=== camera_fifo_burst_reader ===
**config.mk**
```make
export PLATFORM = sky130hd
export DESIGN_NAME = camera_fifo_burst_reader
export DESIGN_NICKNAME = d
export VERILOG_FILES = /design/src/rtl/camera_fifo_burst_reader.sv
export SDC_FILE = /design/constraint.sdc
export NUM_CORES = 1
export LEC_CHECK = 0
export CORE_AREA = 10 10 114 116
export DETAILED_ROUTE_END_ITERATION = 7
export DIE_AREA = 0 0 124 126
export GPL_TIMING_DRIVEN = 0
export PLACE_DENSITY = 0.71
export RECOVER_POWER = 100
export SYNTH_ARGS = -nofsm -noshare
export SYNTH_HDL_FRONTEND = slang
export SYNTH_SLANG_ARGS = --single-unit
export TNS_END_PERCENT = 30
```
**constraint.sdc**
```tcl
create_clock -name clk -period 6.21 [get_ports clk]
set_input_delay 1.242 -clock clk [delete_from_list [all_inputs] [get_ports clk]]
set_output_delay 1.242 -clock clk [all_outputs]
set_load 0.02 [all_outputs]
```
**src/rtl/camera_fifo_burst_reader.sv**
```systemverilog
// Camera FIFO burst reader: requests one burst, streams BURST_LEN words out, steps the frame address.
// Optional underrun counter is compiled in with CAMERA_FIFO_BURST_READER_UNDERRUN_EN.
module camera_fifo_burst_reader #(
    parameter int unsigned              DATA_WIDTH   = 32,
    parameter int unsigned              BURST_LEN    = 256,
    parameter int unsigned              ADDR_WIDTH   = 28,
    parameter logic [ADDR_WIDTH-1:0]    BASE_ADDR    = '0,
    parameter int unsigned              FRAME_BURSTS = 1800
) (
    input  logic                  clk,
    input  logic                  rst,
    output logic                  fifo_rd_en,
    input  logic [DATA_WIDTH-1:0] fifo_rd_data,
    input  logic                  fifo_empty,
    input  logic                  fifo_almost_empty,
    output logic                  burst_req,
    output logic [ADDR_WIDTH-1:0] burst_addr,
    input  logic                  burst_ack,
    output logic                  m_valid,
    output logic [DATA_WIDTH-1:0] m_data,
    output logic                  m_last,
    input  logic                  m_ready,
    output logic                  frame_done
`ifdef CAMERA_FIFO_BURST_READER_UNDERRUN_EN
    ,
    output logic [15:0]           underrun_cnt
`endif
);

    localparam int unsigned CNT_W = $clog2(BURST_LEN + 1);
    localparam int unsigned FB_W  = (FRAME_BURSTS > 1) ? $clog2(FRAME_BURSTS) : 1;

    localparam logic [CNT_W-1:0]      BURST_LEN_C = CNT_W'(BURST_LEN);
    localparam logic [CNT_W-1:0]      LAST_IDX    = CNT_W'(BURST_LEN - 1);
    localparam logic [FB_W-1:0]       FRAME_LAST  = FB_W'(FRAME_BURSTS - 1);
    localparam logic [ADDR_WIDTH-1:0] ADDR_STEP   = ADDR_WIDTH'(BURST_LEN * (DATA_WIDTH / 8));

    typedef enum logic [1:0] {
        IDLE,
        REQ,
        XFER,
        DONE
    } state_t;

    state_t                  state_q, state_d;
    logic [ADDR_WIDTH-1:0]   addr_q, addr_d;
    logic [FB_W-1:0]         bcnt_q, bcnt_d;
    logic [CNT_W-1:0]        issued_q, issued_d;
    logic                    frame_done_q, frame_done_d;
    logic                    inflight_q, inflight_d;
    logic                    inflight_last_q, inflight_last_d;

    logic [DATA_WIDTH-1:0]   buf_data_q [2];
    logic [1:0]              buf_last_q;
    logic                    wr_ptr_q;
    logic                    rd_ptr_q;
    logic [1:0]              buf_cnt_q;

    logic                    pop;
    logic                    head_last;
    logic [1:0]              occ;
    logic                    rd_en;

    assign m_valid    = (buf_cnt_q != 2'd0);
    assign m_data     = buf_data_q[rd_ptr_q];
    assign head_last  = buf_last_q[rd_ptr_q];
    assign m_last     = m_valid & head_last;
    assign pop        = m_valid & m_ready;
    assign burst_addr = addr_q;
    assign frame_done = frame_done_q;
    assign fifo_rd_en = rd_en;

    // Occupancy counts the word leaving this cycle as already gone, so reads keep pace with m_ready.
    assign occ = buf_cnt_q - {1'b0, pop} + {1'b0, inflight_q};

    always_comb begin
        state_d         = state_q;
        addr_d          = addr_q;
        bcnt_d          = bcnt_q;
        issued_d        = issued_q;
        frame_done_d    = 1'b0;
        burst_req       = 1'b0;
        rd_en           = 1'b0;
        inflight_d      = 1'b0;
        inflight_last_d = 1'b0;

        unique case (state_q)
            IDLE: begin
                if (!fifo_almost_empty) begin
                    state_d = REQ;
                end
            end
            REQ: begin
                burst_req = 1'b1;
                issued_d  = '0;
                if (burst_ack) begin
                    state_d = XFER;
                end
            end
            XFER: begin
                rd_en = !rst && (issued_q < BURST_LEN_C) && !fifo_empty && (occ < 2'd2);
                if (rd_en) begin
                    issued_d        = issued_q + CNT_W'(1);
                    inflight_d      = 1'b1;
                    inflight_last_d = (issued_q == LAST_IDX);
                end
                if (pop && head_last) begin
                    state_d = DONE;
                end
            end
            DONE: begin
                state_d = IDLE;
                if (bcnt_q == FRAME_LAST) begin
                    bcnt_d       = '0;
                    addr_d       = BASE_ADDR;
                    frame_done_d = 1'b1;
                end else begin
                    bcnt_d = bcnt_q + FB_W'(1);
                    addr_d = addr_q + ADDR_STEP;
                end
            end
            default: begin
                state_d = IDLE;
            end
        endcase
    end

    always_ff @(posedge clk) begin
        if (rst) begin
            state_q         <= IDLE;
            addr_q          <= BASE_ADDR;
            bcnt_q          <= '0;
            issued_q        <= '0;
            frame_done_q    <= 1'b0;
            inflight_q      <= 1'b0;
            inflight_last_q <= 1'b0;
        end else begin
            state_q         <= state_d;
            addr_q          <= addr_d;
            bcnt_q          <= bcnt_d;
            issued_q        <= issued_d;
            frame_done_q    <= frame_done_d;
            inflight_q      <= inflight_d;
            inflight_last_q <= inflight_last_d;
        end
    end

    always_ff @(posedge clk) begin
        if (rst) begin
            wr_ptr_q   <= 1'b0;
            rd_ptr_q   <= 1'b0;
            buf_cnt_q  <= 2'd0;
            buf_last_q <= '0;
        end else begin
            if (inflight_q) begin
                buf_last_q[wr_ptr_q] <= inflight_last_q;
                wr_ptr_q             <= ~wr_ptr_q;
            end
            if (pop) begin
                rd_ptr_q <= ~rd_ptr_q;
            end
            buf_cnt_q <= buf_cnt_q + {1'b0, inflight_q} - {1'b0, pop};
        end
    end

    // Payload storage needs no reset; validity is carried by buf_cnt_q.
    always_ff @(posedge clk) begin
        if (inflight_q) begin
            buf_data_q[wr_ptr_q] <= fifo_rd_data;
        end
    end

`ifdef CAMERA_FIFO_BURST_READER_UNDERRUN_EN
    logic [15:0] underrun_q;

    always_ff @(posedge clk) begin
        if (rst) begin
            underrun_q <= '0;
        end else if ((state_q == XFER) && fifo_empty && (issued_q < BURST_LEN_C)
                     && (underrun_q != '1)) begin
            underrun_q <= underrun_q + 16'd1;
        end
    end

    assign underrun_cnt = underrun_q;
`endif

endmodule

```
=== fifo_rd_stream ===
## src/rtl/fifo_pkg.sv

```systemverilog
// Shared definitions for the FIFO read-side stream adapter: buffer depth,
// default counter width and the modulo-3 pointer increment.
package fifo_pkg;

  localparam int unsigned RD_BUF_DEPTH  = 3;
  localparam int unsigned CSIZE_DEFAULT = 16;

  typedef logic [1:0] rd_ptr_t;

  // Pointers cover 0..RD_BUF_DEPTH-1 and wrap 2 -> 0.
  function automatic rd_ptr_t rd_ptr_inc(input rd_ptr_t p);
    return (p == rd_ptr_t'(RD_BUF_DEPTH - 1)) ? rd_ptr_t'(0) : p + rd_ptr_t'(1);
  endfunction

endpackage

```

## src/rtl/fifo_rd_stream_buf.sv

```systemverilog
// 3-entry register buffer with wrapping read/write pointers and occupancy.
// Output data is taken straight from the entry at the read pointer.
module fifo_rd_stream_buf
  import fifo_pkg::*;
#(
  parameter int unsigned DSIZE = 8
) (
  input  logic             I_clk,
  input  logic             I_rst_n,
  input  logic             I_wr_en,
  input  logic [DSIZE-1:0] I_wdata,
  input  logic             I_pop,
  output logic [DSIZE-1:0] O_rdata,
  output logic [1:0]       O_occ
);

  logic [DSIZE-1:0] mem_q [RD_BUF_DEPTH];
  rd_ptr_t          wr_ptr_q, rd_ptr_q;
  logic [1:0]       occ_q, occ_d;

  always_comb begin
    occ_d = occ_q;
    unique case ({I_wr_en, I_pop})
      2'b10:   occ_d = occ_q + 2'd1;
      2'b01:   occ_d = occ_q - 2'd1;
      default: occ_d = occ_q;
    endcase
  end

  always_ff @(posedge I_clk or negedge I_rst_n) begin
    if (!I_rst_n) begin
      wr_ptr_q <= '0;
      rd_ptr_q <= '0;
      occ_q    <= '0;
    end else begin
      occ_q <= occ_d;
      if (I_wr_en) wr_ptr_q <= rd_ptr_inc(wr_ptr_q);
      if (I_pop)   rd_ptr_q <= rd_ptr_inc(rd_ptr_q);
    end
  end

  // Contents are don't-care after reset, so no reset on the data path.
  always_ff @(posedge I_clk) begin
    if (I_wr_en) mem_q[wr_ptr_q] <= I_wdata;
  end

  assign O_rdata = mem_q[rd_ptr_q];
  assign O_occ   = occ_q;

endmodule

```

## src/rtl/fifo_rd_stream.sv

```systemverilog
// Turns a registered-read async FIFO port into a first-word-fall-through valid/ready stream.
// Optional pop counter is compiled in with FIFO_RD_STREAM_CNT_EN.
module fifo_rd_stream
  import fifo_pkg::*;
#(
  parameter int unsigned DSIZE = 8,
  parameter int unsigned CSIZE = CSIZE_DEFAULT
) (
  input  logic             I_clk,
  input  logic             I_rst_n,
`ifdef FIFO_RD_STREAM_CNT_EN
  input  logic             I_cnt_clr,
  output logic [CSIZE-1:0] O_xfer_cnt,
`endif
  input  logic             I_fifo_rempty,
  output logic             O_fifo_rinc,
  input  logic [DSIZE-1:0] I_fifo_rdata,
  output logic             O_valid,
  input  logic             I_ready,
  output logic [DSIZE-1:0] O_data,
  output logic [1:0]       O_occ
);

  if (CSIZE == 0) begin : g_csize_chk
    $error("CSIZE must be at least 1");
  end

  logic       run_q;
  logic       inflight_q;
  logic       pop;
  logic [2:0] pending;

  // Words already committed: buffered plus the one returning this cycle.
  assign pending = {1'b0, O_occ} + {2'b00, inflight_q};

  // run_q holds off the first read until one edge after reset release.
  assign O_fifo_rinc = run_q && !I_fifo_rempty && (pending < 3'(RD_BUF_DEPTH));
  assign O_valid     = (O_occ != 2'd0);
  assign pop         = O_valid && I_ready;

  always_ff @(posedge I_clk or negedge I_rst_n) begin
    if (!I_rst_n) begin
      run_q      <= 1'b0;
      inflight_q <= 1'b0;
    end else begin
      run_q      <= 1'b1;
      inflight_q <= O_fifo_rinc;
    end
  end

  fifo_rd_stream_buf #(
    .DSIZE (DSIZE)
  ) u_buf (
    .I_clk   (I_clk),
    .I_rst_n (I_rst_n),
    .I_wr_en (inflight_q),
    .I_wdata (I_fifo_rdata),
    .I_pop   (pop),
    .O_rdata (O_data),
    .O_occ   (O_occ)
  );

`ifdef FIFO_RD_STREAM_CNT_EN
  logic [CSIZE-1:0] xfer_cnt_q;

  always_ff @(posedge I_clk or negedge I_rst_n) begin
    if (!I_rst_n) begin
      xfer_cnt_q <= '0;
    end else if (I_cnt_clr) begin
      xfer_cnt_q <= '0;
    end else if (pop) begin
      xfer_cnt_q <= xfer_cnt_q + CSIZE'(1);
    end
  end

  assign O_xfer_cnt = xfer_cnt_q;
`endif

endmodule
```

## config.mk

```make
export PLATFORM = sky130hd
export DESIGN_NAME = fifo_rd_stream
export DESIGN_NICKNAME = d
export VERILOG_FILES = /design/src/rtl/fifo_pkg.sv /design/src/rtl/fifo_rd_stream_buf.sv /design/src/rtl/fifo_rd_stream.sv
export SDC_FILE = /design/constraint.sdc
export NUM_CORES = 1
export LEC_CHECK = 0
export ABC_CLOCK_PERIOD_IN_PS = 2050
export CAP_MARGIN = 5
export CORE_MARGIN = 1
export CORE_UTILIZATION = 50
export CTS_CLUSTER_DIAMETER = 50
export CTS_CLUSTER_SIZE = 40
export DETAILED_ROUTE_END_ITERATION = 10
export PLACE_DENSITY = 0.82
export SETUP_SLACK_MARGIN = 0.3
export SLEW_MARGIN = 15
export SYNTH_ARGS = -nofsm -noshare
export SYNTH_HDL_FRONTEND = slang
export SYNTH_HIERARCHICAL = 1
export SYNTH_SLANG_ARGS = --single-unit
```

## constraint.sdc

```tcl
create_clock -name I_clk -period 2.05 [get_ports I_clk]
set_input_delay 0.41 -clock I_clk [delete_from_list [all_inputs] [get_ports I_clk]]
set_output_delay 0.41 -clock I_clk [all_outputs]
set_load 0.01 [all_outputs]
```

Figure 1. Routing congestion (fifo_rd_stream).
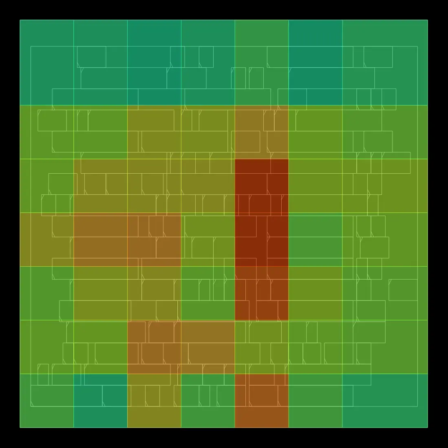
routing usage on met3: 6.38%
GR Util All Layers: 18.9%

==> results.sh, fifo_rd_stream <==
# implementation run metrics
export IMPL_fin_crit_sh_pct=98.6
export IMPL_finalHoldViolCount=0
export IMPL_placeable_core_area_sq_mm=0.00230
export IMPL_worst_ir_drop_vdd_mv=1.13
export IMPL_synth_cells_most_frequent="24 x edfxtp_1, 9 x mux2i_1, 9 x nand2_1"
export IMPL_setup_tns_ps=0
export IMPL_io_pins=24
export IMPL_die_height_um=52.4
export IMPL_met1_length_um=816
export IMPL_ys_warn_count=6
export IMPL_worst_r2r_endpoint="u_buf/O_occ[1]"
export IMPL_startpoint="u_buf/O_occ[0]"
export IMPL_asyncSetResetFlopFracSynth_pct=25.0
export IMPL_avgRoutedWirePerCell_um=13.6
export IMPL_number_of_synthesized_flops_with_an_enable_pin=24
export IMPL_share_seq_of_total_power_pct=41.7
export IMPL_r2r_setup_slack_ps=240
export IMPL_placementRows=17
export IMPL_cp_end_kind="output pin"
export IMPL_finalNonFillerCells=151
export IMPL_crit_chain="ha_2 -> ha_4 -> a2111oi_4 -> buf_2"
export IMPL_n_multi_input_combinational_cell=45
export IMPL_design_seq_count=32
export IMPL_powerSeq_w=0.000919
export IMPL_grt_first_pass_wirelength_um=3450
export IMPL_total_nets_after_synthesis=97
export IMPL_setup_worst_path_class="reg2out"
export IMPL_placement_io_buffers=23
export IMPL_slowest_delay_ps=400
export IMPL_grt_overflow=0
export IMPL_hold_buffers_post_cts=0
export IMPL_postPlaceCellArea_sq_mm=0.00159
export IMPL_num_fill_cells=156
export IMPL_maximum_number_of_pins_on_one_net_before_global_route_repair=19
export IMPL_tritoncts="yes"
export IMPL_run_status="finished clean"
export IMPL_gr_max_usage_layer="met2"
export IMPL_clockBufferDepth=2
export IMPL_detailedPlace_worstSlack_ps=-130
export IMPL_place_detailed_hpwl_um=1400
export IMPL_tap_cells=28
export IMPL_synthesis_area_sq_mm=0.00127
export IMPL_layout_clock_buffers=6
[fifo_rd_stream: state kept, by name, indices dropped and copies added (netlist names)]
register / cells
run_q: 1
u_buf/O_occ: 2
u_buf/mem_q: 24
u_buf/rd_ptr_q: 2
u_buf/wr_ptr_q: 2
inflight_q: 1
[fifo_rd_stream: cell families after synthesis]
logic type	Yosys count	share of synthesized area [%]
AOI/OAI and AO/OA	12	5.92
xor gates and xnor gates	3	2.07
adders and majority gates	3	2.96
buffers and inverters	5	2.37
DFF	32	72.7
muxes	9	7.11
other	1	0.296
and+or+nand+nor	17	6.61
Figure 2. Floorplan with the power grid (camera_fifo_burst_reader).
(4 px per um) Pins as bars on the die edge. Tap cells in grey.
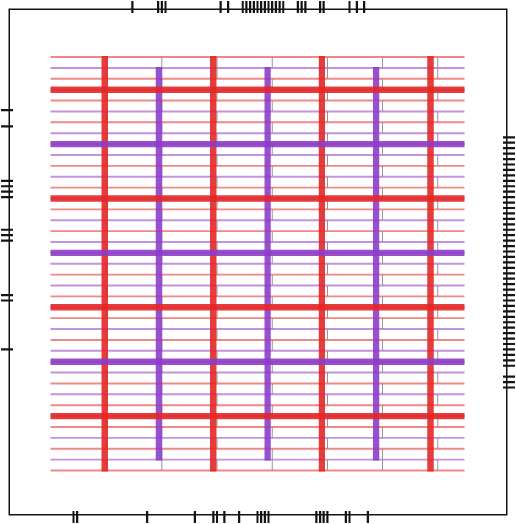
[purple] VDD
[red] VSS
met4 straps: 7
signal pins: 103
tap cells: 140

==> results.sh, camera_fifo_burst_reader <==
# implementation run metrics
export IMPL_drive_gt1_share_pct=14.0
export IMPL_critical_path_buffers_and_inverters=5
export IMPL_tap_cells=140
export IMPL_crit_chain="dlygate4sd3_1 -> o21ai_0 -> inv_1 -> ha_1 -> inv_1 -> ha_1 -> xor3_1 -> nor2_1 -> clkbuf_1 -> clkdlybuf4s50_1"
export IMPL_post_drt_via_cell_ratio=4.89
export IMPL_tritoncts="yes"
export IMPL_clock_cell_area_share_pct=8.87
export IMPL_worst_r2r_endpoint="bcnt_q[5]"
export IMPL_routed_wl_met2_um=4820
export IMPL_timing_final_max_slew_violations=34
export IMPL_hold_buffers_post_cts=0
export IMPL_comb_share_pct=25.1
export IMPL_postRouteWirelength_um=9810
export IMPL_met1_length_um=4310
export IMPL_cpMaxStageDelayCell="clkdlybuf4s50_1"
export IMPL_routed_via_count=3131
export IMPL_cellInternalPower_w=0.00168
export IMPL_powerSeq_w=0.000858
export IMPL_layout_top_cell_excl_fill_tap="dlygate4sd3_1"
export IMPL_power_combinational_total_w=0.000504
export IMPL_hold_slack_ps=456
export IMPL_synth_area_leader_cell="edfxtp_1"
export IMPL_xor_share_pct=5.64
export IMPL_failed_checks="capacitance limit, slew limit"
export IMPL_final_min_clock_period_ps=5410
export IMPL_worst_ir_drop_vdd_mv=0.150
export IMPL_number_of_synthesized_flops_with_an_enable_pin=64
export IMPL_synth_compound_area_share_pct=3.43
export IMPL_pwr_share_comb_pct=22.1
export IMPL_r2r_setup_slack_ps=3150
export IMPL_crit_path_arrival_time_ps=4160
export IMPL_insertedDiodeCount=0
export IMPL_placeable_core_area_sq_mm=0.0107
export IMPL_r2r_cells=6
export IMPL_synth_mux_area_fraction_pct=9.63
export IMPL_ff_latch_area_sq_mm=0.00292
export IMPL_run_status="complete, but fails checks"
export IMPL_maxCapViolCount=1
export IMPL_finalSetupViolations=0
export IMPL_cts_htree_levels=4
export IMPL_share_seq_of_total_power_pct=37.7
export IMPL_maximum_number_of_pins_on_one_net_before_global_route_repair=34
==> camera_fifo_burst_reader: worst max-delay path by stage <==
stage,slack [ps],from,to,depth (start not counted)
finish,800,m_ready,fifo_rd_en,10
global route,580,m_ready,fifo_rd_en,10
CTS,1250,m_ready,fifo_rd_en,10
detailed placement,1290,m_ready,fifo_rd_en,10
global placement,1300,m_ready,fifo_rd_en,10
floorplan,2460,m_ready,fifo_rd_en,8

=== bus_arbiter_rr ===
Figure 3. Routing congestion (bus_arbiter_rr).
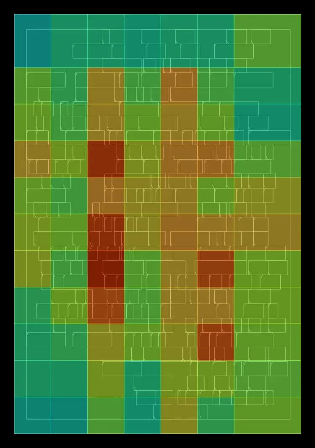

==> src/rtl/bus_pkg.sv <==
// Shared definitions for the system-bus arbiter: FSM states, channel limits
// and well-known channel indices.
package bus_pkg;

   localparam int unsigned BUS_N_CH_MAX = 32;

   localparam int unsigned CH_ICACHE = 0;
   localparam int unsigned CH_DCACHE = 1;

   typedef enum logic [1:0] {
      StIdle,
      StGrant,
      StRelease
   } bus_state_e;

endpackage

==> src/rtl/rr_picker.sv <==
// Combinational winner selection: fixed priority from channel 0, or round-robin
// starting at ptr, using a double-width masked priority encoder.
module rr_picker #(
   parameter int unsigned N_CH = 8,
   localparam int unsigned CW = $clog2(N_CH)
) (
   input  logic [N_CH-1:0] req,
   input  logic [CW-1:0]   ptr,
   input  logic            rr_en,
   output logic [N_CH-1:0] win,
   output logic [CW-1:0]   win_idx,
   output logic            any
);

   logic [2*N_CH-1:0] dbl;
   logic [2*N_CH-1:0] masked;
   logic              found;

   always_comb begin
      dbl     = {req, req};
      masked  = '0;
      win_idx = '0;
      found   = 1'b0;
      // Upper copy is never masked, so the search wraps from N_CH-1 back to 0.
      for (int i = 0; i < 2 * N_CH; i++) begin
         masked[i] = dbl[i] && (!rr_en || (i >= int'(ptr)));
      end
      for (int i = 0; i < 2 * N_CH; i++) begin
         if (!found && masked[i]) begin
            found   = 1'b1;
            win_idx = CW'(i % N_CH);
         end
      end
      any = |req;
      win = any ? (N_CH'(1) << win_idx) : '0;
   end

endmodule

==> src/rtl/bus_arbiter_rr.sv <==
// Shared system-bus arbiter: grants one of N_CH masters, holds the grant until
// BUS_ready, inserts a one-cycle turnaround, and releases stuck grants on timeout.
module bus_arbiter_rr
   import bus_pkg::*;
#(
   parameter int unsigned N_CH    = 8,
   parameter int unsigned RR_MODE = 1,
   parameter int unsigned TIMEOUT = 255,
   localparam int unsigned CW     = $clog2(N_CH)
) (
   input  logic            clk,
   input  logic            clr,
   input  logic [N_CH-1:0] DMA,
   input  logic            BUS_ready,
   output logic [N_CH-1:0] grant,
   output logic            BUS_req,
   output logic [CW-1:0]   owner,
   output logic            busy,
   output logic            timeout_err
);

   localparam int unsigned   TW       = (TIMEOUT < 2) ? 1 : $clog2(TIMEOUT + 1);
   // Counter value seen on the edge that expires the grant (TIMEOUT edges after grant).
   localparam logic [TW-1:0] CNT_LAST = TW'((TIMEOUT == 0) ? 0 : TIMEOUT - 1);
   localparam logic [CW-1:0] LAST_CH  = CW'(N_CH - 1);

   bus_state_e      state_q, state_d;
   logic [N_CH-1:0] grant_q, grant_d;
   logic [CW-1:0]   owner_q, owner_d;
   logic [CW-1:0]   ptr_q, ptr_d;
   logic [TW-1:0]   cnt_q, cnt_d;
   logic            terr_q, terr_d;

   logic [N_CH-1:0] win;
   logic [CW-1:0]   win_idx;
   logic            any;

   rr_picker #(
      .N_CH(N_CH)
   ) u_picker (
      .req    (DMA),
      .ptr    (ptr_q),
      .rr_en  (RR_MODE != 0),
      .win    (win),
      .win_idx(win_idx),
      .any    (any)
   );

   always_comb begin
      state_d = state_q;
      grant_d = grant_q;
      owner_d = owner_q;
      ptr_d   = ptr_q;
      cnt_d   = cnt_q;
      terr_d  = 1'b0;
      unique case (state_q)
         StIdle: begin
            if (any) begin
               state_d = StGrant;
               grant_d = win;
               owner_d = win_idx;
               cnt_d   = '0;
               ptr_d   = (win_idx == LAST_CH) ? '0 : win_idx + 1'b1;
            end
         end
         StGrant: begin
            if (BUS_ready || !DMA[owner_q]) begin
               state_d = StRelease;
               grant_d = '0;
               owner_d = '0;
            end else if ((TIMEOUT != 0) && (cnt_q == CNT_LAST)) begin
               state_d = StRelease;
               grant_d = '0;
               owner_d = '0;
               terr_d  = 1'b1;
            end else if (cnt_q != '1) begin
               cnt_d = cnt_q + 1'b1;
            end
         end
         StRelease: begin
            state_d = StIdle;
         end
         default: begin
            state_d = StIdle;
         end
      endcase
   end

   always_ff @(posedge clk) begin
      if (clr) begin
         state_q <= StIdle;
         grant_q <= '0;
         owner_q <= '0;
         ptr_q   <= '0;
         cnt_q   <= '0;
         terr_q  <= 1'b0;
      end else begin
         state_q <= state_d;
         grant_q <= grant_d;
         owner_q <= owner_d;
         ptr_q   <= ptr_d;
         cnt_q   <= cnt_d;
         terr_q  <= terr_d;
      end
   end

   assign grant       = grant_q;
   assign BUS_req     = |grant_q;
   assign owner       = owner_q;
   assign busy        = (state_q != StIdle);
   assign timeout_err = terr_q;

endmodule

==> config.mk <==
export PLATFORM = sky130hd
export DESIGN_NAME = bus_arbiter_rr
export DESIGN_NICKNAME = d
export VERILOG_FILES = /design/src/rtl/bus_pkg.sv /design/src/rtl/rr_picker.sv /design/src/rtl/bus_arbiter_rr.sv
export SDC_FILE = /design/constraint.sdc
export NUM_CORES = 1
export LEC_CHECK = 0
export CORE_ASPECT_RATIO = 1.5
export CORE_MARGIN = 2
export CORE_UTILIZATION = 45
export DETAILED_ROUTE_END_ITERATION = 8
export GPL_ROUTABILITY_DRIVEN = 0
export GPL_TIMING_DRIVEN = 0
export PLACE_DENSITY = 0.68
export SYNTH_ARGS = -nofsm -noshare
export SYNTH_HDL_FRONTEND = slang
export SYNTH_HIERARCHICAL = 1
export SYNTH_SLANG_ARGS = --single-unit
==> constraint.sdc <==
create_clock -name clk -period 3 [get_ports clk]
set_clock_uncertainty 0.2 [all_clocks]
set_input_delay 0.75 -clock clk [delete_from_list [all_inputs] [get_ports clk]]
set_output_delay 0.75 -clock clk [all_outputs]
set_load 0.05 [all_outputs]
=== rs_ssc_dsd_serial_decoder ===
<file path="config.mk">
export PLATFORM = sky130hd
export DESIGN_NAME = rs_ssc_dsd_serial_decoder
export DESIGN_NICKNAME = d
export VERILOG_FILES = /design/src/rtl/rs_ssc_dsd_serial_decoder.sv
export SDC_FILE = /design/constraint.sdc
export NUM_CORES = 1
export LEC_CHECK = 0
export CAP_MARGIN = 20
export CORE_AREA = 2 2 238 240
export DETAILED_ROUTE_END_ITERATION = 7
export DIE_AREA = 0 0 240 242
export PLACE_DENSITY = 0.71
export SLEW_MARGIN = 0
export SYNTH_ARGS = -nofsm -noshare
export SYNTH_HDL_FRONTEND = slang
export SYNTH_SLANG_ARGS = --single-unit
</file>
<file path="constraint.sdc">
create_clock -name clk -period 5.3 [get_ports clk]
set_input_delay 1.06 -clock clk [delete_from_list [all_inputs] [get_ports clk]]
set_output_delay 1.06 -clock clk [all_outputs]
set_load 0.05 [all_outputs]
</file>
<file path="src/rtl/rs_ssc_dsd_serial_decoder.sv">
// Serial RS(39,36) SSC-DSD decoder: one symbol per cycle, single-symbol correct, double-symbol detect.
// Optional saturating CE/DUE counters are built when RS_SSC_DSD_ERR_CNT_EN is defined.
module rs_ssc_dsd_serial_decoder #(
  parameter int EARLY_EXIT = 1
`ifdef RS_SSC_DSD_ERR_CNT_EN
  ,
  parameter int CNT_W = 16
`endif
) (
  input  logic         clk,
  input  logic         rst_n,
  input  logic         in_valid,
  output logic         in_ready,
  input  logic [311:0] codeword_in,
  output logic         out_valid,
  input  logic         out_ready,
  output logic [287:0] data_out,
  output logic [1:0]   status,
  output logic [5:0]   err_loc
`ifdef RS_SSC_DSD_ERR_CNT_EN
  ,
  output logic [CNT_W-1:0] ce_cnt,
  output logic [CNT_W-1:0] due_cnt
`endif
);

  localparam logic [2:0] ST_IDLE   = 3'd0;
  localparam logic [2:0] ST_SYND   = 3'd1;
  localparam logic [2:0] ST_CLASS  = 3'd2;
  localparam logic [2:0] ST_SEARCH = 3'd3;
  localparam logic [2:0] ST_DONE   = 3'd4;

  localparam logic [1:0] STAT_NE  = 2'b00;
  localparam logic [1:0] STAT_CE  = 2'b01;
  localparam logic [1:0] STAT_DUE = 2'b10;

  // Multiply by alpha: x^8 folds back as x^6+x^4+x^3+x^2+x+1.
  function automatic logic [7:0] mul_a(input logic [7:0] x);
    return {x[6:0], 1'b0} ^ (x[7] ? 8'h5F : 8'h00);
  endfunction

  function automatic logic [7:0] mul_a2(input logic [7:0] x);
    return mul_a(mul_a(x));
  endfunction

  logic [2:0]   state;
  logic [311:0] cw;
  logic [5:0]   idx;
  logic [7:0]   s0, s1, s2;
  logic [7:0]   t1, t2;
  logic         found;
  logic [5:0]   found_loc;
  logic [7:0]   sym;
  logic         last_syn;
  logic         match;

  always_comb begin
    sym = 8'h00;
    for (int k = 0; k < 36; k++) begin
      if (idx == 6'(k)) sym = cw[311-8*k -: 8];
    end
  end

  assign last_syn  = (idx == 6'd0);
  assign match     = (t1 == s1) && (t2 == s2);
  assign in_ready  = (state == ST_IDLE);
  assign out_valid = (state == ST_DONE);
  assign data_out  = cw[311:24];

  always_ff @(posedge clk or negedge rst_n) begin
    if (!rst_n) begin
      state     <= ST_IDLE;
      cw        <= '0;
      idx       <= '0;
      s0        <= '0;
      s1        <= '0;
      s2        <= '0;
      t1        <= '0;
      t2        <= '0;
      found     <= 1'b0;
      found_loc <= '0;
      status    <= STAT_NE;
      err_loc   <= '0;
    end else begin
      case (state)
        ST_IDLE: begin
          if (in_valid) begin
            cw        <= codeword_in;
            s0        <= '0;
            s1        <= '0;
            s2        <= '0;
            idx       <= 6'd35;
            found     <= 1'b0;
            found_loc <= '0;
            status    <= STAT_NE;
            err_loc   <= '0;
            state     <= ST_SYND;
          end
        end

        // Horner evaluation from j=35 down, parity folded in on the final step.
        ST_SYND: begin
          s0 <= s0 ^ sym ^ (last_syn ? cw[23:16] : 8'h00);
          s1 <= mul_a(s1) ^ sym ^ (last_syn ? cw[15:8] : 8'h00);
          s2 <= mul_a2(s2) ^ sym ^ (last_syn ? cw[7:0] : 8'h00);
          if (last_syn) state <= ST_CLASS;
          else          idx   <= idx - 6'd1;
        end

        ST_CLASS: begin
          case ({s2 != 8'h00, s1 != 8'h00, s0 != 8'h00})
            3'b000: begin
              status <= STAT_NE;
              state  <= ST_DONE;
            end
            3'b001: begin
              status  <= STAT_CE;
              err_loc <= 6'd36;
              state   <= ST_DONE;
            end
            3'b010: begin
              status  <= STAT_CE;
              err_loc <= 6'd37;
              state   <= ST_DONE;
            end
            3'b100: begin
              status  <= STAT_CE;
              err_loc <= 6'd38;
              state   <= ST_DONE;
            end
            3'b110: begin
              status <= STAT_DUE;
              state  <= ST_DONE;
            end
            default: begin
              t1    <= s0;
              t2    <= s0;
              idx   <= 6'd0;
              state <= ST_SEARCH;
            end
          endcase
        end

        // T1/T2 track S0*a^j and S0*a^2j; a match pins the error to data symbol j.
        ST_SEARCH: begin
          if (match) begin
            for (int k = 0; k < 36; k++) begin
              if (idx == 6'(k)) cw[311-8*k -: 8] <= sym ^ s0;
            end
            found     <= 1'b1;
            found_loc <= idx;
          end
          if (match && (EARLY_EXIT != 0)) begin
            status  <= STAT_CE;
            err_loc <= idx;
            state   <= ST_DONE;
          end else if (idx == 6'd35) begin
            state <= ST_DONE;
            if (match) begin
              status  <= STAT_CE;
              err_loc <= idx;
            end else if (found) begin
              status  <= STAT_CE;
              err_loc <= found_loc;
            end else begin
              status  <= STAT_DUE;
              err_loc <= '0;
            end
          end else begin
            t1  <= mul_a(t1);
            t2  <= mul_a2(t2);
            idx <= idx + 6'd1;
          end
        end

        ST_DONE: begin
          if (out_ready) state <= ST_IDLE;
        end

        default: state <= ST_IDLE;
      endcase
    end
  end

`ifdef RS_SSC_DSD_ERR_CNT_EN
  logic handshake;
  assign handshake = out_valid & out_ready;

  always_ff @(posedge clk or negedge rst_n) begin
    if (!rst_n) begin
      ce_cnt  <= '0;
      due_cnt <= '0;
    end else if (handshake) begin
      if ((status == STAT_CE) && (ce_cnt != '1))   ce_cnt  <= ce_cnt + CNT_W'(1);
      if ((status == STAT_DUE) && (due_cnt != '1)) due_cnt <= due_cnt + CNT_W'(1);
    end
  end
`endif

endmodule

</file>
=== cu_state_sequencer ===
<file path="config.mk">
export PLATFORM = sky130hd
export DESIGN_NAME = cu_state_sequencer
export DESIGN_NICKNAME = d
export VERILOG_FILES = /design/src/rtl/cu_state_sequencer.sv
export SDC_FILE = /design/constraint.sdc
export NUM_CORES = 1
export LEC_CHECK = 0
export CAP_MARGIN = 20
export CORE_MARGIN = 3
export CORE_UTILIZATION = 36
export DETAILED_ROUTE_END_ITERATION = 8
export PLACE_DENSITY = 0.72
export SYNTH_ARGS = -nofsm -noshare
export SYNTH_HDL_FRONTEND = slang
export SYNTH_SLANG_ARGS = --single-unit
</file>
<file path="constraint.sdc">
create_clock -name clk -period 4.8 [get_ports clk]
set_input_delay 0.96 -clock clk [delete_from_list [all_inputs] [get_ports clk]]
set_output_delay 0.96 -clock clk [all_outputs]
set_load 0.02 [all_outputs]
</file>
<file path="src/rtl/cu_state_sequencer.sv">
// Control-unit state sequencer: fetch / decode / execute stepping with a
// memory-operation-complete watchdog that traps into a terminal bus-error state.
module cu_state_sequencer #(
  parameter int unsigned MOC_TIMEOUT = 15
) (
  input  logic        clk,
  input  logic        rst_n,
  input  logic [31:0] ir,
  input  logic        cond_true,
  input  logic        moc,
  output logic [6:0]  state,
  output logic        bus_err
);

  localparam int unsigned CNT_W = (MOC_TIMEOUT < 2) ? 1 : $clog2(MOC_TIMEOUT + 1);
  localparam logic [CNT_W-1:0] CNT_LAST = CNT_W'(MOC_TIMEOUT - 1);

  typedef enum logic [6:0] {
    ST_RESET      = 7'd0,
    ST_FETCH0     = 7'd1,
    ST_FETCH1     = 7'd2,
    ST_FETCH_WAIT = 7'd3,
    ST_DECODE     = 7'd4,
    ST_DP_IMM     = 7'd10,
    ST_DP_REG     = 7'd11,
    ST_LD_ADDR    = 7'd20,
    ST_LD_MAR     = 7'd21,
    ST_LD_WAIT    = 7'd22,
    ST_LD_WB      = 7'd23,
    ST_ST_ADDR    = 7'd30,
    ST_ST_MAR     = 7'd31,
    ST_ST_WAIT    = 7'd32,
    ST_BR_LINK    = 7'd41,
    ST_BR_PC      = 7'd42,
    ST_BUSERR     = 7'd126,
    ST_UNDEF      = 7'd127
  } state_t;

  state_t           cur;
  logic [CNT_W-1:0] wait_cnt;

  // Condition field and operand bits are resolved elsewhere; only class/selector bits steer us.
  logic unused_ir;
  assign unused_ir = ^{ir[31:28], ir[23:21], ir[19:5], ir[3:0]};

  // Instruction class dispatch for a condition-passed instruction.
  function automatic state_t dispatch(input logic [31:0] i);
    state_t d;
    d = ST_UNDEF;
    case (i[27:25])
      3'b001: d = ST_DP_IMM;
      3'b000: d = i[4]  ? ST_UNDEF   : ST_DP_REG;
      3'b010: d = i[20] ? ST_LD_ADDR : ST_ST_ADDR;
      3'b101: d = i[24] ? ST_BR_LINK : ST_BR_PC;
      default: d = ST_UNDEF;
    endcase
    return d;
  endfunction

  // Successor of each wait state once memory reports completion.
  function automatic state_t wait_exit(input state_t s);
    state_t d;
    d = ST_FETCH0;
    case (s)
      ST_FETCH_WAIT: d = ST_DECODE;
      ST_LD_WAIT:    d = ST_LD_WB;
      default:       d = ST_FETCH0;
    endcase
    return d;
  endfunction

  assign state = cur;

  // State register, wait watchdog and bus-error flag.
  always_ff @(posedge clk) begin
    if (!rst_n) begin
      cur      <= ST_RESET;
      wait_cnt <= '0;
      bus_err  <= 1'b0;
    end else begin
      wait_cnt <= '0;
      bus_err  <= 1'b0;
      case (cur)
        ST_RESET:   cur <= ST_FETCH0;
        ST_FETCH0:  cur <= ST_FETCH1;
        ST_FETCH1:  cur <= ST_FETCH_WAIT;
        ST_DECODE:  cur <= cond_true ? dispatch(ir) : ST_FETCH0;
        ST_DP_IMM, ST_DP_REG, ST_LD_WB, ST_BR_PC, ST_UNDEF:
                    cur <= ST_FETCH0;
        ST_LD_ADDR: cur <= ST_LD_MAR;
        ST_LD_MAR:  cur <= ST_LD_WAIT;
        ST_ST_ADDR: cur <= ST_ST_MAR;
        ST_ST_MAR:  cur <= ST_ST_WAIT;
        ST_BR_LINK: cur <= ST_BR_PC;
        ST_FETCH_WAIT, ST_LD_WAIT, ST_ST_WAIT: begin
          // Completion wins over a timeout landing on the same cycle.
          if (moc) begin
            cur <= wait_exit(cur);
          end else if (wait_cnt == CNT_LAST) begin
            cur     <= ST_BUSERR;
            bus_err <= 1'b1;
          end else begin
            cur      <= cur;
            wait_cnt <= wait_cnt + CNT_W'(1);
          end
        end
        ST_BUSERR: begin
          cur     <= ST_BUSERR;
          bus_err <= 1'b1;
        end
        default:    cur <= ST_RESET;
      endcase
    end
  end

endmodule

</file>
=== add_accum ===
File: config.mk
export PLATFORM = sky130hd
export DESIGN_NAME = add_accum
export DESIGN_NICKNAME = d
export VERILOG_FILES = /design/src/rtl/add_accum.sv
export SDC_FILE = /design/constraint.sdc
export NUM_CORES = 1
export LEC_CHECK = 0
export CAP_MARGIN = 25
export CORE_MARGIN = 3
export CORE_UTILIZATION = 51
export CTS_CLUSTER_SIZE = 25
export DETAILED_ROUTE_END_ITERATION = 16
export GPL_TIMING_DRIVEN = 0
export PLACE_DENSITY = 0.84
export SYNTH_ARGS = -nofsm -noshare
export SYNTH_HDL_FRONTEND = slang
export SYNTH_SLANG_ARGS = --single-unit
File: constraint.sdc
create_clock -name clk -period 6.48 [get_ports clk]
set_input_delay 1.296 -clock clk [delete_from_list [all_inputs] [get_ports clk]]
set_output_delay 1.296 -clock clk [all_outputs]
set_load 0.01 [all_outputs]
File: src/rtl/add_accum.sv
// add_accum: streaming accumulating adder.
// Sums COUNT unsigned IN_SIZE-bit samples into one OUT_SIZE-bit result,
// using a valid/ready handshake on both the sample and the result side.
// The overflow flag is sticky for the whole frame.
// Optional build macro ADD_SATURATE_EN: when it is defined, the accumulator
// saturates at all ones. When it is undefined, the accumulator wraps.
module add_accum #(
   parameter int IN_SIZE  = 8,
   parameter int OUT_SIZE = 16,
   parameter int COUNT    = 4
) (
   input  logic                         clk,
   input  logic                         rst,
   input  logic [IN_SIZE-1:0]           a,
   input  logic                         a_valid,
   output logic                         a_ready,
   input  logic                         clear,
   output logic [OUT_SIZE-1:0]          c,
   output logic                         c_valid,
   input  logic                         c_ready,
   output logic                         overflow,
   output logic [$clog2(COUNT+1)-1:0]   sample_cnt
);

   localparam int              CNT_W    = $clog2(COUNT + 1);
   localparam logic [CNT_W-1:0] LAST_CNT = CNT_W'(COUNT - 1);

   typedef enum logic {
      ST_ACC,
      ST_HOLD
   } state_t;

   state_t              r_state;
   logic [OUT_SIZE-1:0] r_acc;
   logic [CNT_W-1:0]    r_cnt;
   logic                r_ovf;

   logic                w_accept;
   logic [OUT_SIZE:0]   w_sum;
   logic [OUT_SIZE-1:0] w_next_acc;

   // NOTE: a_ready depends combinationally on clear, so a sample offered in
   // the same cycle as a clear is refused rather than lost inside the frame.
   assign a_ready  = (r_state == ST_ACC) && !clear;
   assign w_accept = a_valid && a_ready;

   // Both operands are zero-extended to OUT_SIZE+1 bits, so the top bit of
   // the sum is the carry out of the accumulator.
   assign w_sum = {1'b0, r_acc} + {{(OUT_SIZE + 1 - IN_SIZE){1'b0}}, a};

   // Choose the next accumulator value: saturate or wrap, depending on the build.
   always_comb begin
`ifdef ADD_SATURATE_EN
      // Once the frame has overflowed, hold all ones until the frame ends.
      w_next_acc = (w_sum[OUT_SIZE] || r_ovf) ? {OUT_SIZE{1'b1}} : w_sum[OUT_SIZE-1:0];
`else
      w_next_acc = w_sum[OUT_SIZE-1:0];
`endif
   end

   // Frame FSM: accumulate in ACC, then present the result in HOLD until it is taken or cleared.
   always_ff @(posedge clk) begin
      // NOTE: all state is updated with non-blocking assignments, so every
      // register samples the pre-edge values no matter the statement order.
      if (rst) begin
         r_state <= ST_ACC;
         r_acc   <= '0;
         r_cnt   <= '0;
         r_ovf   <= 1'b0;
      end else begin
         case (r_state)
            ST_ACC: begin
               if (clear) begin
                  r_acc <= '0;
                  r_cnt <= '0;
                  r_ovf <= 1'b0;
               end else if (w_accept) begin
                  r_acc <= w_next_acc;
                  r_ovf <= r_ovf | w_sum[OUT_SIZE];
                  r_cnt <= r_cnt + CNT_W'(1);
                  if (r_cnt == LAST_CNT) begin
                     r_state <= ST_HOLD;
                  end
               end
            end
            ST_HOLD: begin
               // clear and a consumer handshake both end the frame the same way;
               // the difference is only whether the result was delivered.
               if (clear || c_ready) begin
                  r_state <= ST_ACC;
                  r_acc   <= '0;
                  r_cnt   <= '0;
                  r_ovf   <= 1'b0;
               end
            end
         endcase
      end
   end

   assign c          = r_acc;
   assign c_valid    = (r_state == ST_HOLD);
   assign overflow   = r_ovf;
   assign sample_cnt = r_cnt;

endmodule

Figure 4. Routing congestion (cu_state_sequencer).
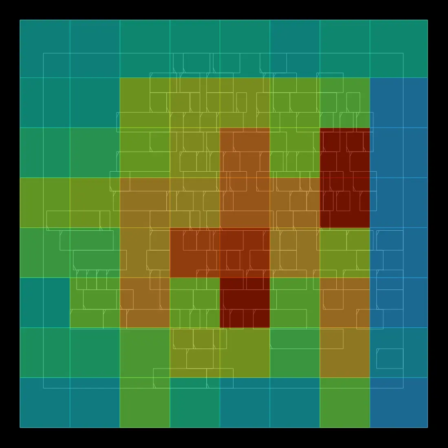
routing usage on met3: 4.14%
most used routing layer in global routing: met2
average wire per standard cell: 14.5 um
GR Util All Layers: 15.4%
global routing met1 resource utilization: 19.5%

==> results.sh, cu_state_sequencer <==
# implementation run metrics
export IMPL_topCellsByArea="dfxtp_1 26%, nor2_1 6.6%, nand3_1 3.3%"
export IMPL_chipWidth_um=56.3
export IMPL_synthAdderAreaFrac_pct=2.75
export IMPL_asyncSetResetFlopFracSynth_pct=0
export IMPL_pwr_share_comb_pct=42.6
export IMPL_met1_length_um=954
export IMPL_post_drt_via_cell_ratio=6.22
export IMPL_non_filler_cell_area_final_sq_mm=0.00113
export IMPL_die_height_um=56.3
export IMPL_critical_path_required_ps=3840
export IMPL_min_delay_path_class="reg2reg"
export IMPL_run_status="finished clean"
export IMPL_worstMarginPinSlew_ps=535
export IMPL_max_freq_ghz=0.384
export IMPL_powerDensity_mw_per_mm2=358
export IMPL_place_congestion=0.842
export IMPL_ant_nets=0
export IMPL_layout_setup_ws_ps=2200
export IMPL_finalCoreUtilization_pct=49.2
cu_state_sequencer: layout make-up:
class	instances	area (sq um)	share of cell area (%)
sequential	12	240	21.3
tap	28	35.0	3.10
clock buffer	4	36.3	3.21
timing repair buffer	17	170	15.1
multi-input combinational	93	629	55.7
inverter	5	18.8	1.66
cu_state_sequencer: power groups by stage:
stage          Combinational (W)  Clock (W)  Sequential [W]
2_1_floorplan           0.000128          0        0.000139
3_3_place_gp            0.000166          0        0.000152
3_5_place_dp            0.000170          0        0.000153
4_1_cts                 0.000171  0.0000827        0.000151
5_1_grt                 0.000187  0.0000929        0.000157
6_report                0.000172  0.0000807        0.000152
Figure 5. Routed metal, one colour a layer (add_accum).
(8 px per um)
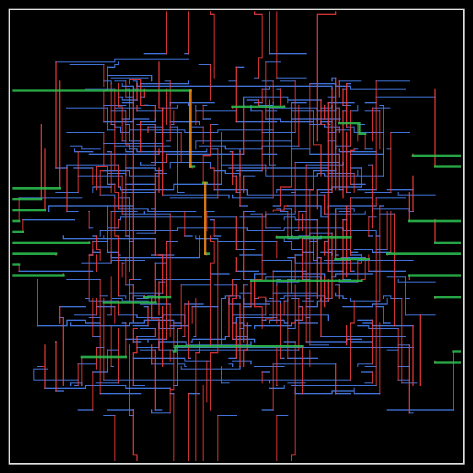
[green] metal 3 | wire length: 170 um
[red] metal 2 | wire length: 1520 um
[orange] metal 4 | wire length: 18.4 um
[blue] metal 1 | wire length: 1470 um
Total Routed Length: 3180 um
via count: 1307
GR Util All Layers: 20.0%

==> results.sh, add_accum <==
# implementation run metrics
export IMPL_syn_instance_count=158
export IMPL_timing_final_max_slew_violations=0
export IMPL_io_pins=35
export IMPL_finalCoreUtilization_pct=73.8
export IMPL_grt_overflow=0
export IMPL_max_freq_ghz=0.251
export IMPL_synthMostInstantiatedCell="dfxtp_1"
export IMPL_initialDrtViolationCount=46
export IMPL_synth_cells_most_frequent="21 x dfxtp_1, 18 x a21oi_1, 17 x nor2_1"
export IMPL_fin_nets=221
export IMPL_synth_distinct_cells=43
export IMPL_tap_cells=28
export IMPL_tritoncts_buffers=3
export IMPL_xor_share_pct=2.01
export IMPL_min_delay_path_class="reg2reg"
export IMPL_worstMarginPinSlew_ps=515
export IMPL_run_status="finished clean"
export IMPL_design_seq_count=21
export IMPL_synth_mux_area_fraction_pct=1.53
export IMPL_powerSeq_w=0.000134
export IMPL_hold_buffers_post_cts=0
add_accum: state kept, by name (all words and copies together), names as in the netlist:
| signal | cells |
|---|---|
| c | 16 |
| sample_cnt | 3 |
| c_valid | 1 |
| overflow | 1 |
add_accum: routing by layer:
| metal | vias up | GRT usage, % | share of wire, % |
|---|---|---|---|
| met1 | 603 | 25.1 | 46 |
| met5 | - | 0 | 0 |
| met3 | 4 | 3.22 | 5.3 |
| li1 | 659 | - | - |
| met2 | 41 | 34.7 | 48 |
| met4 | 0 | 5.76 | 0.57 |
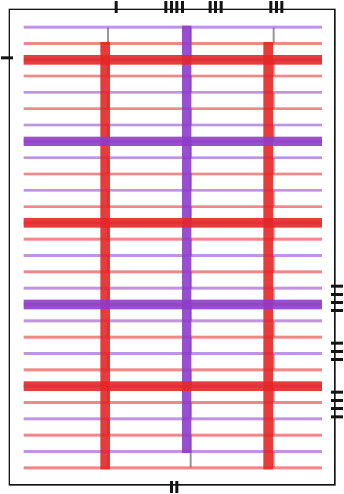
Figure 6: bus_arbiter_rr, floorplan with the power grid.
(6 px per um) Pins as bars on the die edge. Tap cells in grey.
[red] VSS
[purple] VDD
met4 straps: 3
signal pins: 25
VDD IR max: 0.321 mV
width of the chip: 54.0 um
placeable core area: 0.00365 sq mm
Die Y-Extent: 79.0 um

## Picture notes: Figure 3
Core Util, Final: 57.6%
global routing met1 resource utilization: 24.9%
average wire per standard cell: 15.1 um

==> results.sh, bus_arbiter_rr <==
# implementation run metrics
export IMPL_design_seq_count=25
export IMPL_worstMarginPinSlew_ps=656
export IMPL_place_detailed_hpwl_um=3170
export IMPL_synthesis_area_sq_mm=0.00169
export IMPL_cellInternalPower_w=0.000600
export IMPL_synth_yosys_chip_area_sq_mm=0.00169
export IMPL_count_of_instantiated_cells_in_the_yosys_netlist=199
export IMPL_ys_seq_elements=25
export IMPL_routed_wl_met2_um=2230
export IMPL_worst_path_dominant_cell_family="simple AND/OR/NAND/NOR gates"
export IMPL_run_status="finished clean"
export IMPL_min_delay_path_class="reg2reg"
export IMPL_timing_final_max_slew_violations=0
export IMPL_tritoncts="yes"
export IMPL_slew_headroom_pct=55.9
export IMPL_yosysSeqAreaShare_pct=29.7
export IMPL_tritoncts_num_sinks=25
export IMPL_slowest_delay_ps=490
export IMPL_count_of_plain_and_timing_repair_buffers_in_the_layout=34
export IMPL_xor_share_pct=0
export IMPL_clk_transition_reported_paths_ps=90
export IMPL_share_seq_of_total_power_pct=38.8
export IMPL_synth_largest_type_area_fraction_pct=29.7
export IMPL_met1_length_um=1820
## bus_arbiter_rr: tightest hold or removal path: cells and delay by family (launching register included)
family	cells	cell delay (ps)
simple gates	1	50
compound gates	1	50
flops	1	320
## bus_arbiter_rr: flip-flops by register name, indices dropped and copies added (netlist names)
signal and count:
cnt_q 8, grant 8, owner 3, ptr_q 3
state_q 2, timeout_err 1
Figure 7. Placed cells, one colour a class (rs_ssc_dsd_serial_decoder).
(2 px per um) Fill, decap, tap and diode cells in grey.
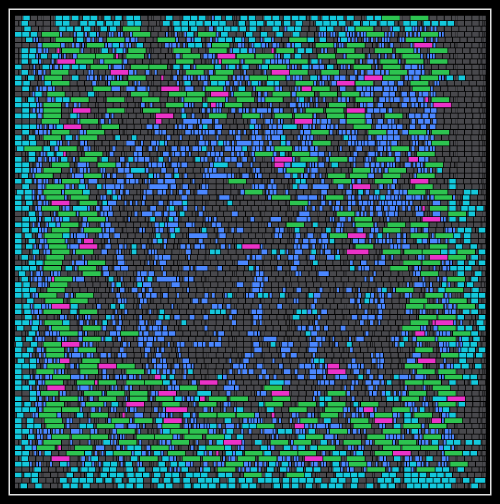
[magenta] clock drivers and dummy loads | cells: 73 | share of their area: 4.6%
[green] sequential cells | cells: 376 | share of their area: 33%
[cyan] remaining buffers and delay cells | cells: 735 | share of their area: 25%
[blue] combinational and other logic | cells: 1971 | share of their area: 38%

==> results.sh, rs_ssc_dsd_serial_decoder <==
# implementation run metrics
export IMPL_run_status="finished clean"
export IMPL_worst_r2r_startpoint="idx[1]"
export IMPL_synthAdderAreaFrac_pct=0.319
export IMPL_biggestCellCategory="logic gates"
export IMPL_post_drt_via_cell_ratio=6.14
export IMPL_power_share_clock_pct=11.2
export IMPL_clock_cell_area_share_pct=4.50
export IMPL_final_setup_skew_ps=24.0
export IMPL_startpoint="idx[1]"
export IMPL_xor_share_pct=2.91
export IMPL_power_switching_share_pct=56.4
export IMPL_final_min_clock_period_ps=4840
export IMPL_non_clock_inverter_total_of_the_final_layout=25
export IMPL_synth_cells_most_frequent="470 x nand2_1, 377 x nor2_1, 376 x dfrtp_1"
export IMPL_detail_route_drc_violations=0
export IMPL_count_of_instantiated_cells_in_the_yosys_netlist=2834
export IMPL_p_clk_w=0.00292
export IMPL_warning_count=34
export IMPL_clk_transition_reported_paths_ps=60
export IMPL_worstHoldStart="cw[14]"
export IMPL_area_share_nonclk_buffers_pct=24.0
export IMPL_largest_register_by_flop_count="cw"
export IMPL_worst_r2r_endpoint="cw[311]"
export IMPL_power_combinational_total_w=0.0164
export IMPL_synthTopLogicFamily="simple AND/OR/NAND/NOR gates"
export IMPL_synth_mux_area_fraction_pct=0.602
export IMPL_gr_util_all_layers_pct=39.2
export IMPL_powerSeq_w=0.00672
export IMPL_synth_area_leader_cell="dfrtp_1"
export IMPL_slowest_delay_ps=790
export IMPL_ys_seq_elements=376
==> rs_ssc_dsd_serial_decoder: cell usage in the layout (no fill, tap or decap), types with 23 or more instances in the layout <==
master,n
a21oi_1,136
xor2_1,36
inv_1,23
a31oi_1,239
nor3_1,36
a31oi_2,30
o21ai_0,89
o21ai_1,33
buf_4,114
nand3_1,61
nand2_1,468
nor2_1,377
xnor2_1,42
clkbuf_16,42
clkdlybuf4s50_1,612
dfrtp_1,375
==> rs_ssc_dsd_serial_decoder: worst min-delay path: cells and delay by family, from the launching register on <==
kind	cells	cell delay [ps]
flops	1	350
simple gates	2	100

=== rpn_token_lexer ===
Figure 8. Routed metal, one colour a layer (rpn_token_lexer).
(4 px per um)
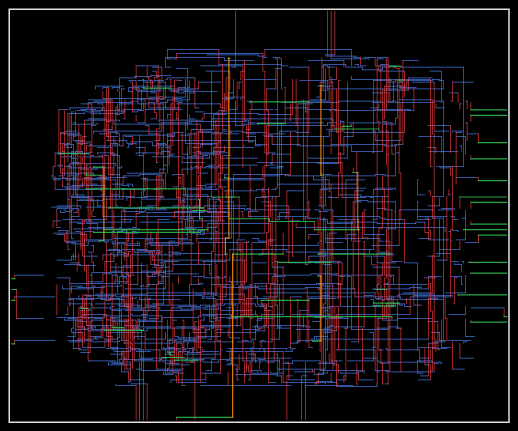

===== src/rtl/rpn_pkg.sv =====
// rpn_pkg: shared token kinds, opcodes, error codes and ASCII constants for the RPN front end
package rpn_pkg;
  typedef enum logic [1:0] {TOK_NUM = 2'b00, TOK_OP = 2'b01, TOK_EOL = 2'b10, TOK_ERR = 2'b11} tok_kind_e;
  typedef enum logic [1:0] {S_IDLE, S_NUM, S_PEND} lex_state_e;
  localparam logic [3:0] OP_ADD = 4'd0, OP_SUB = 4'd1, OP_MUL = 4'd2, OP_DIV = 4'd3, OP_MOD = 4'd4, OP_POW = 4'd5;
  localparam logic [1:0] ERR_BADCHAR = 2'd1, ERR_OVF = 2'd2;
  localparam logic [7:0] CH_0 = 8'h30, CH_9 = 8'h39, CH_SP = 8'h20, CH_TAB = 8'h09, CH_CR = 8'h0d, CH_LF = 8'h0a;
  localparam logic [7:0] CH_PLUS = 8'h2b, CH_MINUS = 8'h2d, CH_STAR = 8'h2a, CH_SLASH = 8'h2f, CH_PCT = 8'h25, CH_CARET = 8'h5e;
  function automatic logic [4:0] op_lookup(input logic [7:0] c);
    return c == CH_PLUS  ? {1'b1, OP_ADD} :
           c == CH_MINUS ? {1'b1, OP_SUB} :
           c == CH_STAR  ? {1'b1, OP_MUL} :
           c == CH_SLASH ? {1'b1, OP_DIV} :
           c == CH_PCT   ? {1'b1, OP_MOD} :
           c == CH_CARET ? {1'b1, OP_POW} : 5'd0;
  endfunction
endpackage


===== src/rtl/token_fifo.sv =====
// token_fifo: first-word fall-through sync FIFO with wrap-bit pointers and zeroed output when empty
module token_fifo #(
  parameter int W = 18,
  parameter int DEPTH = 4
) (
  input  logic         clk,
  input  logic         rst,
  input  logic         push,
  input  logic         pop,
  input  logic [W-1:0] din,
  output logic [W-1:0] dout,
  output logic         full,
  output logic         empty
);
  localparam int AW = $clog2(DEPTH);
  logic [W-1:0] mem [DEPTH];
  logic [AW:0] wp, rp;
  assign full = wp[AW] != rp[AW] && wp[AW-1:0] == rp[AW-1:0];
  assign empty = wp == rp;
  assign dout = empty ? '0 : mem[rp[AW-1:0]];
  // advance pointers; a push into a full FIFO or a pop from an empty one is ignored
  always_ff @(posedge clk or posedge rst)
    if (rst) begin
      wp <= '0;
      rp <= '0;
    end else begin
      if (push && !full) wp <= wp + (AW+1)'(1);
      if (pop && !empty) rp <= rp + (AW+1)'(1);
    end
  // storage is not reset: the read port is masked while empty
  always_ff @(posedge clk)
    if (push && !full) mem[wp[AW-1:0]] <= din;
endmodule


===== src/rtl/rpn_token_lexer.sv =====
// rpn_token_lexer: turns an ASCII byte stream into NUM/OP/EOL/ERR tokens queued in a small FIFO
module rpn_token_lexer import rpn_pkg::*; #(
  parameter int NUM_W = 16,
  parameter int FIFO_DEPTH = 4
) (
  input  logic             clk,
  input  logic             rst,
  input  logic             in_valid,
  input  logic [7:0]       in_data,
  output logic             in_ready,
  output logic             tok_valid,
  input  logic             tok_ready,
  output logic [1:0]       tok_kind,
  output logic [NUM_W-1:0] tok_value
);
  localparam int TW = NUM_W + 2;
  lex_state_e state;
  logic [NUM_W-1:0] acc;
  logic ovf;
  logic [TW-1:0] pend_tok, num_tok, byte_tok, push_data, head;
  logic [NUM_W+3:0] wide;
  logic [4:0] op_hit;
  logic is_digit, is_sep, is_eol, is_op, accept, push, full, empty;
  assign in_ready = state != S_PEND && !full;
  // classify the byte, form candidate tokens and decide this cycle's single push
  always_comb begin
    op_hit = op_lookup(in_data);
    is_op = op_hit[4];
    is_digit = in_data >= CH_0 && in_data <= CH_9;
    is_sep = in_data == CH_SP || in_data == CH_TAB;
    is_eol = in_data == CH_CR || in_data == CH_LF;
    wide = {4'd0, acc} * (NUM_W+4)'(10) + (NUM_W+4)'(in_data[3:0]);
    num_tok = ovf ? {TOK_ERR, NUM_W'(ERR_OVF)} : {TOK_NUM, acc};
    byte_tok = is_op ? {TOK_OP, NUM_W'(op_hit[3:0])} : is_eol ? {TOK_EOL, NUM_W'(0)} : {TOK_ERR, NUM_W'(ERR_BADCHAR)};
    accept = in_valid && in_ready;
    push = state == S_PEND ? !full : accept && !is_digit && !(state == S_IDLE && is_sep);
    push_data = state == S_PEND ? pend_tok : state == S_NUM && (is_sep || is_op || is_eol) ? num_tok : byte_tok;
  end
  // lexer FSM: accumulator with sticky overflow, and the OP/EOL token held back behind a number
  always_ff @(posedge clk or posedge rst)
    if (rst) begin
      state <= S_IDLE;
      acc <= '0;
      ovf <= 1'b0;
      pend_tok <= '0;
    end else
      case (state)
        S_IDLE:
          if (accept && is_digit) begin
            acc <= NUM_W'(in_data[3:0]);
            ovf <= 1'b0;
            state <= S_NUM;
          end
        S_NUM:
          if (accept) begin
            acc <= is_digit ? wide[NUM_W-1:0] : '0;
            ovf <= is_digit && (ovf || wide[NUM_W+3:NUM_W] != 4'd0);
            pend_tok <= byte_tok;
            state <= is_digit ? S_NUM : (is_op || is_eol) ? S_PEND : S_IDLE;
          end
        default:
          if (!full) state <= S_IDLE;
      endcase
  token_fifo #(.W(TW), .DEPTH(FIFO_DEPTH)) u_fifo (
    .clk(clk),
    .rst(rst),
    .push(push),
    .pop(tok_ready),
    .din(push_data),
    .dout(head),
    .full(full),
    .empty(empty)
  );
  assign tok_valid = !empty;
  assign {tok_kind, tok_value} = head;
endmodule

===== config.mk =====
export PLATFORM = sky130hd
export DESIGN_NAME = rpn_token_lexer
export DESIGN_NICKNAME = d
export VERILOG_FILES = /design/src/rtl/rpn_pkg.sv /design/src/rtl/token_fifo.sv /design/src/rtl/rpn_token_lexer.sv
export SDC_FILE = /design/constraint.sdc
export NUM_CORES = 1
export LEC_CHECK = 0
export CORE_ASPECT_RATIO = 0.8
export CORE_MARGIN = 8
export CORE_UTILIZATION = 59
export CTS_CLUSTER_SIZE = 30
export DETAILED_ROUTE_END_ITERATION = 16
export PLACE_DENSITY = 0.81
export SLEW_MARGIN = 20
export SYNTH_ARGS = -nofsm -noshare
export SYNTH_HDL_FRONTEND = slang
export SYNTH_SLANG_ARGS = --single-unit
export TNS_END_PERCENT = 20

===== constraint.sdc =====
create_clock -name clk -period 3.6 [get_ports clk]
set_input_delay 0.72 -clock clk [delete_from_list [all_inputs] [get_ports clk]]
set_output_delay 0.72 -clock clk [all_outputs]
set_load 0.05 [all_outputs]

=== trigger_seq ===
File: config.mk
export PLATFORM = sky130hd
export DESIGN_NAME = trigger_seq
export DESIGN_NICKNAME = d
export VERILOG_FILES = /design/src/rtl/trigger_seq.sv
export SDC_FILE = /design/constraint.sdc
export NUM_CORES = 1
export LEC_CHECK = 0
export CAP_MARGIN = 30
export CORE_ASPECT_RATIO = 0.7
export CORE_MARGIN = 2
export CORE_UTILIZATION = 44
export DETAILED_ROUTE_END_ITERATION = 6
export HOLD_SLACK_MARGIN = 0.1
export PLACE_DENSITY = 0.75
export SLEW_MARGIN = 20
export SYNTH_ARGS = -nofsm -noshare
export SYNTH_HDL_FRONTEND = slang
export SYNTH_SLANG_ARGS = --single-unit
File: constraint.sdc
create_clock -name aclk -period 2 [get_ports aclk]
set_input_delay 0.3 -clock aclk [delete_from_list [all_inputs] [get_ports aclk]]
set_output_delay 0.3 -clock aclk [all_outputs]
set_load 0.01 [all_outputs]
File: src/rtl/trigger_seq.sv
// trigger_seq: sequences a periodic trigger generator through delay and counted-pulse bursts.
// Define TRIGGER_SEQ_REPEAT_EN to add GAP_REG/NREP_REG and the GAP state for repeated bursts.
module trigger_seq (
  input  logic        aclk,
  input  logic        aresetn,
  input  logic        go,
  input  logic        abort,
  input  logic        trig_in,
  input  logic [15:0] DELAY_REG,
  input  logic [15:0] NPULSE_REG,
  input  logic [15:0] WIDTH0_REG,
  input  logic [15:0] WIDTH1_REG,
`ifdef TRIGGER_SEQ_REPEAT_EN
  input  logic [15:0] GAP_REG,
  input  logic [7:0]  NREP_REG,
`endif
  output logic        start_out,
  output logic [15:0] width0_out,
  output logic [15:0] width1_out,
  output logic        busy,
  output logic        done,
  output logic [15:0] pulse_cnt
);

`ifdef TRIGGER_SEQ_REPEAT_EN
  typedef enum logic [1:0] {S_IDLE, S_DELAY, S_RUN, S_GAP} state_t;
`else
  typedef enum logic [1:0] {S_IDLE, S_DELAY, S_RUN} state_t;
`endif

  state_t      state, next;
  logic [15:0] delay_r, npulse_r, width0_r, width1_r;
  logic [15:0] cnt;
  logic        trig_d, done_r;
  logic        fall, last_fall;
`ifdef TRIGGER_SEQ_REPEAT_EN
  logic [15:0] gap_r;
  logic [7:0]  nrep_r, rep_cnt;
`endif

  assign fall      = trig_d & ~trig_in;
  assign last_fall = fall && ((pulse_cnt + 16'd1) == npulse_r);

  always_ff @(posedge aclk) begin
    if (!aresetn) state <= S_IDLE;
    else          state <= next;
  end

  always_comb begin
    next = state;
    case (state)
      S_IDLE:  if (go && NPULSE_REG != '0) next = S_DELAY;
      S_DELAY: if (abort) next = S_IDLE;
               else if (cnt == delay_r) next = S_RUN;
`ifdef TRIGGER_SEQ_REPEAT_EN
      S_RUN:   if (abort) next = S_IDLE;
               else if (last_fall) next = (rep_cnt != nrep_r) ? S_GAP : S_IDLE;
      S_GAP:   if (abort) next = S_IDLE;
               else if (cnt == gap_r) next = S_RUN;
`else
      S_RUN:   if (abort) next = S_IDLE;
               else if (last_fall) next = S_IDLE;
`endif
      default: next = S_IDLE;
    endcase
  end

  always_comb begin
    start_out  = (state == S_RUN);
    busy       = (state != S_IDLE);
    done       = done_r;
    width0_out = width0_r;
    width1_out = width1_r;
  end

  // Abort wins over counting: a falling edge in the abort cycle is not counted.
  always_ff @(posedge aclk) begin
    if (!aresetn) begin
      delay_r   <= '0;
      npulse_r  <= '0;
      width0_r  <= '0;
      width1_r  <= '0;
      cnt       <= '0;
      pulse_cnt <= '0;
      trig_d    <= 1'b0;
      done_r    <= 1'b0;
`ifdef TRIGGER_SEQ_REPEAT_EN
      gap_r     <= '0;
      nrep_r    <= '0;
      rep_cnt   <= '0;
`endif
    end else begin
      trig_d <= trig_in;
      done_r <= 1'b0;
      case (state)
        S_IDLE: if (go) begin
          delay_r   <= DELAY_REG;
          npulse_r  <= NPULSE_REG;
          width0_r  <= WIDTH0_REG;
          width1_r  <= WIDTH1_REG;
          cnt       <= '0;
          pulse_cnt <= '0;
          if (NPULSE_REG == '0) done_r <= 1'b1;
`ifdef TRIGGER_SEQ_REPEAT_EN
          gap_r     <= GAP_REG;
          nrep_r    <= NREP_REG;
          rep_cnt   <= '0;
`endif
        end
        S_DELAY: if (!abort) cnt <= cnt + 16'd1;
        S_RUN: if (!abort && fall) begin
          pulse_cnt <= pulse_cnt + 16'd1;
          if (last_fall) begin
`ifdef TRIGGER_SEQ_REPEAT_EN
            if (rep_cnt != nrep_r) begin
              rep_cnt <= rep_cnt + 8'd1;
              cnt     <= '0;
            end else begin
              done_r  <= 1'b1;
            end
`else
            done_r <= 1'b1;
`endif
          end
        end
`ifdef TRIGGER_SEQ_REPEAT_EN
        S_GAP: if (!abort) begin
          cnt <= cnt + 16'd1;
          if (cnt == gap_r) pulse_cnt <= '0;
        end
`endif
        default: ;
      endcase
    end
  end

endmodule

Figure 9. Clock distribution (trigger_seq).
(3 px per um)
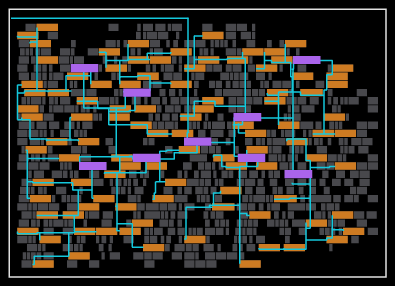
[orange] flip-flops | count: 100
[purple] clock drivers | count: 9
[cyan] clock wires | length: 1200 um
routed clock nets: 10

==> results.sh, trigger_seq <==
# implementation run metrics
export IMPL_pwr_share_comb_pct=13.8
export IMPL_io_pins=120
export IMPL_ys_flop_type="dfxtp_1"
export IMPL_first_global_vias=4180
export IMPL_tap_cells=128
export IMPL_crit_path_arrival_time_ps=1640
export IMPL_tritoncts="yes"
export IMPL_finalSetupViolations=0
export IMPL_met1_length_um=5730
export IMPL_p_leak_nw=2.42
export IMPL_synthTopLogicFamily="simple AND/OR/NAND/NOR gates"
export IMPL_insertedDiodeCount=0
export IMPL_powerSeq_w=0.00213
export IMPL_worst_r2r_startpoint="pulse_cnt[0]"
export IMPL_maximum_number_of_pins_on_one_net_before_global_route_repair=44
export IMPL_cpMaxStageDelayCell="clkdlybuf4s50_1"
export IMPL_worst_r2r_endpoint="state[1]"
export IMPL_cellInternalPower_w=0.00327
export IMPL_postRouteWirelength_um=12900
export IMPL_die_height_um=88.7
export IMPL_synth_cells_most_frequent="146 x nand2_1, 100 x dfxtp_1, 85 x a21oi_1"
export IMPL_layout_clock_buffers=12
export IMPL_worst_setup_path_endpoint="start_out"
export IMPL_count_of_instantiated_cells_in_the_yosys_netlist=576
export IMPL_grt_first_pass_wirelength_um=20600
export IMPL_final_setup_skew_ps=5.46
export IMPL_run_status="finished clean"
export IMPL_worstMarginPinSlew_ps=605
export IMPL_cts_htree_levels=3
export IMPL_placementRows=30
export IMPL_worstHoldStart="width0_out[15]"
export IMPL_clock_cell_area_share_pct=4.45
export IMPL_r2r_setup_slack_ps=80
export IMPL_synth_distinct_cells=46
export IMPL_worst_path_dominant_cell_family="buffers and inverters"
export IMPL_avgRoutedWirePerCell_um=15.4
-- trigger_seq: metrics by stage --
stage,worst slack (ps),std cells
2_1_floorplan,37.3,576
3_3_place_gp,8.32,820
3_5_place_dp,-34.3,820
4_1_cts,51.2,836
5_1_grt,-23.1,836
6_report,58.0,836
-- trigger_seq: flip-flops by register name, indices dropped and copies added (netlist names) --
signal,cells
cnt,16
npulse_r,16
state,2
delay_r,16
trig_d,1
width0_out,16
width1_out,16
done,1
pulse_cnt,16
Figure 10. Routing congestion (rpn_token_lexer).
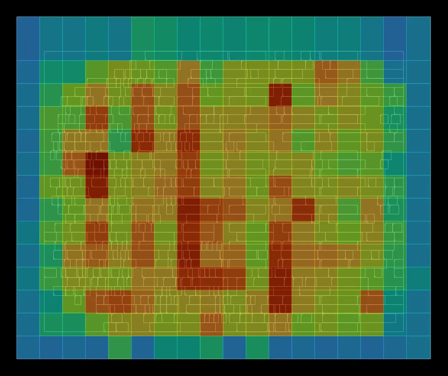
global routing met1 resource utilization: 23.8%
GR Util All Layers: 18.2%
met2 track demand over resource in global routing: 30.7%

Notes on Figure 8 above:
[orange] metal 4 | wire length: 167 um
[green] metal 3 | wire length: 495 um
[red] metal 2 | wire length: 5350 um
[blue] metal 1 | wire length: 5070 um

==> results.sh, rpn_token_lexer <==
# implementation run metrics
export IMPL_run_status="finished clean"
export IMPL_drive_gt1_share_pct=16.6
export IMPL_postRouteWirelength_um=11100
export IMPL_hold_path_endpoint="pend_tok[1]"
export IMPL_postPlaceCellArea_sq_mm=0.00601
export IMPL_crit_cells=11
export IMPL_biggestCellCategory="flip-flops and latches"
export IMPL_clock_cell_area_share_pct=5.21
export IMPL_routed_via_count=3639
export IMPL_worst_ir_drop_vdd_mv=0.922
export IMPL_met3WireLength_um=494
export IMPL_clk_transition_reported_paths_ps=70
export IMPL_tritoncts="yes"
export IMPL_cts_htree_levels=3
export IMPL_design_seq_count=102
export IMPL_layout_clock_buffers=10
export IMPL_startpoint="acc[1]"
export IMPL_detailedPlace_worstSlack_ps=16.3
export IMPL_slew_headroom_pct=42.2
export IMPL_routed_top_layer="met4"
export IMPL_io_pins=32
export IMPL_non_clock_inverter_total_of_the_final_layout=18
export IMPL_ant_nets=0
export IMPL_ys_seq_elements=102
export IMPL_crit_path_arrival_time_ps=3560
export IMPL_layout_top_cell_excl_fill_tap="edfxtp_1"
export IMPL_min_delay_path_class="reg2reg"
export IMPL_maxCapViolCount=0
export IMPL_syn_to_final_growth_pct=13.9
export IMPL_grt_first_pass_wirelength_um=18600
export IMPL_setup_tns_ps=0
export IMPL_hold_path_cell_count=2
export IMPL_area_share_nonclk_buffers_pct=5.61
-- rpn_token_lexer: cell families after synthesis --
logic type / count (synthesis) / share of synthesized area (%)
compound gates: 72 / 8.28
xor+xnor: 29 / 4.57
simple gates: 146 / 14.0
flops: 102 / 52.4
mux: 28 / 9.27
buf+inv: 33 / 2.32
fa+ha+maj: 40 / 9.18
-- rpn_token_lexer: power breakdown --
part	switching [W]	internal, W	total (W)
clock	0.000411	0.000634	0.00105
sequential	0.000124	0.00151	0.00164
combinational	0.00153	0.000867	0.00240
total	0.00206	0.00301	0.00508

=== seg_display_scheduler_flat ===
Figure 11. Floorplan with the power grid (seg_display_scheduler_flat).
(6 px per um) Pins as bars on the die edge. Tap cells in grey.
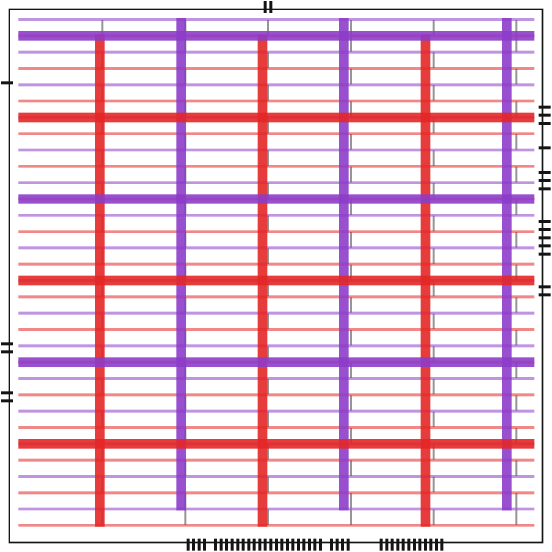

### config.mk
export PLATFORM = sky130hd
export DESIGN_NAME = seg_display_scheduler_flat
export DESIGN_NICKNAME = d
export VERILOG_FILES = /design/src/rtl/seg_display_scheduler_if.sv /design/src/rtl/seg_display_scheduler.sv /design/src/flat_wrapper.sv
export SDC_FILE = /design/constraint.sdc
export NUM_CORES = 1
export LEC_CHECK = 0
export CAP_MARGIN = 40
export CORE_UTILIZATION = 55
export CTS_CLUSTER_SIZE = 24
export DETAILED_ROUTE_END_ITERATION = 10
export GPL_TIMING_DRIVEN = 0
export PLACE_DENSITY = 0.87
export SLEW_MARGIN = 20
export SYNTH_ARGS = -nofsm -noshare
export SYNTH_HDL_FRONTEND = slang
export SYNTH_SLANG_ARGS = --single-unit
export TNS_END_PERCENT = 5
### constraint.sdc
create_clock -name i_Clk -period 7.32 [get_ports i_Clk]
set_clock_uncertainty 0.1 [all_clocks]
set_input_delay 1.098 -clock i_Clk [delete_from_list [all_inputs] [get_ports i_Clk]]
set_output_delay 1.098 -clock i_Clk [all_outputs]
set_load 0.01 [all_outputs]
### src/rtl/seg_display_scheduler_if.sv
// Requester/display bundle for the shared two-digit 7-segment scheduler.
interface seg_display_scheduler_if #(
    parameter int unsigned N_REQ   = 4,
    parameter int unsigned VALUE_W = 8
);
    logic [N_REQ-1:0]         i_Req;
    logic [N_REQ*VALUE_W-1:0] i_Value;
    logic [N_REQ-1:0]         o_Ack;
    logic [N_REQ-1:0]         o_Grant;
    logic                     o_Busy;
    logic [6:0]               o_Segment1;
    logic [6:0]               o_Segment2;

    // Requester side: drives requests and values, observes the display.
    modport master (
        output i_Req, i_Value,
        input  o_Ack, o_Grant, o_Busy, o_Segment1, o_Segment2
    );

    // Scheduler side.
    modport slave (
        input  i_Req, i_Value,
        output o_Ack, o_Grant, o_Busy, o_Segment1, o_Segment2
    );
endinterface

### src/rtl/seg_display_scheduler.sv
// Round-robin scheduler sharing a two-digit 7-segment display between requesters.
// The granted value is converted to decimal by a subtract-10 loop and held for
// HOLD_CYCLES before the next arbitration.
module seg_display_scheduler #(
    parameter int unsigned N_REQ       = 4,
    parameter int unsigned VALUE_W     = 8,
    parameter int unsigned HOLD_CYCLES = 25000000
) (
    input logic                    i_Clk,
    input logic                    i_Reset,
    seg_display_scheduler_if.slave bus
);
    localparam int unsigned PTR_W  = $clog2(N_REQ);
    localparam int unsigned HOLD_W = $clog2(HOLD_CYCLES);

    localparam logic [6:0]       SegBlank = 7'b1111111;
    localparam logic [6:0]       SegDash  = 7'b0111111;
    localparam logic [N_REQ-1:0] OneLsb   = N_REQ'(1);

    typedef enum logic [1:0] {StIdle, StConv, StShow} state_e;

    state_e             state_q, state_d;
    logic [PTR_W-1:0]   ptr_q, ptr_d;
    logic [VALUE_W-1:0] rem_q, rem_d;
    logic [3:0]         tens_q, tens_d;
    logic               big_q, big_d;
    logic [HOLD_W-1:0]  hold_q, hold_d;
    logic [N_REQ-1:0]   ack_q, ack_d;
    logic [N_REQ-1:0]   grant_q, grant_d;
    logic               busy_q, busy_d;
    logic [6:0]         seg1_q, seg1_d;
    logic [6:0]         seg2_q, seg2_d;

    logic               sel_valid;
    logic [PTR_W-1:0]   sel_idx;
    logic [PTR_W-1:0]   cand;
    logic [VALUE_W-1:0] sel_value;
    logic               hold_last;
    logic               rem_small;

    function automatic logic [PTR_W-1:0] wrap_idx(input int unsigned a);
        return PTR_W'(a % N_REQ);
    endfunction

    // Active-low {g,f,e,d,c,b,a}; anything out of range shows a dash.
    function automatic logic [6:0] digit_code(input logic [3:0] d);
        case (d)
            4'd0:    return 7'b1000000;
            4'd1:    return 7'b1111001;
            4'd2:    return 7'b0100100;
            4'd3:    return 7'b0110000;
            4'd4:    return 7'b0011001;
            4'd5:    return 7'b0010010;
            4'd6:    return 7'b0000010;
            4'd7:    return 7'b1111000;
            4'd8:    return 7'b0000000;
            4'd9:    return 7'b0010000;
            default: return SegDash;
        endcase
    endfunction

    assign sel_value = bus.i_Value[32'(sel_idx) * VALUE_W +: VALUE_W];
    assign hold_last = (hold_q == HOLD_W'(HOLD_CYCLES - 1));
    assign rem_small = (rem_q < VALUE_W'(10));

    // Round-robin search: first asserted request at or above the pointer, wrapping.
    always_comb begin
        sel_valid = 1'b0;
        sel_idx   = '0;
        cand      = '0;
        for (int i = 0; i < int'(N_REQ); i++) begin
            cand = wrap_idx(32'(ptr_q) + 32'(i));
            if (!sel_valid && bus.i_Req[cand]) begin
                sel_valid = 1'b1;
                sel_idx   = cand;
            end
        end
    end

    // State and all registered outputs; reset aborts any conversion or hold.
    always_ff @(posedge i_Clk) begin
        if (i_Reset) begin
            state_q <= StIdle;
            ptr_q   <= '0;
            rem_q   <= '0;
            tens_q  <= '0;
            big_q   <= 1'b0;
            hold_q  <= '0;
            ack_q   <= '0;
            grant_q <= '0;
            busy_q  <= 1'b0;
            seg1_q  <= SegBlank;
            seg2_q  <= SegBlank;
        end else begin
            state_q <= state_d;
            ptr_q   <= ptr_d;
            rem_q   <= rem_d;
            tens_q  <= tens_d;
            big_q   <= big_d;
            hold_q  <= hold_d;
            ack_q   <= ack_d;
            grant_q <= grant_d;
            busy_q  <= busy_d;
            seg1_q  <= seg1_d;
            seg2_q  <= seg2_d;
        end
    end

    // Next-state: conversion ends once the remainder is a single digit.
    always_comb begin
        state_d = state_q;
        case (state_q)
            StIdle:  if (sel_valid) state_d = StConv;
            StConv:  if (big_q || rem_small) state_d = StShow;
            StShow:  if (hold_last) state_d = StIdle;
            default: state_d = StIdle;
        endcase
    end

    // Datapath: latch on grant, subtract-10 loop, hold counter.
    always_comb begin
        ptr_d  = ptr_q;
        rem_d  = rem_q;
        tens_d = tens_q;
        big_d  = big_q;
        hold_d = hold_q;
        case (state_q)
            StIdle: begin
                if (sel_valid) begin
                    rem_d  = sel_value;
                    tens_d = '0;
                    big_d  = (32'(sel_value) >= 32'd100);
                    ptr_d  = wrap_idx(32'(sel_idx) + 32'd1);
                end
            end
            StConv: begin
                if (!big_q && !rem_small) begin
                    rem_d  = rem_q - VALUE_W'(10);
                    tens_d = tens_q + 4'd1;
                end else begin
                    hold_d = '0;
                end
            end
            StShow: begin
                if (!hold_last) hold_d = hold_q + HOLD_W'(1);
            end
            default: ;
        endcase
    end

    // Output next-values: ack pulses on the latch edge, segments update when
    // conversion finishes, grant drops as the hold expires.
    always_comb begin
        ack_d   = '0;
        grant_d = grant_q;
        busy_d  = (state_d != StIdle);
        seg1_d  = seg1_q;
        seg2_d  = seg2_q;
        case (state_q)
            StIdle: begin
                if (sel_valid) begin
                    ack_d   = OneLsb << sel_idx;
                    grant_d = OneLsb << sel_idx;
                end
            end
            StConv: begin
                if (big_q) begin
                    seg1_d = SegDash;
                    seg2_d = SegDash;
                end else if (rem_small) begin
                    seg1_d = digit_code(tens_q);
                    seg2_d = digit_code(rem_q[3:0]);
                end
            end
            StShow: begin
                if (hold_last) grant_d = '0;
            end
            default: ;
        endcase
    end

    assign bus.o_Ack      = ack_q;
    assign bus.o_Grant    = grant_q;
    assign bus.o_Busy     = busy_q;
    assign bus.o_Segment1 = seg1_q;
    assign bus.o_Segment2 = seg2_q;
endmodule

### src/flat_wrapper.sv
// flat-port wrapper written by rule: the top's interface ports become plain ports
module seg_display_scheduler_flat 
#(
    parameter int unsigned N_REQ       = 4,
    parameter int unsigned VALUE_W     = 8,
    parameter int unsigned HOLD_CYCLES = 25000000
)
  (i_Clk, i_Reset, bus_i_Req, bus_i_Value, bus_o_Ack, bus_o_Grant, bus_o_Busy, bus_o_Segment1, bus_o_Segment2);
  seg_display_scheduler_if #(.N_REQ(N_REQ), .VALUE_W(VALUE_W)) bus_i ();
  input logic i_Clk;
  input logic i_Reset;
  input wire logic [$bits(bus_i.i_Req)-1:0] bus_i_Req;
  input wire logic [$bits(bus_i.i_Value)-1:0] bus_i_Value;
  output wire logic [$bits(bus_i.o_Ack)-1:0] bus_o_Ack;
  output wire logic [$bits(bus_i.o_Grant)-1:0] bus_o_Grant;
  output wire logic [$bits(bus_i.o_Busy)-1:0] bus_o_Busy;
  output wire logic [$bits(bus_i.o_Segment1)-1:0] bus_o_Segment1;
  output wire logic [$bits(bus_i.o_Segment2)-1:0] bus_o_Segment2;
  assign bus_i.i_Req = bus_i_Req;
  assign bus_i.i_Value = bus_i_Value;
  assign bus_o_Ack = bus_i.o_Ack;
  assign bus_o_Grant = bus_i.o_Grant;
  assign bus_o_Busy = bus_i.o_Busy;
  assign bus_o_Segment1 = bus_i.o_Segment1;
  assign bus_o_Segment2 = bus_i.o_Segment2;
  seg_display_scheduler #(.N_REQ(N_REQ), .VALUE_W(VALUE_W), .HOLD_CYCLES(HOLD_CYCLES)) u_core (.i_Clk(i_Clk), .i_Reset(i_Reset), .bus(bus_i));
endmodule
=== roi_downsampler_28 ===
[config.mk]
export PLATFORM = sky130hd
export DESIGN_NAME = roi_downsampler_28
export DESIGN_NICKNAME = d
export VERILOG_FILES = /design/src/rtl/roi_downsampler_28.sv
export SDC_FILE = /design/constraint.sdc
export NUM_CORES = 1
export LEC_CHECK = 0
export CORE_UTILIZATION = 25
export CTS_BUF_LIST = sky130_fd_sc_hd__clkbuf_8 sky130_fd_sc_hd__clkbuf_16
export CTS_CLUSTER_DIAMETER = 80
export DETAILED_ROUTE_END_ITERATION = 6
export MAX_ROUTING_LAYER = met4
export PLACE_DENSITY = 0.42
export SETUP_SLACK_MARGIN = 0.02
export SLEW_MARGIN = 15
export SYNTH_ARGS = -nofsm -noshare
export SYNTH_HDL_FRONTEND = slang
export SYNTH_SLANG_ARGS = --single-unit
[constraint.sdc]
create_clock -name pclk -period 31.9 [get_ports pclk]
set_input_delay 4.785 -clock pclk [delete_from_list [all_inputs] [get_ports pclk]]
set_output_delay 4.785 -clock pclk [all_outputs]
set_load 0.1 [all_outputs]
[src/rtl/roi_downsampler_28.sv]
// Averages 10x10 pixel cells of a fixed 280x280 region of a raster-scanned grey
// frame into a 28x28 image, writing each cell one cycle after its last pixel.
module roi_downsampler_28 #(
   parameter int H_ACTIVE = 640,
   parameter int V_ACTIVE = 480,
   parameter bit INVERT   = 1'b1
) (
   input  logic        pclk,
   input  logic        rst,
   input  logic        pix_we,
   input  logic [18:0] pix_addr,
   input  logic [7:0]  pix_data,
   input  logic        frame_end,
   input  logic [9:0]  box_left,
   input  logic [9:0]  box_up,
   output logic        out_we,
   output logic [9:0]  out_addr,
   output logic [7:0]  out_data,
   output logic        frame_done,
   output logic        frame_abort,
   output logic        busy
);
   localparam int ROI  = 280;
   localparam int GRID = 28;
   localparam int CW   = 12;
   localparam logic [CW-1:0] LEFT_MAX = CW'(H_ACTIVE - ROI);
   localparam logic [CW-1:0] UP_MAX   = CW'(V_ACTIVE - ROI);
   localparam logic [CW-1:0] X_LAST   = CW'(H_ACTIVE - 1);

   typedef enum logic {IDLE, ACCUM} state_t;
   state_t state;

   logic [CW-1:0] x, y, left_eff, up_eff;
   logic [3:0]    sx, sy;
   logic [4:0]    cx, cy;
   logic [14:0]   acc [GRID];

   logic          start, take, hit, cell_end, last_cell, abort;
   logic [CW-1:0] cur_x, cur_y, cur_left, cur_up;
   logic [3:0]    cur_sx, cur_sy, nxt_sx, nxt_sy;
   logic [4:0]    cur_cx, cur_cy, nxt_cx, nxt_cy;
   logic [14:0]   acc_sum;
   logic [24:0]   product;
   logic [7:0]    avg;

   // An address-0 pixel starts a fresh frame: its position, box and cell
   // counters come from reset values rather than the registered ones.
   always_comb begin
      // NOTE: every signal gets a default first so no path can infer a latch.
      start    = pix_we && (pix_addr == '0);
      take     = start || (state == ACCUM && pix_we);
      cur_x    = start ? '0 : x;
      cur_y    = start ? '0 : y;
      cur_left = start ? ((CW'(box_left) > LEFT_MAX) ? LEFT_MAX : CW'(box_left)) : left_eff;
      cur_up   = start ? ((CW'(box_up) > UP_MAX) ? UP_MAX : CW'(box_up)) : up_eff;
      cur_sx   = start ? '0 : sx;
      cur_sy   = start ? '0 : sy;
      cur_cx   = start ? '0 : cx;
      cur_cy   = start ? '0 : cy;
      hit      = take && (cur_x >= cur_left) && (cur_x < cur_left + CW'(ROI)) &&
                 (cur_y >= cur_up) && (cur_y < cur_up + CW'(ROI));
      acc_sum   = acc[cur_cx] + 15'(pix_data);
      cell_end  = hit && (cur_sx == 4'd9) && (cur_sy == 4'd9);
      last_cell = cell_end && (cur_cx == 5'd27) && (cur_cy == 5'd27);
      abort     = (state == ACCUM) && !last_cell && (start || frame_end);
      product   = 25'(acc_sum) * 25'd655;
      avg       = product[23:16];
      nxt_sx = cur_sx;
      nxt_sy = cur_sy;
      nxt_cx = cur_cx;
      nxt_cy = cur_cy;
      if (hit) begin
         if (cur_sx == 4'd9) begin
            nxt_sx = '0;
            if (cur_cx == 5'd27) begin
               nxt_cx = '0;
               if (cur_sy == 4'd9) begin
                  nxt_sy = '0;
                  nxt_cy = cur_cy + 5'd1;
               end else begin
                  nxt_sy = cur_sy + 4'd1;
               end
            end else begin
               nxt_cx = cur_cx + 5'd1;
            end
         end else begin
            nxt_sx = cur_sx + 4'd1;
         end
      end
   end

   // NOTE: state uses non-blocking assignments so every flop samples pre-edge values.
   always_ff @(posedge pclk) begin
      if (rst) begin
         state       <= IDLE;
         x           <= '0;
         y           <= '0;
         left_eff    <= '0;
         up_eff      <= '0;
         sx          <= '0;
         sy          <= '0;
         cx          <= '0;
         cy          <= '0;
         out_we      <= 1'b0;
         out_addr    <= '0;
         out_data    <= '0;
         frame_done  <= 1'b0;
         frame_abort <= 1'b0;
      end else begin
         out_we      <= cell_end && !abort;
         frame_done  <= last_cell;
         frame_abort <= abort;
         if (cell_end && !abort) begin
            out_addr <= 10'(cur_cy) * 10'd28 + 10'(cur_cx);
            out_data <= INVERT ? 8'd255 - avg : avg;
         end
         if (take) begin
            if (cur_x == X_LAST) begin
               x <= '0;
               y <= cur_y + CW'(1);
            end else begin
               x <= cur_x + CW'(1);
               y <= cur_y;
            end
            left_eff <= cur_left;
            up_eff   <= cur_up;
            sx       <= nxt_sx;
            sy       <= nxt_sy;
            cx       <= nxt_cx;
            cy       <= nxt_cy;
         end
         if (start)
            state <= ACCUM;
         else if (state == ACCUM && (last_cell || frame_end))
            state <= IDLE;
      end
   end

   // NOTE: the accumulator row is not reset; every cell reloads it on its first pixel.
   always_ff @(posedge pclk) begin
      if (hit)
         acc[cur_cx] <= (cur_sx == 4'd0 && cur_sy == 4'd0) ? 15'(pix_data) : acc_sum;
   end

   assign busy = (state == ACCUM);

endmodule

=== imem_loader ===
--- src/rtl/imem_loader.sv ---
// Boot loader: receives a length/data/checksum framed byte stream, writes the
// assembled 32-bit words into instruction memory and holds the core in reset until the image is verified.
module imem_loader #(
    parameter int unsigned WORDS     = 64,
    parameter logic [31:0] BASE_ADDR = 32'h0000_0000
) (
    input  logic        clk_i,
    input  logic        reset_i,
    input  logic        start_i,
    input  logic        byte_valid_i,
    input  logic [7:0]  byte_data_i,
    output logic        byte_ready_o,
    output logic        imem_we_o,
    output logic [31:0] imem_addr_o,
    output logic [31:0] imem_wdata_o,
    output logic        core_reset_o,
    output logic        busy_o,
    output logic        done_o,
    output logic        error_o
);

    localparam int unsigned LEN_W  = 16;
    localparam int unsigned ASM_W  = 24;
    localparam int unsigned ADDR_W = 32;

    localparam logic [2:0] S_IDLE  = 3'd0;
    localparam logic [2:0] S_LEN0  = 3'd1;
    localparam logic [2:0] S_LEN1  = 3'd2;
    localparam logic [2:0] S_DATA  = 3'd3;
    localparam logic [2:0] S_CSUM  = 3'd4;
    localparam logic [2:0] S_DONE  = 3'd5;
    localparam logic [2:0] S_ERROR = 3'd6;

    logic [2:0]        state_q, state_d;
    logic [LEN_W-1:0]  len_q, len_d;
    logic [LEN_W-1:0]  k_q, k_d;
    logic [7:0]        xor_q, xor_d;
    logic [ASM_W-1:0]  asm_q, asm_d;
    logic [1:0]        bcnt_q, bcnt_d;
    logic              we_q, we_d;
    logic [ADDR_W-1:0] addr_q, addr_d;
    logic [31:0]       wdata_q, wdata_d;
    logic              byte_ready_q, busy_q, done_q, error_q, core_reset_q;

    logic              accept_c;
    logic [LEN_W-1:0]  n_c;
    logic [ADDR_W-1:0] word_addr_c;
    logic              loading_c;

    assign accept_c    = byte_valid_i && byte_ready_q;
    assign n_c         = {byte_data_i, len_q[7:0]};
    assign word_addr_c = BASE_ADDR + (ADDR_W'(k_q) << 2);
    assign loading_c   = (state_d == S_LEN0) || (state_d == S_LEN1) ||
                         (state_d == S_DATA) || (state_d == S_CSUM);

    // Next-state, word assembly and write-port control
    always_comb begin
        state_d = state_q;
        len_d   = len_q;
        k_d     = k_q;
        xor_d   = xor_q;
        asm_d   = asm_q;
        bcnt_d  = bcnt_q;
        we_d    = 1'b0;
        addr_d  = addr_q;
        wdata_d = wdata_q;

        case (state_q)
            S_IDLE, S_DONE, S_ERROR: begin
                if (start_i) begin
                    state_d = S_LEN0;
                    k_d     = '0;
                    xor_d   = '0;
                    asm_d   = '0;
                    bcnt_d  = '0;
                end
            end
            S_LEN0: begin
                if (accept_c) begin
                    len_d   = {8'h00, byte_data_i};
                    xor_d   = xor_q ^ byte_data_i;
                    state_d = S_LEN1;
                end
            end
            S_LEN1: begin
                if (accept_c) begin
                    len_d = n_c;
                    xor_d = xor_q ^ byte_data_i;
                    if (32'(n_c) > WORDS) begin
                        state_d = S_ERROR;
                    end else if (n_c == '0) begin
                        state_d = S_CSUM;
                    end else begin
                        state_d = S_DATA;
                    end
                end
            end
            S_DATA: begin
                if (accept_c) begin
                    xor_d = xor_q ^ byte_data_i;
                    if (bcnt_q == 2'd3) begin
                        we_d    = 1'b1;
                        addr_d  = word_addr_c;
                        wdata_d = {byte_data_i, asm_q};
                        asm_d   = '0;
                        bcnt_d  = '0;
                        k_d     = k_q + LEN_W'(1);
                        if (k_q + LEN_W'(1) == len_q) begin
                            state_d = S_CSUM;
                        end
                    end else begin
                        // Little-endian: earlier bytes drift toward bit 0
                        asm_d  = {byte_data_i, asm_q[ASM_W-1:8]};
                        bcnt_d = bcnt_q + 2'd1;
                    end
                end
            end
            S_CSUM: begin
                if (accept_c) begin
                    state_d = (byte_data_i == xor_q) ? S_DONE : S_ERROR;
                end
            end
            default: state_d = S_IDLE;
        endcase
    end

    // State and registered outputs, decoded from the next state
    always_ff @(posedge clk_i) begin
        if (reset_i) begin
            state_q      <= S_IDLE;
            len_q        <= '0;
            k_q          <= '0;
            xor_q        <= '0;
            asm_q        <= '0;
            bcnt_q       <= '0;
            we_q         <= 1'b0;
            addr_q       <= '0;
            wdata_q      <= '0;
            byte_ready_q <= 1'b0;
            busy_q       <= 1'b0;
            done_q       <= 1'b0;
            error_q      <= 1'b0;
            core_reset_q <= 1'b1;
        end else begin
            state_q      <= state_d;
            len_q        <= len_d;
            k_q          <= k_d;
            xor_q        <= xor_d;
            asm_q        <= asm_d;
            bcnt_q       <= bcnt_d;
            we_q         <= we_d;
            addr_q       <= addr_d;
            wdata_q      <= wdata_d;
            byte_ready_q <= loading_c;
            busy_q       <= loading_c;
            done_q       <= (state_d == S_DONE);
            error_q      <= (state_d == S_ERROR);
            core_reset_q <= (state_d != S_DONE);
        end
    end

    assign byte_ready_o = byte_ready_q;
    assign imem_we_o    = we_q;
    assign imem_addr_o  = addr_q;
    assign imem_wdata_o = wdata_q;
    assign core_reset_o = core_reset_q;
    assign busy_o       = busy_q;
    assign done_o       = done_q;
    assign error_o      = error_q;

endmodule
--- config.mk ---
export PLATFORM = sky130hd
export DESIGN_NAME = imem_loader
export DESIGN_NICKNAME = d
export VERILOG_FILES = /design/src/rtl/imem_loader.sv
export SDC_FILE = /design/constraint.sdc
export NUM_CORES = 1
export LEC_CHECK = 0
export ABC_AREA = 1
export CAP_MARGIN = 15
export CORE_MARGIN = 1.5
export CORE_UTILIZATION = 50
export CTS_BUF_LIST = sky130_fd_sc_hd__clkbuf_4 sky130_fd_sc_hd__clkbuf_8
export DETAILED_ROUTE_END_ITERATION = 8
export GPL_ROUTABILITY_DRIVEN = 0
export PLACE_DENSITY = 0.78
export SYNTH_ARGS = -nofsm -noshare
export SYNTH_HDL_FRONTEND = slang
export SYNTH_SLANG_ARGS = --single-unit
--- constraint.sdc ---
create_clock -name clk_i -period 2.15 [get_ports clk_i]
set_input_delay 0.43 -clock clk_i [delete_from_list [all_inputs] [get_ports clk_i]]
set_output_delay 0.43 -clock clk_i [all_outputs]
set_load 0.01 [all_outputs]
Figure 12. Placed cells, one colour a class (seg_display_scheduler_flat).
(6 px per um) Fill, decap, tap and diode cells in grey.
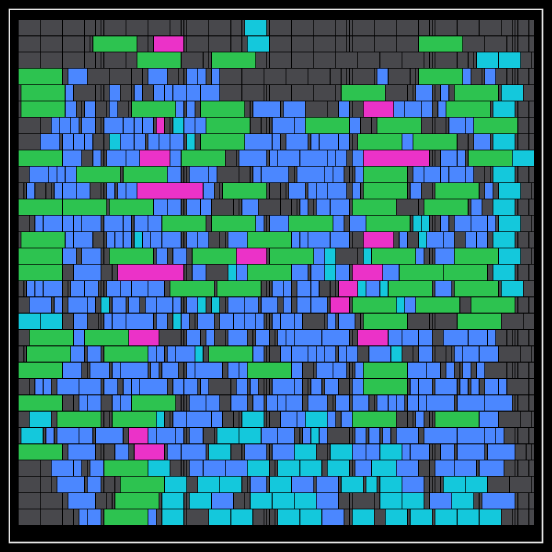
[magenta] clock drivers and dummy loads | cells: 16 | share of their area: 4.9%
[green] sequential cells | cells: 79 | share of their area: 32%
[cyan] remaining buffers and delay cells | cells: 84 | share of their area: 14%
[blue] combinational and other logic | cells: 385 | share of their area: 49%
placeable core area: 0.00725 sq mm
Non-Filler Cell Area, Final: 0.00509 sq mm

Figure 13. Routing congestion (seg_display_scheduler_flat).
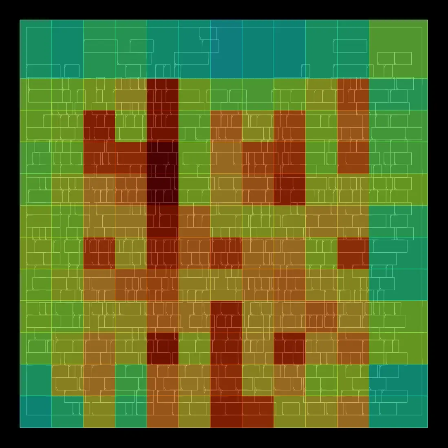
routing usage on met3: 4.20%
GR Util All Layers: 27.2%
global routing met1 resource utilization: 31.2%

Notes on Figure 11 above:
[red] VSS
[purple] VDD
met5 straps: 6
met4 straps: 6
met1 rails: 32
tap cells: 99

==> results.sh, seg_display_scheduler_flat <==
# implementation run metrics
export IMPL_run_status="finished clean"
export IMPL_critical_path_buffers_and_inverters=3
export IMPL_ys_flop_type="dfxtp_1"
export IMPL_min_delay_path_class="reg2reg"
export IMPL_placement_io_buffers=60
export IMPL_worstMarginPinSlew_ps=591
export IMPL_topCellsByArea="dfxtp_1 38%, ha_1 6.4%, mux2i_1 5.8%"
export IMPL_postRouteWirelength_um=9790
export IMPL_fp_dieArea_sq_mm=0.00785
export IMPL_warning_count=40
export IMPL_gr_max_usage_layer="met2"
export IMPL_hold_path_cell_count=2
export IMPL_synth_area_leader_cell="dfxtp_1"
export IMPL_powerSeq_w=0.000572
export IMPL_fin_crit_sh_pct=52.5
export IMPL_ys_seq_elements=79
export IMPL_place_detailed_hpwl_um=7320
export IMPL_rsz0062_at_grt="false"
export IMPL_finalNonFillerCells=663
export IMPL_critical_path_required_ps=7500
export IMPL_hold_slack_ps=372
export IMPL_powerDensity_mw_per_mm2=312
export IMPL_final_min_clock_period_ps=3840
export IMPL_p_leak_nw=1.98
export IMPL_startpoint="bus_i_Req[2]"
export IMPL_mostFrequentLayoutCells="79 x dfxtp_1, 60 x clkdlybuf4s50_1, 59 x nor2_1"
export IMPL_p_clk_w=0.000395
export IMPL_setup_worst_path_class="in2reg"
## seg_display_scheduler_flat: layout make-up
cell class                 count  area [sq um]  share of cell area (%)
multi-input combinational    361          2350                    46.1
sequential                    79          1580                    31.0
timing repair buffer          60           601                    11.8
clock buffer                  10           128                    2.50
tap                           99           124                    2.43
clock inverter                 6           116                    2.28
buffer                        24           105                    2.06
inverter                      24          91.3                    1.79
## seg_display_scheduler_flat: metal layers
| metal | vias to the layer above | wire, um |
|---|---|---|
| met5 | - | 0 |
| met4 | 0 | 113 |
| met1 | 1760 | 4320 |
| li1 | 1862 | - |
| met2 | 93 | 5010 |
| met3 | 13 | 350 |
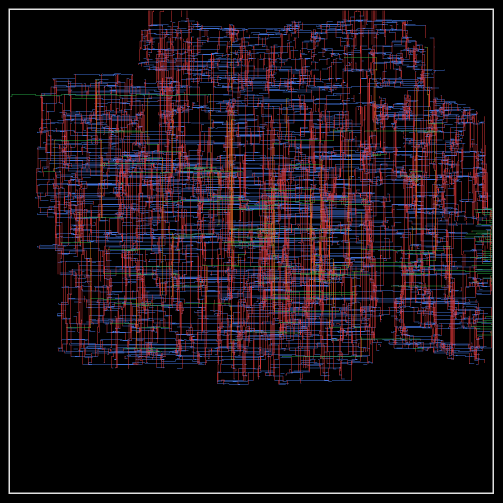
Figure 14: roi_downsampler_28, routed metal, one colour a layer.
(1.5 px per um)
[blue] metal 1 | wire length: 32.6 mm
[orange] metal 4 | wire length: 2050 um
[red] metal 2 | wire length: 33.8 mm
[green] metal 3 | wire length: 2820 um

Figure 15. Clock distribution (roi_downsampler_28).
(1 px per um)
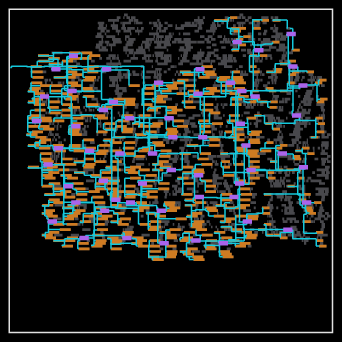
[orange] flip-flops | count: 508
[purple] clock drivers | count: 57
[cyan] clock wires | length: 7020 um
routed clock nets: 58
Fin Clk Skew: 37.0 ps
clock latency at the later pin of the worst-skew pair: 630 ps
Clock power frac: 42.3%
clock distribution power: 0.000646 W

==> results.sh, roi_downsampler_28 <==
# implementation run metrics
export IMPL_run_status="finished clean"
export IMPL_clock_root_buffer="clkbuf_16"
export IMPL_number_of_synthesized_flops_with_an_enable_pin=420
export IMPL_maxCapViolCount=0
export IMPL_powerSeq_w=0.000712
export IMPL_warning_count=42
export IMPL_max_freq_ghz=0.0650
export IMPL_crit_cells=44
export IMPL_ys_warn_count=0
export IMPL_critical_path_buffers_and_inverters=9
export IMPL_worst_r2r_startpoint="cx[0]"
export IMPL_cts_htree_levels=2
export IMPL_detailedPlace_worstSlack_ps=15970
export IMPL_io_pins=73
export IMPL_ys_sh_simple_pct=11.3
export IMPL_finalHoldViolCount=0
export IMPL_post_cts_resize_count=0
export IMPL_numPlacedInstances=3435
export IMPL_postRouteWirelength_um=71300
export IMPL_logic_area_sq_mm=0.0105
export IMPL_power_switching_w=0.000369
export IMPL_synth_mux_area_fraction_pct=5.55
export IMPL_pwr_share_comb_pct=11.1
export IMPL_synth_cells_most_frequent="420 x edfxtp_1, 184 x nand2_1, 166 x ha_1"
export IMPL_initial_core_util_pct=25.4
export IMPL_clockBufferDepth=3
export IMPL_rsz0062_at_grt="false"
export IMPL_cpMaxStageDelayCell="xnor2_1"
export IMPL_synth_area_leader_cell="edfxtp_1"
export IMPL_xor_share_pct=2.41
## roi_downsampler_28: layer usage
metal / GRT usage [%] / routed length [um] / share of wire (%) / up-vias
met2: 22.9 / 33800 / 47 / 335
met1: 18.2 / 32600 / 46 / 8222
met4: 4.19 / 2050 / 2.9 / 0
li1: - / - / - / 7764
met3: 2.01 / 2820 / 3.9 / 122
met5: - / 0 / 0 / -
## roi_downsampler_28: area by class of cell
cell class	count	share of cell area, %
inverters	107	1.34
repair buffers	132	3.89
clock buffers	60	4.90
flip-flops and latches	508	48.0
well taps	1357	5.66
multi-input cells	1331	35.0
clock inverters	46	1.21
Figure 16. Placed cells, one colour a class (imem_loader).
(4 px per um) Fill, decap, tap and diode cells in grey.
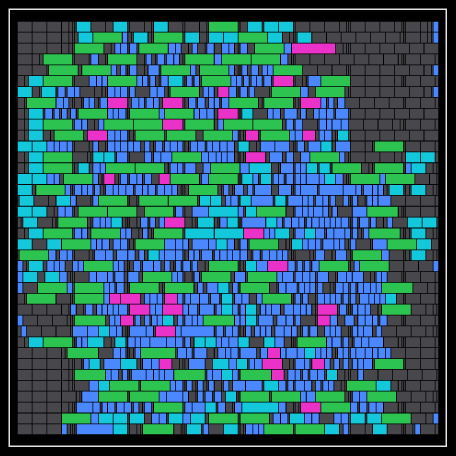
[magenta] clock drivers and dummy loads | cells: 32 | share of their area: 5.4%
[green] sequential cells | cells: 122 | share of their area: 35%
[cyan] remaining buffers and delay cells | cells: 120 | share of their area: 16%
[blue] combinational and other logic | cells: 632 | share of their area: 44%

==> results.sh, imem_loader <==
# implementation run metrics
export IMPL_run_status="finished clean"
export IMPL_setup_tns_ps=0
export IMPL_grt_use_met3_pct=6.04
export IMPL_routed_top_layer="met4"
export IMPL_tap_cells=140
export IMPL_non_clock_inverter_total_of_the_final_layout=62
export IMPL_p_leak_nw=3.15
export IMPL_ys_seq_elements=122
export IMPL_tritoncts="yes"
export IMPL_ant_nets=0
export IMPL_grt_overflow=0
export IMPL_worst_r2r_endpoint="error_o"
export IMPL_final_min_clock_period_ps=2150
export IMPL_fin_nets=907
export IMPL_firstDrtPassIters=6
export IMPL_cpMaxStageDelayCell="dfxtp_2"
export IMPL_min_delay_path_class="reg2reg"
export IMPL_worst_path_dominant_cell_family="simple AND/OR/NAND/NOR gates"
export IMPL_met3WireLength_um=1210
export IMPL_synthMostInstantiatedCell="nor2_1"
export IMPL_logic_area_sq_mm=0.00287
export IMPL_powerDensity_mw_per_mm2=698
export IMPL_clock_cell_area_share_pct=5.30
export IMPL_worst_setup_path_start_kind="register"
export IMPL_syn_to_final_growth_pct=30.0
export IMPL_hold_slack_ps=495
==> imem_loader: cell families (layout without fill, tap and decap cells) <==
family	count (synthesis)	count (layout)	share of synthesized area (%)
xor gates and xnor gates	10	10	1.81
DFF	122	122	43.6
and+or+nand+nor	355	355	26.4
buffers and inverters	112	214	9.44
other	1	16	0.0669
AOI/OAI and AO/OA	187	187	18.3
adders and majority gates	2	2	0.446
==> imem_loader: report_power, final <==
group          internal [W]  switching, W
sequential          0.00237     0.0000830
clock              0.000985      0.000992
combinational      0.000249      0.000412

=== payload_buffer ===
Figure 17. Placed cells, one colour a class (payload_buffer).
(1.5 px per um) Fill, decap, tap and diode cells in grey.
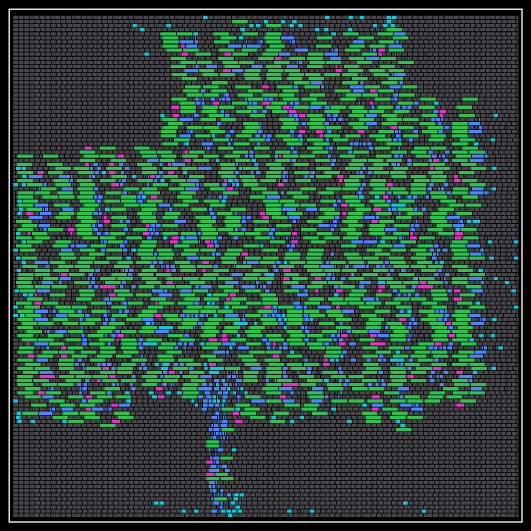

`src/rtl/payload_buffer.sv`:
```
// payload_buffer: DEPTH x DATA_WIDTH single-clock FIFO holding ECHO payload.
//   aclk, areset : clock, asynchronous active-high reset (pointers/count to 0)
//   flush        : synchronous empty; takes priority over wr_en/rd_en
//   wr_en/wr_data: push (ignored when full)
//   rd_en        : pop (ignored when empty)
//   rd_data      : head-of-queue word, valid whenever count > 0
//   count        : number of stored words
// The head word is read combinationally so the responder can load it into
// its output register on the same edge as the previous handshake, which is
// what keeps response beats back-to-back.
module payload_buffer #(
  parameter int DATA_WIDTH = 64,
  parameter int DEPTH      = 16
) (
  input  logic                          aclk,
  input  logic                          areset,
  input  logic                          flush,
  input  logic                          wr_en,
  input  logic [DATA_WIDTH-1:0]         wr_data,
  input  logic                          rd_en,
  output logic [DATA_WIDTH-1:0]         rd_data,
  output logic [$clog2(DEPTH+1)-1:0]    count
);
  localparam int AW = $clog2(DEPTH);
  localparam int CW = $clog2(DEPTH + 1);

  logic [DATA_WIDTH-1:0] mem [DEPTH];
  logic [AW-1:0] wr_ptr_q, wr_ptr_d;
  logic [AW-1:0] rd_ptr_q, rd_ptr_d;
  logic [CW-1:0] count_q, count_d;
  logic          do_wr, do_rd;

  assign do_wr = wr_en && (count_q != CW'(DEPTH)) && !flush;
  assign do_rd = rd_en && (count_q != '0) && !flush;

  always_comb begin
    wr_ptr_d = wr_ptr_q;
    rd_ptr_d = rd_ptr_q;
    count_d  = count_q;
    if (flush) begin
      wr_ptr_d = '0;
      rd_ptr_d = '0;
      count_d  = '0;
    end else begin
      // DEPTH is a power of two, so pointers wrap naturally.
      if (do_wr) wr_ptr_d = wr_ptr_q + AW'(1);
      if (do_rd) rd_ptr_d = rd_ptr_q + AW'(1);
      count_d = count_q + CW'(do_wr) - CW'(do_rd);
    end
  end

  always_ff @(posedge aclk or posedge areset) begin
    if (areset) begin
      wr_ptr_q <= '0;
      rd_ptr_q <= '0;
      count_q  <= '0;
    end else begin
      wr_ptr_q <= wr_ptr_d;
      rd_ptr_q <= rd_ptr_d;
      count_q  <= count_d;
    end
  end

  // Storage itself needs no reset: emptiness is tracked by the pointers.
  always_ff @(posedge aclk) begin
    if (do_wr) mem[wr_ptr_q] <= wr_data;
  end

  assign rd_data = mem[rd_ptr_q];
  assign count   = count_q;
endmodule

```
`config.mk`:
```
export PLATFORM = sky130hd
export DESIGN_NAME = payload_buffer
export DESIGN_NICKNAME = d
export VERILOG_FILES = /design/src/rtl/payload_buffer.sv
export SDC_FILE = /design/constraint.sdc
export NUM_CORES = 1
export LEC_CHECK = 0
export ABC_AREA = 0
export CAP_MARGIN = 10
export CORE_MARGIN = 1.5
export CORE_UTILIZATION = 35
export CTS_BUF_LIST = sky130_fd_sc_hd__clkbuf_4 sky130_fd_sc_hd__clkbuf_8
export CTS_CLUSTER_DIAMETER = 60
export CTS_CLUSTER_SIZE = 25
export DETAILED_ROUTE_END_ITERATION = 16
export HOLD_SLACK_MARGIN = 0.06
export RECOVER_POWER = 25
export SLEW_MARGIN = 40
export SYNTH_ARGS = -nofsm -noshare
export SYNTH_HDL_FRONTEND = slang
export SYNTH_SLANG_ARGS = --single-unit
```
`constraint.sdc`:
```
create_clock -name aclk -period 15.9 [get_ports aclk]
set_input_delay 1.59 -clock aclk [delete_from_list [all_inputs] [get_ports aclk]]
set_output_delay 1.59 -clock aclk [all_outputs]
set_load 0.02 [all_outputs]
```
=== vram_arbiter ===
[src/rtl/vram_arb_pkg.sv]
// Shared types and constants for the VRAM arbiter: FSM states, grant
// sources and the MEM_CONTROLLER write-size encoding.
package vram_arb_pkg;

    typedef enum logic [1:0] {
        ARB_IDLE,
        ARB_ISSUE,
        ARB_WAIT_START,
        ARB_WAIT_DONE
    } arb_state_t;

    typedef enum logic [1:0] {
        GNT_NONE,
        GNT_VDP,
        GNT_REF,
        GNT_AUX
    } grant_t;

    localparam logic [1:0] WR_SIZE_8  = 2'b00;
    localparam logic [1:0] WR_SIZE_16 = 2'b01;
    localparam logic [1:0] WR_SIZE_32 = 2'b10;

    // Cycles to wait for mem_busy to rise before assuming the op already finished.
    localparam int START_TIMEOUT = 2;

endpackage

[src/rtl/vram_refresh_timer.sv]
// Refresh scheduler: an interval counter raises refresh_due every
// REFRESH_INT+1 cycles; a second counter measures how long a due refresh
// has been waiting so the arbiter can force it past the VDP.
module vram_refresh_timer #(
    parameter int REFRESH_INT   = 810,
    parameter int REFRESH_FORCE = 64
) (
    input  logic clk,
    input  logic reset,
    input  logic clear,
    output logic due,
    output logic force_now
);

    localparam int CNT_W   = $clog2(REFRESH_INT + 1);
    localparam int FORCE_W = $clog2(REFRESH_FORCE + 1);
    localparam logic [CNT_W-1:0]   RELOAD    = CNT_W'(REFRESH_INT);
    localparam logic [FORCE_W-1:0] FORCE_MAX = FORCE_W'(REFRESH_FORCE);

    logic [CNT_W-1:0]   interval_cnt;
    logic [FORCE_W-1:0] force_cnt;
    logic               expire;

    assign expire    = (interval_cnt == '0);
    assign force_now = (force_cnt >= FORCE_MAX);

    // Free-running down counter that reloads on expiry, independent of arbiter activity.
    always_ff @(posedge clk) begin
        if (reset) begin
            interval_cnt <= RELOAD;
        end else if (expire) begin
            interval_cnt <= RELOAD;
        end else begin
            interval_cnt <= interval_cnt - 1'b1;
        end
    end

    // Due flag: a new expiry beats a same-cycle clear so no refresh interval is ever lost.
    always_ff @(posedge clk) begin
        if (reset) begin
            due <= 1'b0;
        end else if (expire) begin
            due <= 1'b1;
        end else if (clear) begin
            due <= 1'b0;
        end
    end

    // Waiting-time counter, only runs while a refresh is due and saturates at the force threshold.
    always_ff @(posedge clk) begin
        if (reset) begin
            force_cnt <= '0;
        end else if (clear || !due) begin
            force_cnt <= '0;
        end else if (force_cnt != FORCE_MAX) begin
            force_cnt <= force_cnt + 1'b1;
        end
    end

endmodule

[src/rtl/vram_arbiter.sv]
// VRAM arbiter: shares the single MEM_CONTROLLER port between VDP slot
// accesses (strict priority, captured into a 1-deep pending slot),
// scheduled SDRAM refresh and an auxiliary req/ack requester.
// Every granted op runs IDLE -> ISSUE -> WAIT_START -> WAIT_DONE -> IDLE.
module vram_arbiter #(
    parameter int ADDR_W        = 23,
    parameter int REFRESH_INT   = 810,
    parameter int REFRESH_FORCE = 64
) (
    input  logic              clk,
    input  logic              reset,
    input  logic              vdp_read,
    input  logic              vdp_write,
    input  logic              vdp_refresh_slot,
    input  logic [ADDR_W-1:0] vdp_addr,
    input  logic [31:0]       vdp_din,
    input  logic [1:0]        vdp_wr_size,
    output logic [31:0]       vdp_dout,
    output logic              vdp_valid,
    output logic              vdp_overrun,
    input  logic              aux_req,
    input  logic              aux_wr,
    input  logic [ADDR_W-1:0] aux_addr,
    input  logic [31:0]       aux_din,
    input  logic [1:0]        aux_wr_size,
    output logic              aux_ack,
    output logic [31:0]       aux_dout,
    output logic              aux_valid,
    output logic              mem_read,
    output logic              mem_write,
    output logic              mem_refresh,
    output logic [ADDR_W-1:0] mem_addr,
    output logic [31:0]       mem_din,
    output logic [1:0]        mem_wr_size,
    input  logic              mem_busy,
    input  logic [31:0]       mem_dout
);

    import vram_arb_pkg::*;

    arb_state_t state, state_next;
    grant_t     grant, grant_next;

    logic              vdp_strobe;
    logic              pend_valid;
    logic              pend_write;
    logic [ADDR_W-1:0] pend_addr;
    logic [31:0]       pend_din;
    logic [1:0]        pend_size;
    logic              pend_free;

    logic              op_write;
    logic [1:0]        start_wait;
    logic              issuing;
    logic              launch;
    logic              complete;

    logic              refresh_due;
    logic              refresh_force;
    logic              ref_ok;
    logic              aux_ok;

    logic              sel_write;
    logic [ADDR_W-1:0] sel_addr;
    logic [31:0]       sel_din;
    logic [1:0]        sel_size;

    assign vdp_strobe = vdp_read | vdp_write;

    // A VDP strobe landing this cycle blocks refresh and aux so the VDP is never
    // overtaken between capture and grant; aux may always use a guaranteed idle window.
    assign ref_ok = refresh_due && (vdp_refresh_slot || refresh_force) && !vdp_strobe;
    assign aux_ok = aux_req && (vdp_refresh_slot || (!pend_valid && !vdp_strobe));

    assign issuing     = (state == ARB_ISSUE);
    assign mem_read    = issuing && ((grant == GNT_VDP) || (grant == GNT_AUX)) && !op_write;
    assign mem_write   = issuing && ((grant == GNT_VDP) || (grant == GNT_AUX)) && op_write;
    assign mem_refresh = issuing && (grant == GNT_REF);
    assign aux_ack     = issuing && (grant == GNT_AUX);
    assign pend_free   = issuing && (grant == GNT_VDP);

    vram_refresh_timer #(
        .REFRESH_INT   (REFRESH_INT),
        .REFRESH_FORCE (REFRESH_FORCE)
    ) u_refresh_timer (
        .clk       (clk),
        .reset     (reset),
        .clear     (mem_refresh),
        .due       (refresh_due),
        .force_now (refresh_force)
    );

    // Next-state and grant selection; grants are only made while the controller is idle.
    always_comb begin
        state_next = state;
        grant_next = grant;
        launch     = 1'b0;
        complete   = 1'b0;
        case (state)
            ARB_IDLE: begin
                if (!mem_busy) begin
                    if (pend_valid) begin
                        grant_next = GNT_VDP;
                        state_next = ARB_ISSUE;
                        launch     = 1'b1;
                    end else if (ref_ok) begin
                        grant_next = GNT_REF;
                        state_next = ARB_ISSUE;
                        launch     = 1'b1;
                    end else if (aux_ok) begin
                        grant_next = GNT_AUX;
                        state_next = ARB_ISSUE;
                        launch     = 1'b1;
                    end
                end
            end
            ARB_ISSUE: begin
                state_next = ARB_WAIT_START;
            end
            ARB_WAIT_START: begin
                if (mem_busy) begin
                    state_next = ARB_WAIT_DONE;
                end else if (start_wait == 2'(START_TIMEOUT - 1)) begin
                    state_next = ARB_IDLE;
                    grant_next = GNT_NONE;
                    complete   = 1'b1;
                end
            end
            ARB_WAIT_DONE: begin
                if (!mem_busy) begin
                    state_next = ARB_IDLE;
                    grant_next = GNT_NONE;
                    complete   = 1'b1;
                end
            end
            default: begin
                state_next = ARB_IDLE;
                grant_next = GNT_NONE;
            end
        endcase
    end

    // Operand mux: picks address/data/size from the source being granted this cycle.
    always_comb begin
        sel_write = 1'b0;
        sel_addr  = mem_addr;
        sel_din   = mem_din;
        sel_size  = mem_wr_size;
        if (grant_next == GNT_VDP) begin
            sel_write = pend_write;
            sel_addr  = pend_addr;
            sel_din   = pend_din;
            sel_size  = pend_size;
        end else if (grant_next == GNT_AUX) begin
            sel_write = aux_wr;
            sel_addr  = aux_addr;
            sel_din   = aux_din;
            sel_size  = aux_wr_size;
        end
    end

    // State register.
    always_ff @(posedge clk) begin
        if (reset) begin
            state <= ARB_IDLE;
        end else begin
            state <= state_next;
        end
    end

    // Granted op: operands are latched at grant and held until the op completes.
    always_ff @(posedge clk) begin
        if (reset) begin
            grant       <= GNT_NONE;
            op_write    <= 1'b0;
            mem_addr    <= '0;
            mem_din     <= '0;
            mem_wr_size <= WR_SIZE_8;
        end else begin
            grant <= grant_next;
            if (launch) begin
                op_write    <= sel_write;
                mem_addr    <= sel_addr;
                mem_din     <= sel_din;
                mem_wr_size <= sel_size;
            end
        end
    end

    // Counts cycles spent waiting for mem_busy to rise after a strobe.
    always_ff @(posedge clk) begin
        if (reset) begin
            start_wait <= '0;
        end else if (state == ARB_WAIT_START) begin
            start_wait <= start_wait + 1'b1;
        end else begin
            start_wait <= '0;
        end
    end

    // VDP pending slot: the slot frees during ISSUE, so a strobe in that same cycle still lands.
    always_ff @(posedge clk) begin
        if (reset) begin
            pend_valid <= 1'b0;
            pend_write <= 1'b0;
            pend_addr  <= '0;
            pend_din   <= '0;
            pend_size  <= WR_SIZE_8;
        end else if (vdp_strobe && (!pend_valid || pend_free)) begin
            pend_valid <= 1'b1;
            pend_write <= vdp_write;
            pend_addr  <= vdp_addr;
            pend_din   <= vdp_din;
            pend_size  <= vdp_wr_size;
        end else if (pend_free) begin
            pend_valid <= 1'b0;
        end
    end

    // Sticky overrun: a strobe that finds the slot occupied is dropped and flagged.
    always_ff @(posedge clk) begin
        if (reset) begin
            vdp_overrun <= 1'b0;
        end else if (vdp_strobe && pend_valid && !pend_free) begin
            vdp_overrun <= 1'b1;
        end
    end

    // Read return: captures mem_dout on completion and pulses the owner's valid.
    always_ff @(posedge clk) begin
        if (reset) begin
            vdp_valid <= 1'b0;
            vdp_dout  <= '0;
            aux_valid <= 1'b0;
            aux_dout  <= '0;
        end else begin
            vdp_valid <= complete && (grant == GNT_VDP) && !op_write;
            aux_valid <= complete && (grant == GNT_AUX) && !op_write;
            if (complete && (grant == GNT_VDP) && !op_write) begin
                vdp_dout <= mem_dout;
            end
            if (complete && (grant == GNT_AUX) && !op_write) begin
                aux_dout <= mem_dout;
            end
        end
    end

endmodule

[config.mk]
export PLATFORM = sky130hd
export DESIGN_NAME = vram_arbiter
export DESIGN_NICKNAME = d
export VERILOG_FILES = /design/src/rtl/vram_arb_pkg.sv /design/src/rtl/vram_refresh_timer.sv /design/src/rtl/vram_arbiter.sv
export SDC_FILE = /design/constraint.sdc
export NUM_CORES = 1
export LEC_CHECK = 0
export CAP_MARGIN = 20
export CORE_AREA = 2 2 150 152
export DETAILED_ROUTE_END_ITERATION = 10
export DIE_AREA = 0 0 152 154
export HOLD_SLACK_MARGIN = 0.05
export PLACE_DENSITY_LB_ADDON = 0.3
export SLEW_MARGIN = 5
export SYNTH_ARGS = -nofsm -noshare
export SYNTH_HDL_FRONTEND = slang
export SYNTH_SLANG_ARGS = --single-unit
[constraint.sdc]
create_clock -name clk -period 2.4 [get_ports clk]
set_input_delay 0.24 -clock clk [delete_from_list [all_inputs] [get_ports clk]]
set_output_delay 0.24 -clock clk [all_outputs]
set_load 0.005 [all_outputs]
Figure 18. Clock distribution (payload_buffer).
(1 px per um)
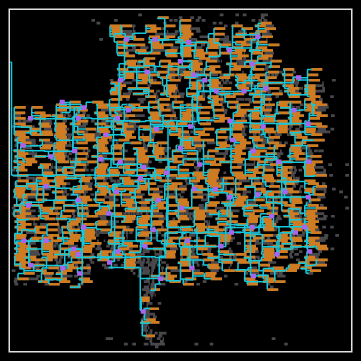
[orange] flip-flops | count: 1037
[cyan] clock wires | length: 10800 um
[purple] clock drivers | count: 80
routed clock nets: 81

## Picture notes: Figure 17
[cyan] remaining buffers and delay cells | cells: 192 | share of their area: 4.6%
[magenta] clock drivers and dummy loads | cells: 148 | share of their area: 4.4%
[green] sequential cells | cells: 1037 | share of their area: 72%
[blue] combinational and other logic | cells: 801 | share of their area: 19%

==> results.sh, payload_buffer <==
# implementation run metrics
export IMPL_run_status="finished clean"
export IMPL_finalSetupViolations=0
export IMPL_topCellsByArea="edfxtp_1 77%, mux2i_1 6.4%, mux4_2 4.5%"
export IMPL_ys_seq_elements=1037
export IMPL_synth_largest_type_area_fraction_pct=76.9
export IMPL_pwr_share_comb_pct=23.1
export IMPL_max_freq_ghz=0.160
export IMPL_timing_final_max_slew_violations=0
export IMPL_count_of_instantiated_cells_in_the_yosys_netlist=1946
export IMPL_routed_via_count=19303
export IMPL_maximum_number_of_pins_on_one_net_before_global_route_repair=68
export IMPL_worstMarginPinSlew_ps=856
export IMPL_tritoncts_num_sinks=1037
export IMPL_layout_top_cell_excl_fill_tap="edfxtp_1"
export IMPL_power_share_clock_pct=26.6
export IMPL_synth_area_leader_cell="edfxtp_1"
export IMPL_postSynthAreaPerCell_sq_um=20.5
export IMPL_met1_length_um=39400
export IMPL_tritoncts="yes"
export IMPL_p_clk_w=0.00163
export IMPL_ys_warn_count=0
export IMPL_synth_compound_area_share_pct=3.69
export IMPL_grt_first_pass_wirelength_um=139000
## payload_buffer: stage by stage
step	instance area [sq um]	hold slack, ps	instances
floorplan	40000	545	1946
global route	45300	633	3680
detailed placement	43300	597	3529
finish	45300	610	3682
CTS	45200	610	3677
global placement	43100	565	3519
## payload_buffer: worst max-delay path: cells and delay by family, from the launching register on
family | cells | cell delay [ps]
muxes | 1 | 650
and+or+nand+nor | 1 | 140
buffers and inverters | 5 | 2190
AOI/OAI and AO/OA | 1 | 190
DFF | 1 | 630
Figure 19. Routing congestion (vram_arbiter).
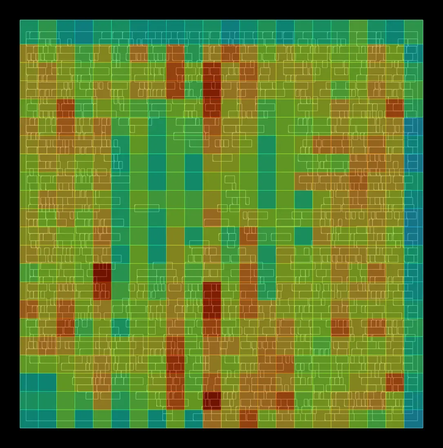
Core Util, Final: 57.2%
met2 track demand over resource in global routing: 33.0%
most used routing layer in global routing: met2
average wire per standard cell: 15.9 um
GR Util All Layers: 20.4%

==> results.sh, vram_arbiter <==
# implementation run metrics
export IMPL_insertedDiodeCount=0
export IMPL_startpoint="state[0]"
export IMPL_crit_path_arrival_time_ps=1960
export IMPL_fin_crit_sh_pct=91.8
export IMPL_synthAdderAreaFrac_pct=0.728
export IMPL_syn_to_final_growth_pct=44.3
export IMPL_critical_path_required_ps=2160
export IMPL_final_min_clock_period_ps=2200
export IMPL_crit_chain="nor2b_1 -> nor3b_2 -> clkdlybuf4s50_1"
export IMPL_worst_r2r_endpoint="mem_addr[21]"
export IMPL_power_switching_share_pct=24.9
export IMPL_p_leak_nw=4.18
export IMPL_hold_path_endpoint="pend_write"
export IMPL_synth_area_leader_cell="dfxtp_1"
export IMPL_io_pins=282
export IMPL_numPlacedInstances=1517
export IMPL_grt_use_met3_pct=7.61
export IMPL_cp_end_kind="output pin"
export IMPL_hold_path_cell_count=2
export IMPL_max_freq_ghz=0.454
export IMPL_slew_headroom_pct=54.8
export IMPL_synthMostInstantiatedCell="nand2_1"
export IMPL_layout_top_cell_excl_fill_tap="clkdlybuf4s50_1"
export IMPL_ys_sh_simple_pct=35.2
export IMPL_power_top_group="sequential cells"
export IMPL_worst_ir_drop_vdd_mv=0.541
export IMPL_grt_first_pass_wirelength_um=39900
export IMPL_first_global_vias=7635
export IMPL_p_clk_w=0.00328
export IMPL_detailedPlace_worstSlack_ps=51.4
export IMPL_run_status="finished clean"
export IMPL_critical_path_peak_fanout=7
export IMPL_initialDrtViolationCount=363
export IMPL_worstHoldStart="reset"
export IMPL_fin_nets=1421
export IMPL_fp_dieArea_sq_mm=0.0234
export IMPL_timing_final_max_slew_violations=0
export IMPL_worst_setup_path_start_kind="register"
export IMPL_hold_slack_ps=95.7
export IMPL_cellInternalPower_w=0.00628
export IMPL_cpMaxStageDelayCell="clkdlybuf4s50_1"
export IMPL_warning_count=28
export IMPL_finalSetupViolations=0
export IMPL_detail_route_drc_violations=0
export IMPL_min_delay_path_class="in2reg"
## vram_arbiter: area by class of cell
| type | instances | area (sq um) |
|---|---|---|
| clock buffers | 32 | 649 |
| clock inverters | 2 | 37.5 |
| fillers | 1917 | 9290 |
| inverters | 7 | 26.3 |
| multi-input cells | 715 | 4010 |
| flip-flops and latches | 208 | 4160 |
| well taps | 280 | 350 |
| repair buffers | 307 | 3160 |
## vram_arbiter: routing by layer
layer  vias up  part of all wire [%]
met5         -                     0
met4         0                   2.0
met3        35                   9.1
met2       262                    46
met1      3615                    43
li1       3894                     -


==> screenshots <==
Placed cells, one colour a class.
image #1
(4 px per um) Fill, decap, tap and diode cells in grey.
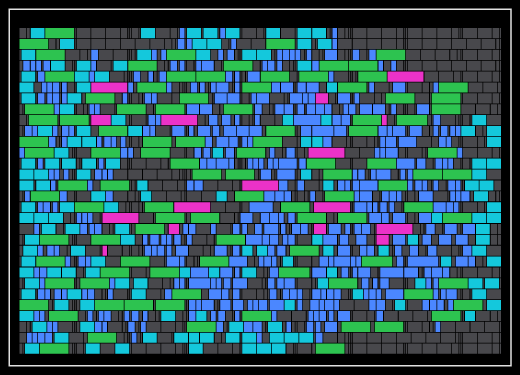
image #2
(10 px per um) Fill, decap, tap and diode cells in grey.
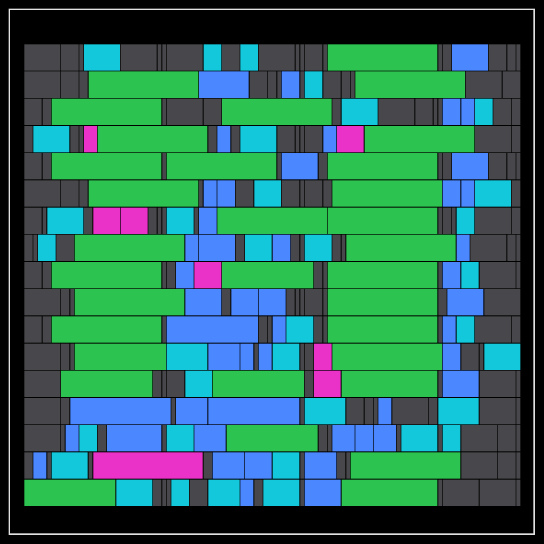
image #3
(4 px per um) Fill, decap, tap and diode cells in grey.
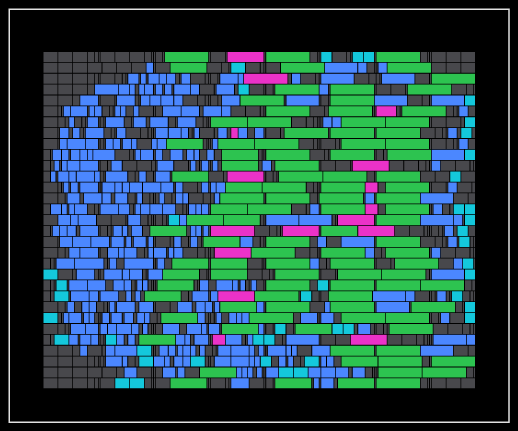
image #4
(3 px per um) Fill, decap, tap and diode cells in grey.
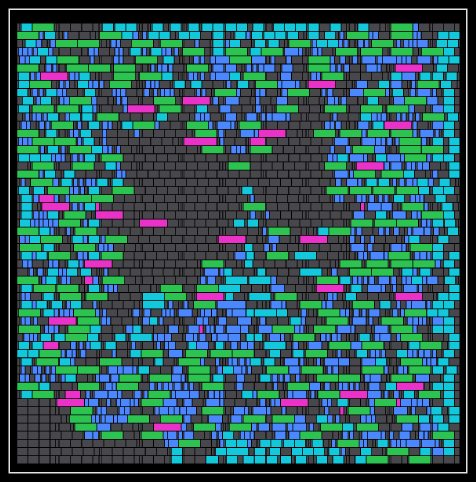
image #5
(8 px per um) Fill, decap, tap and diode cells in grey.
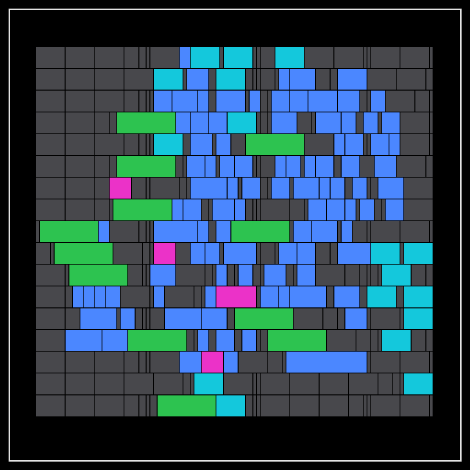
image #6
(1.5 px per um) Fill, decap, tap and diode cells in grey.
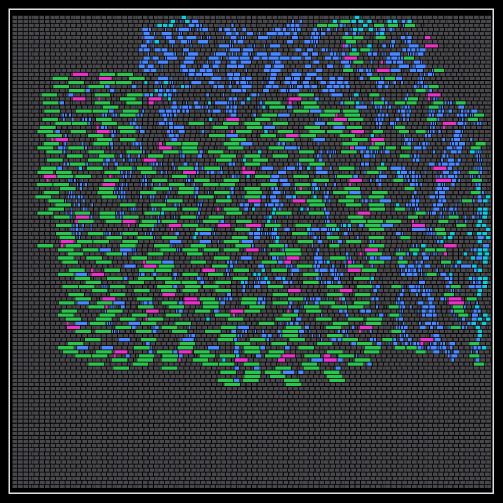
Of these, smallest die: image #2
| picture | from |
|---|---|
| image #3 | rpn_token_lexer |
| image #6 | roi_downsampler_28 |
| image #2 | fifo_rd_stream |
| image #5 | cu_state_sequencer |
| image #4 | vram_arbiter |
| image #1 | trigger_seq |


==> gallery <==
Clock distribution.
panel A
(6 px per um)
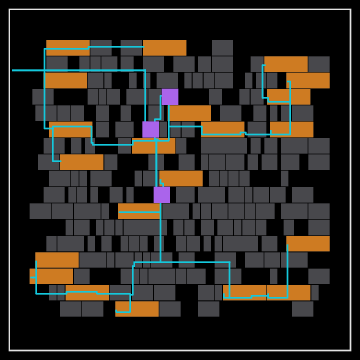
panel B
(2 px per um)
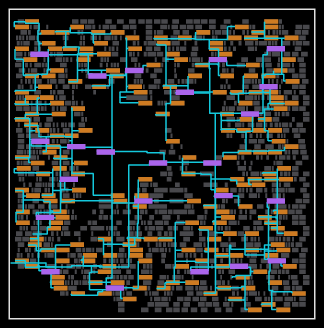
panel C
(6 px per um)
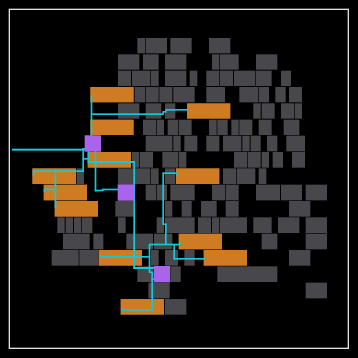
panel D
(3 px per um)
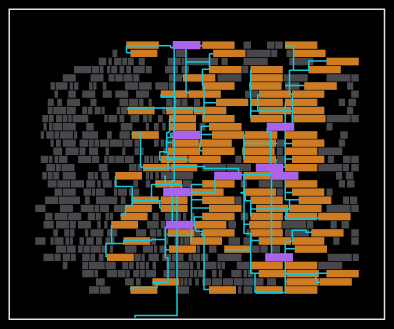
panel E
(3 px per um)
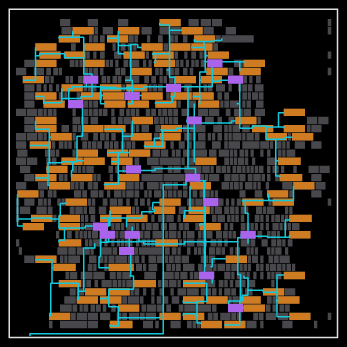
panel F
(4 px per um)
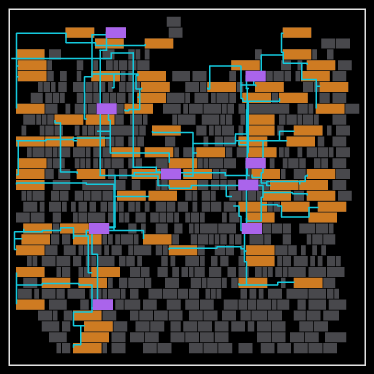
panel B -> vram_arbiter
panel E -> imem_loader
panel F -> seg_display_scheduler_flat
panel A -> add_accum
panel D -> rpn_token_lexer
panel C -> cu_state_sequencer
Of these, largest die: panel B
Of these, most sequential cells: panel B

Key to panel C:
[purple] clock drivers | count: 3
[cyan] clock wires | length: 160 um
[orange] flip-flops | count: 12
routed clock nets: 4

No activity file was given, so power comes from the tool's default toggle rates.
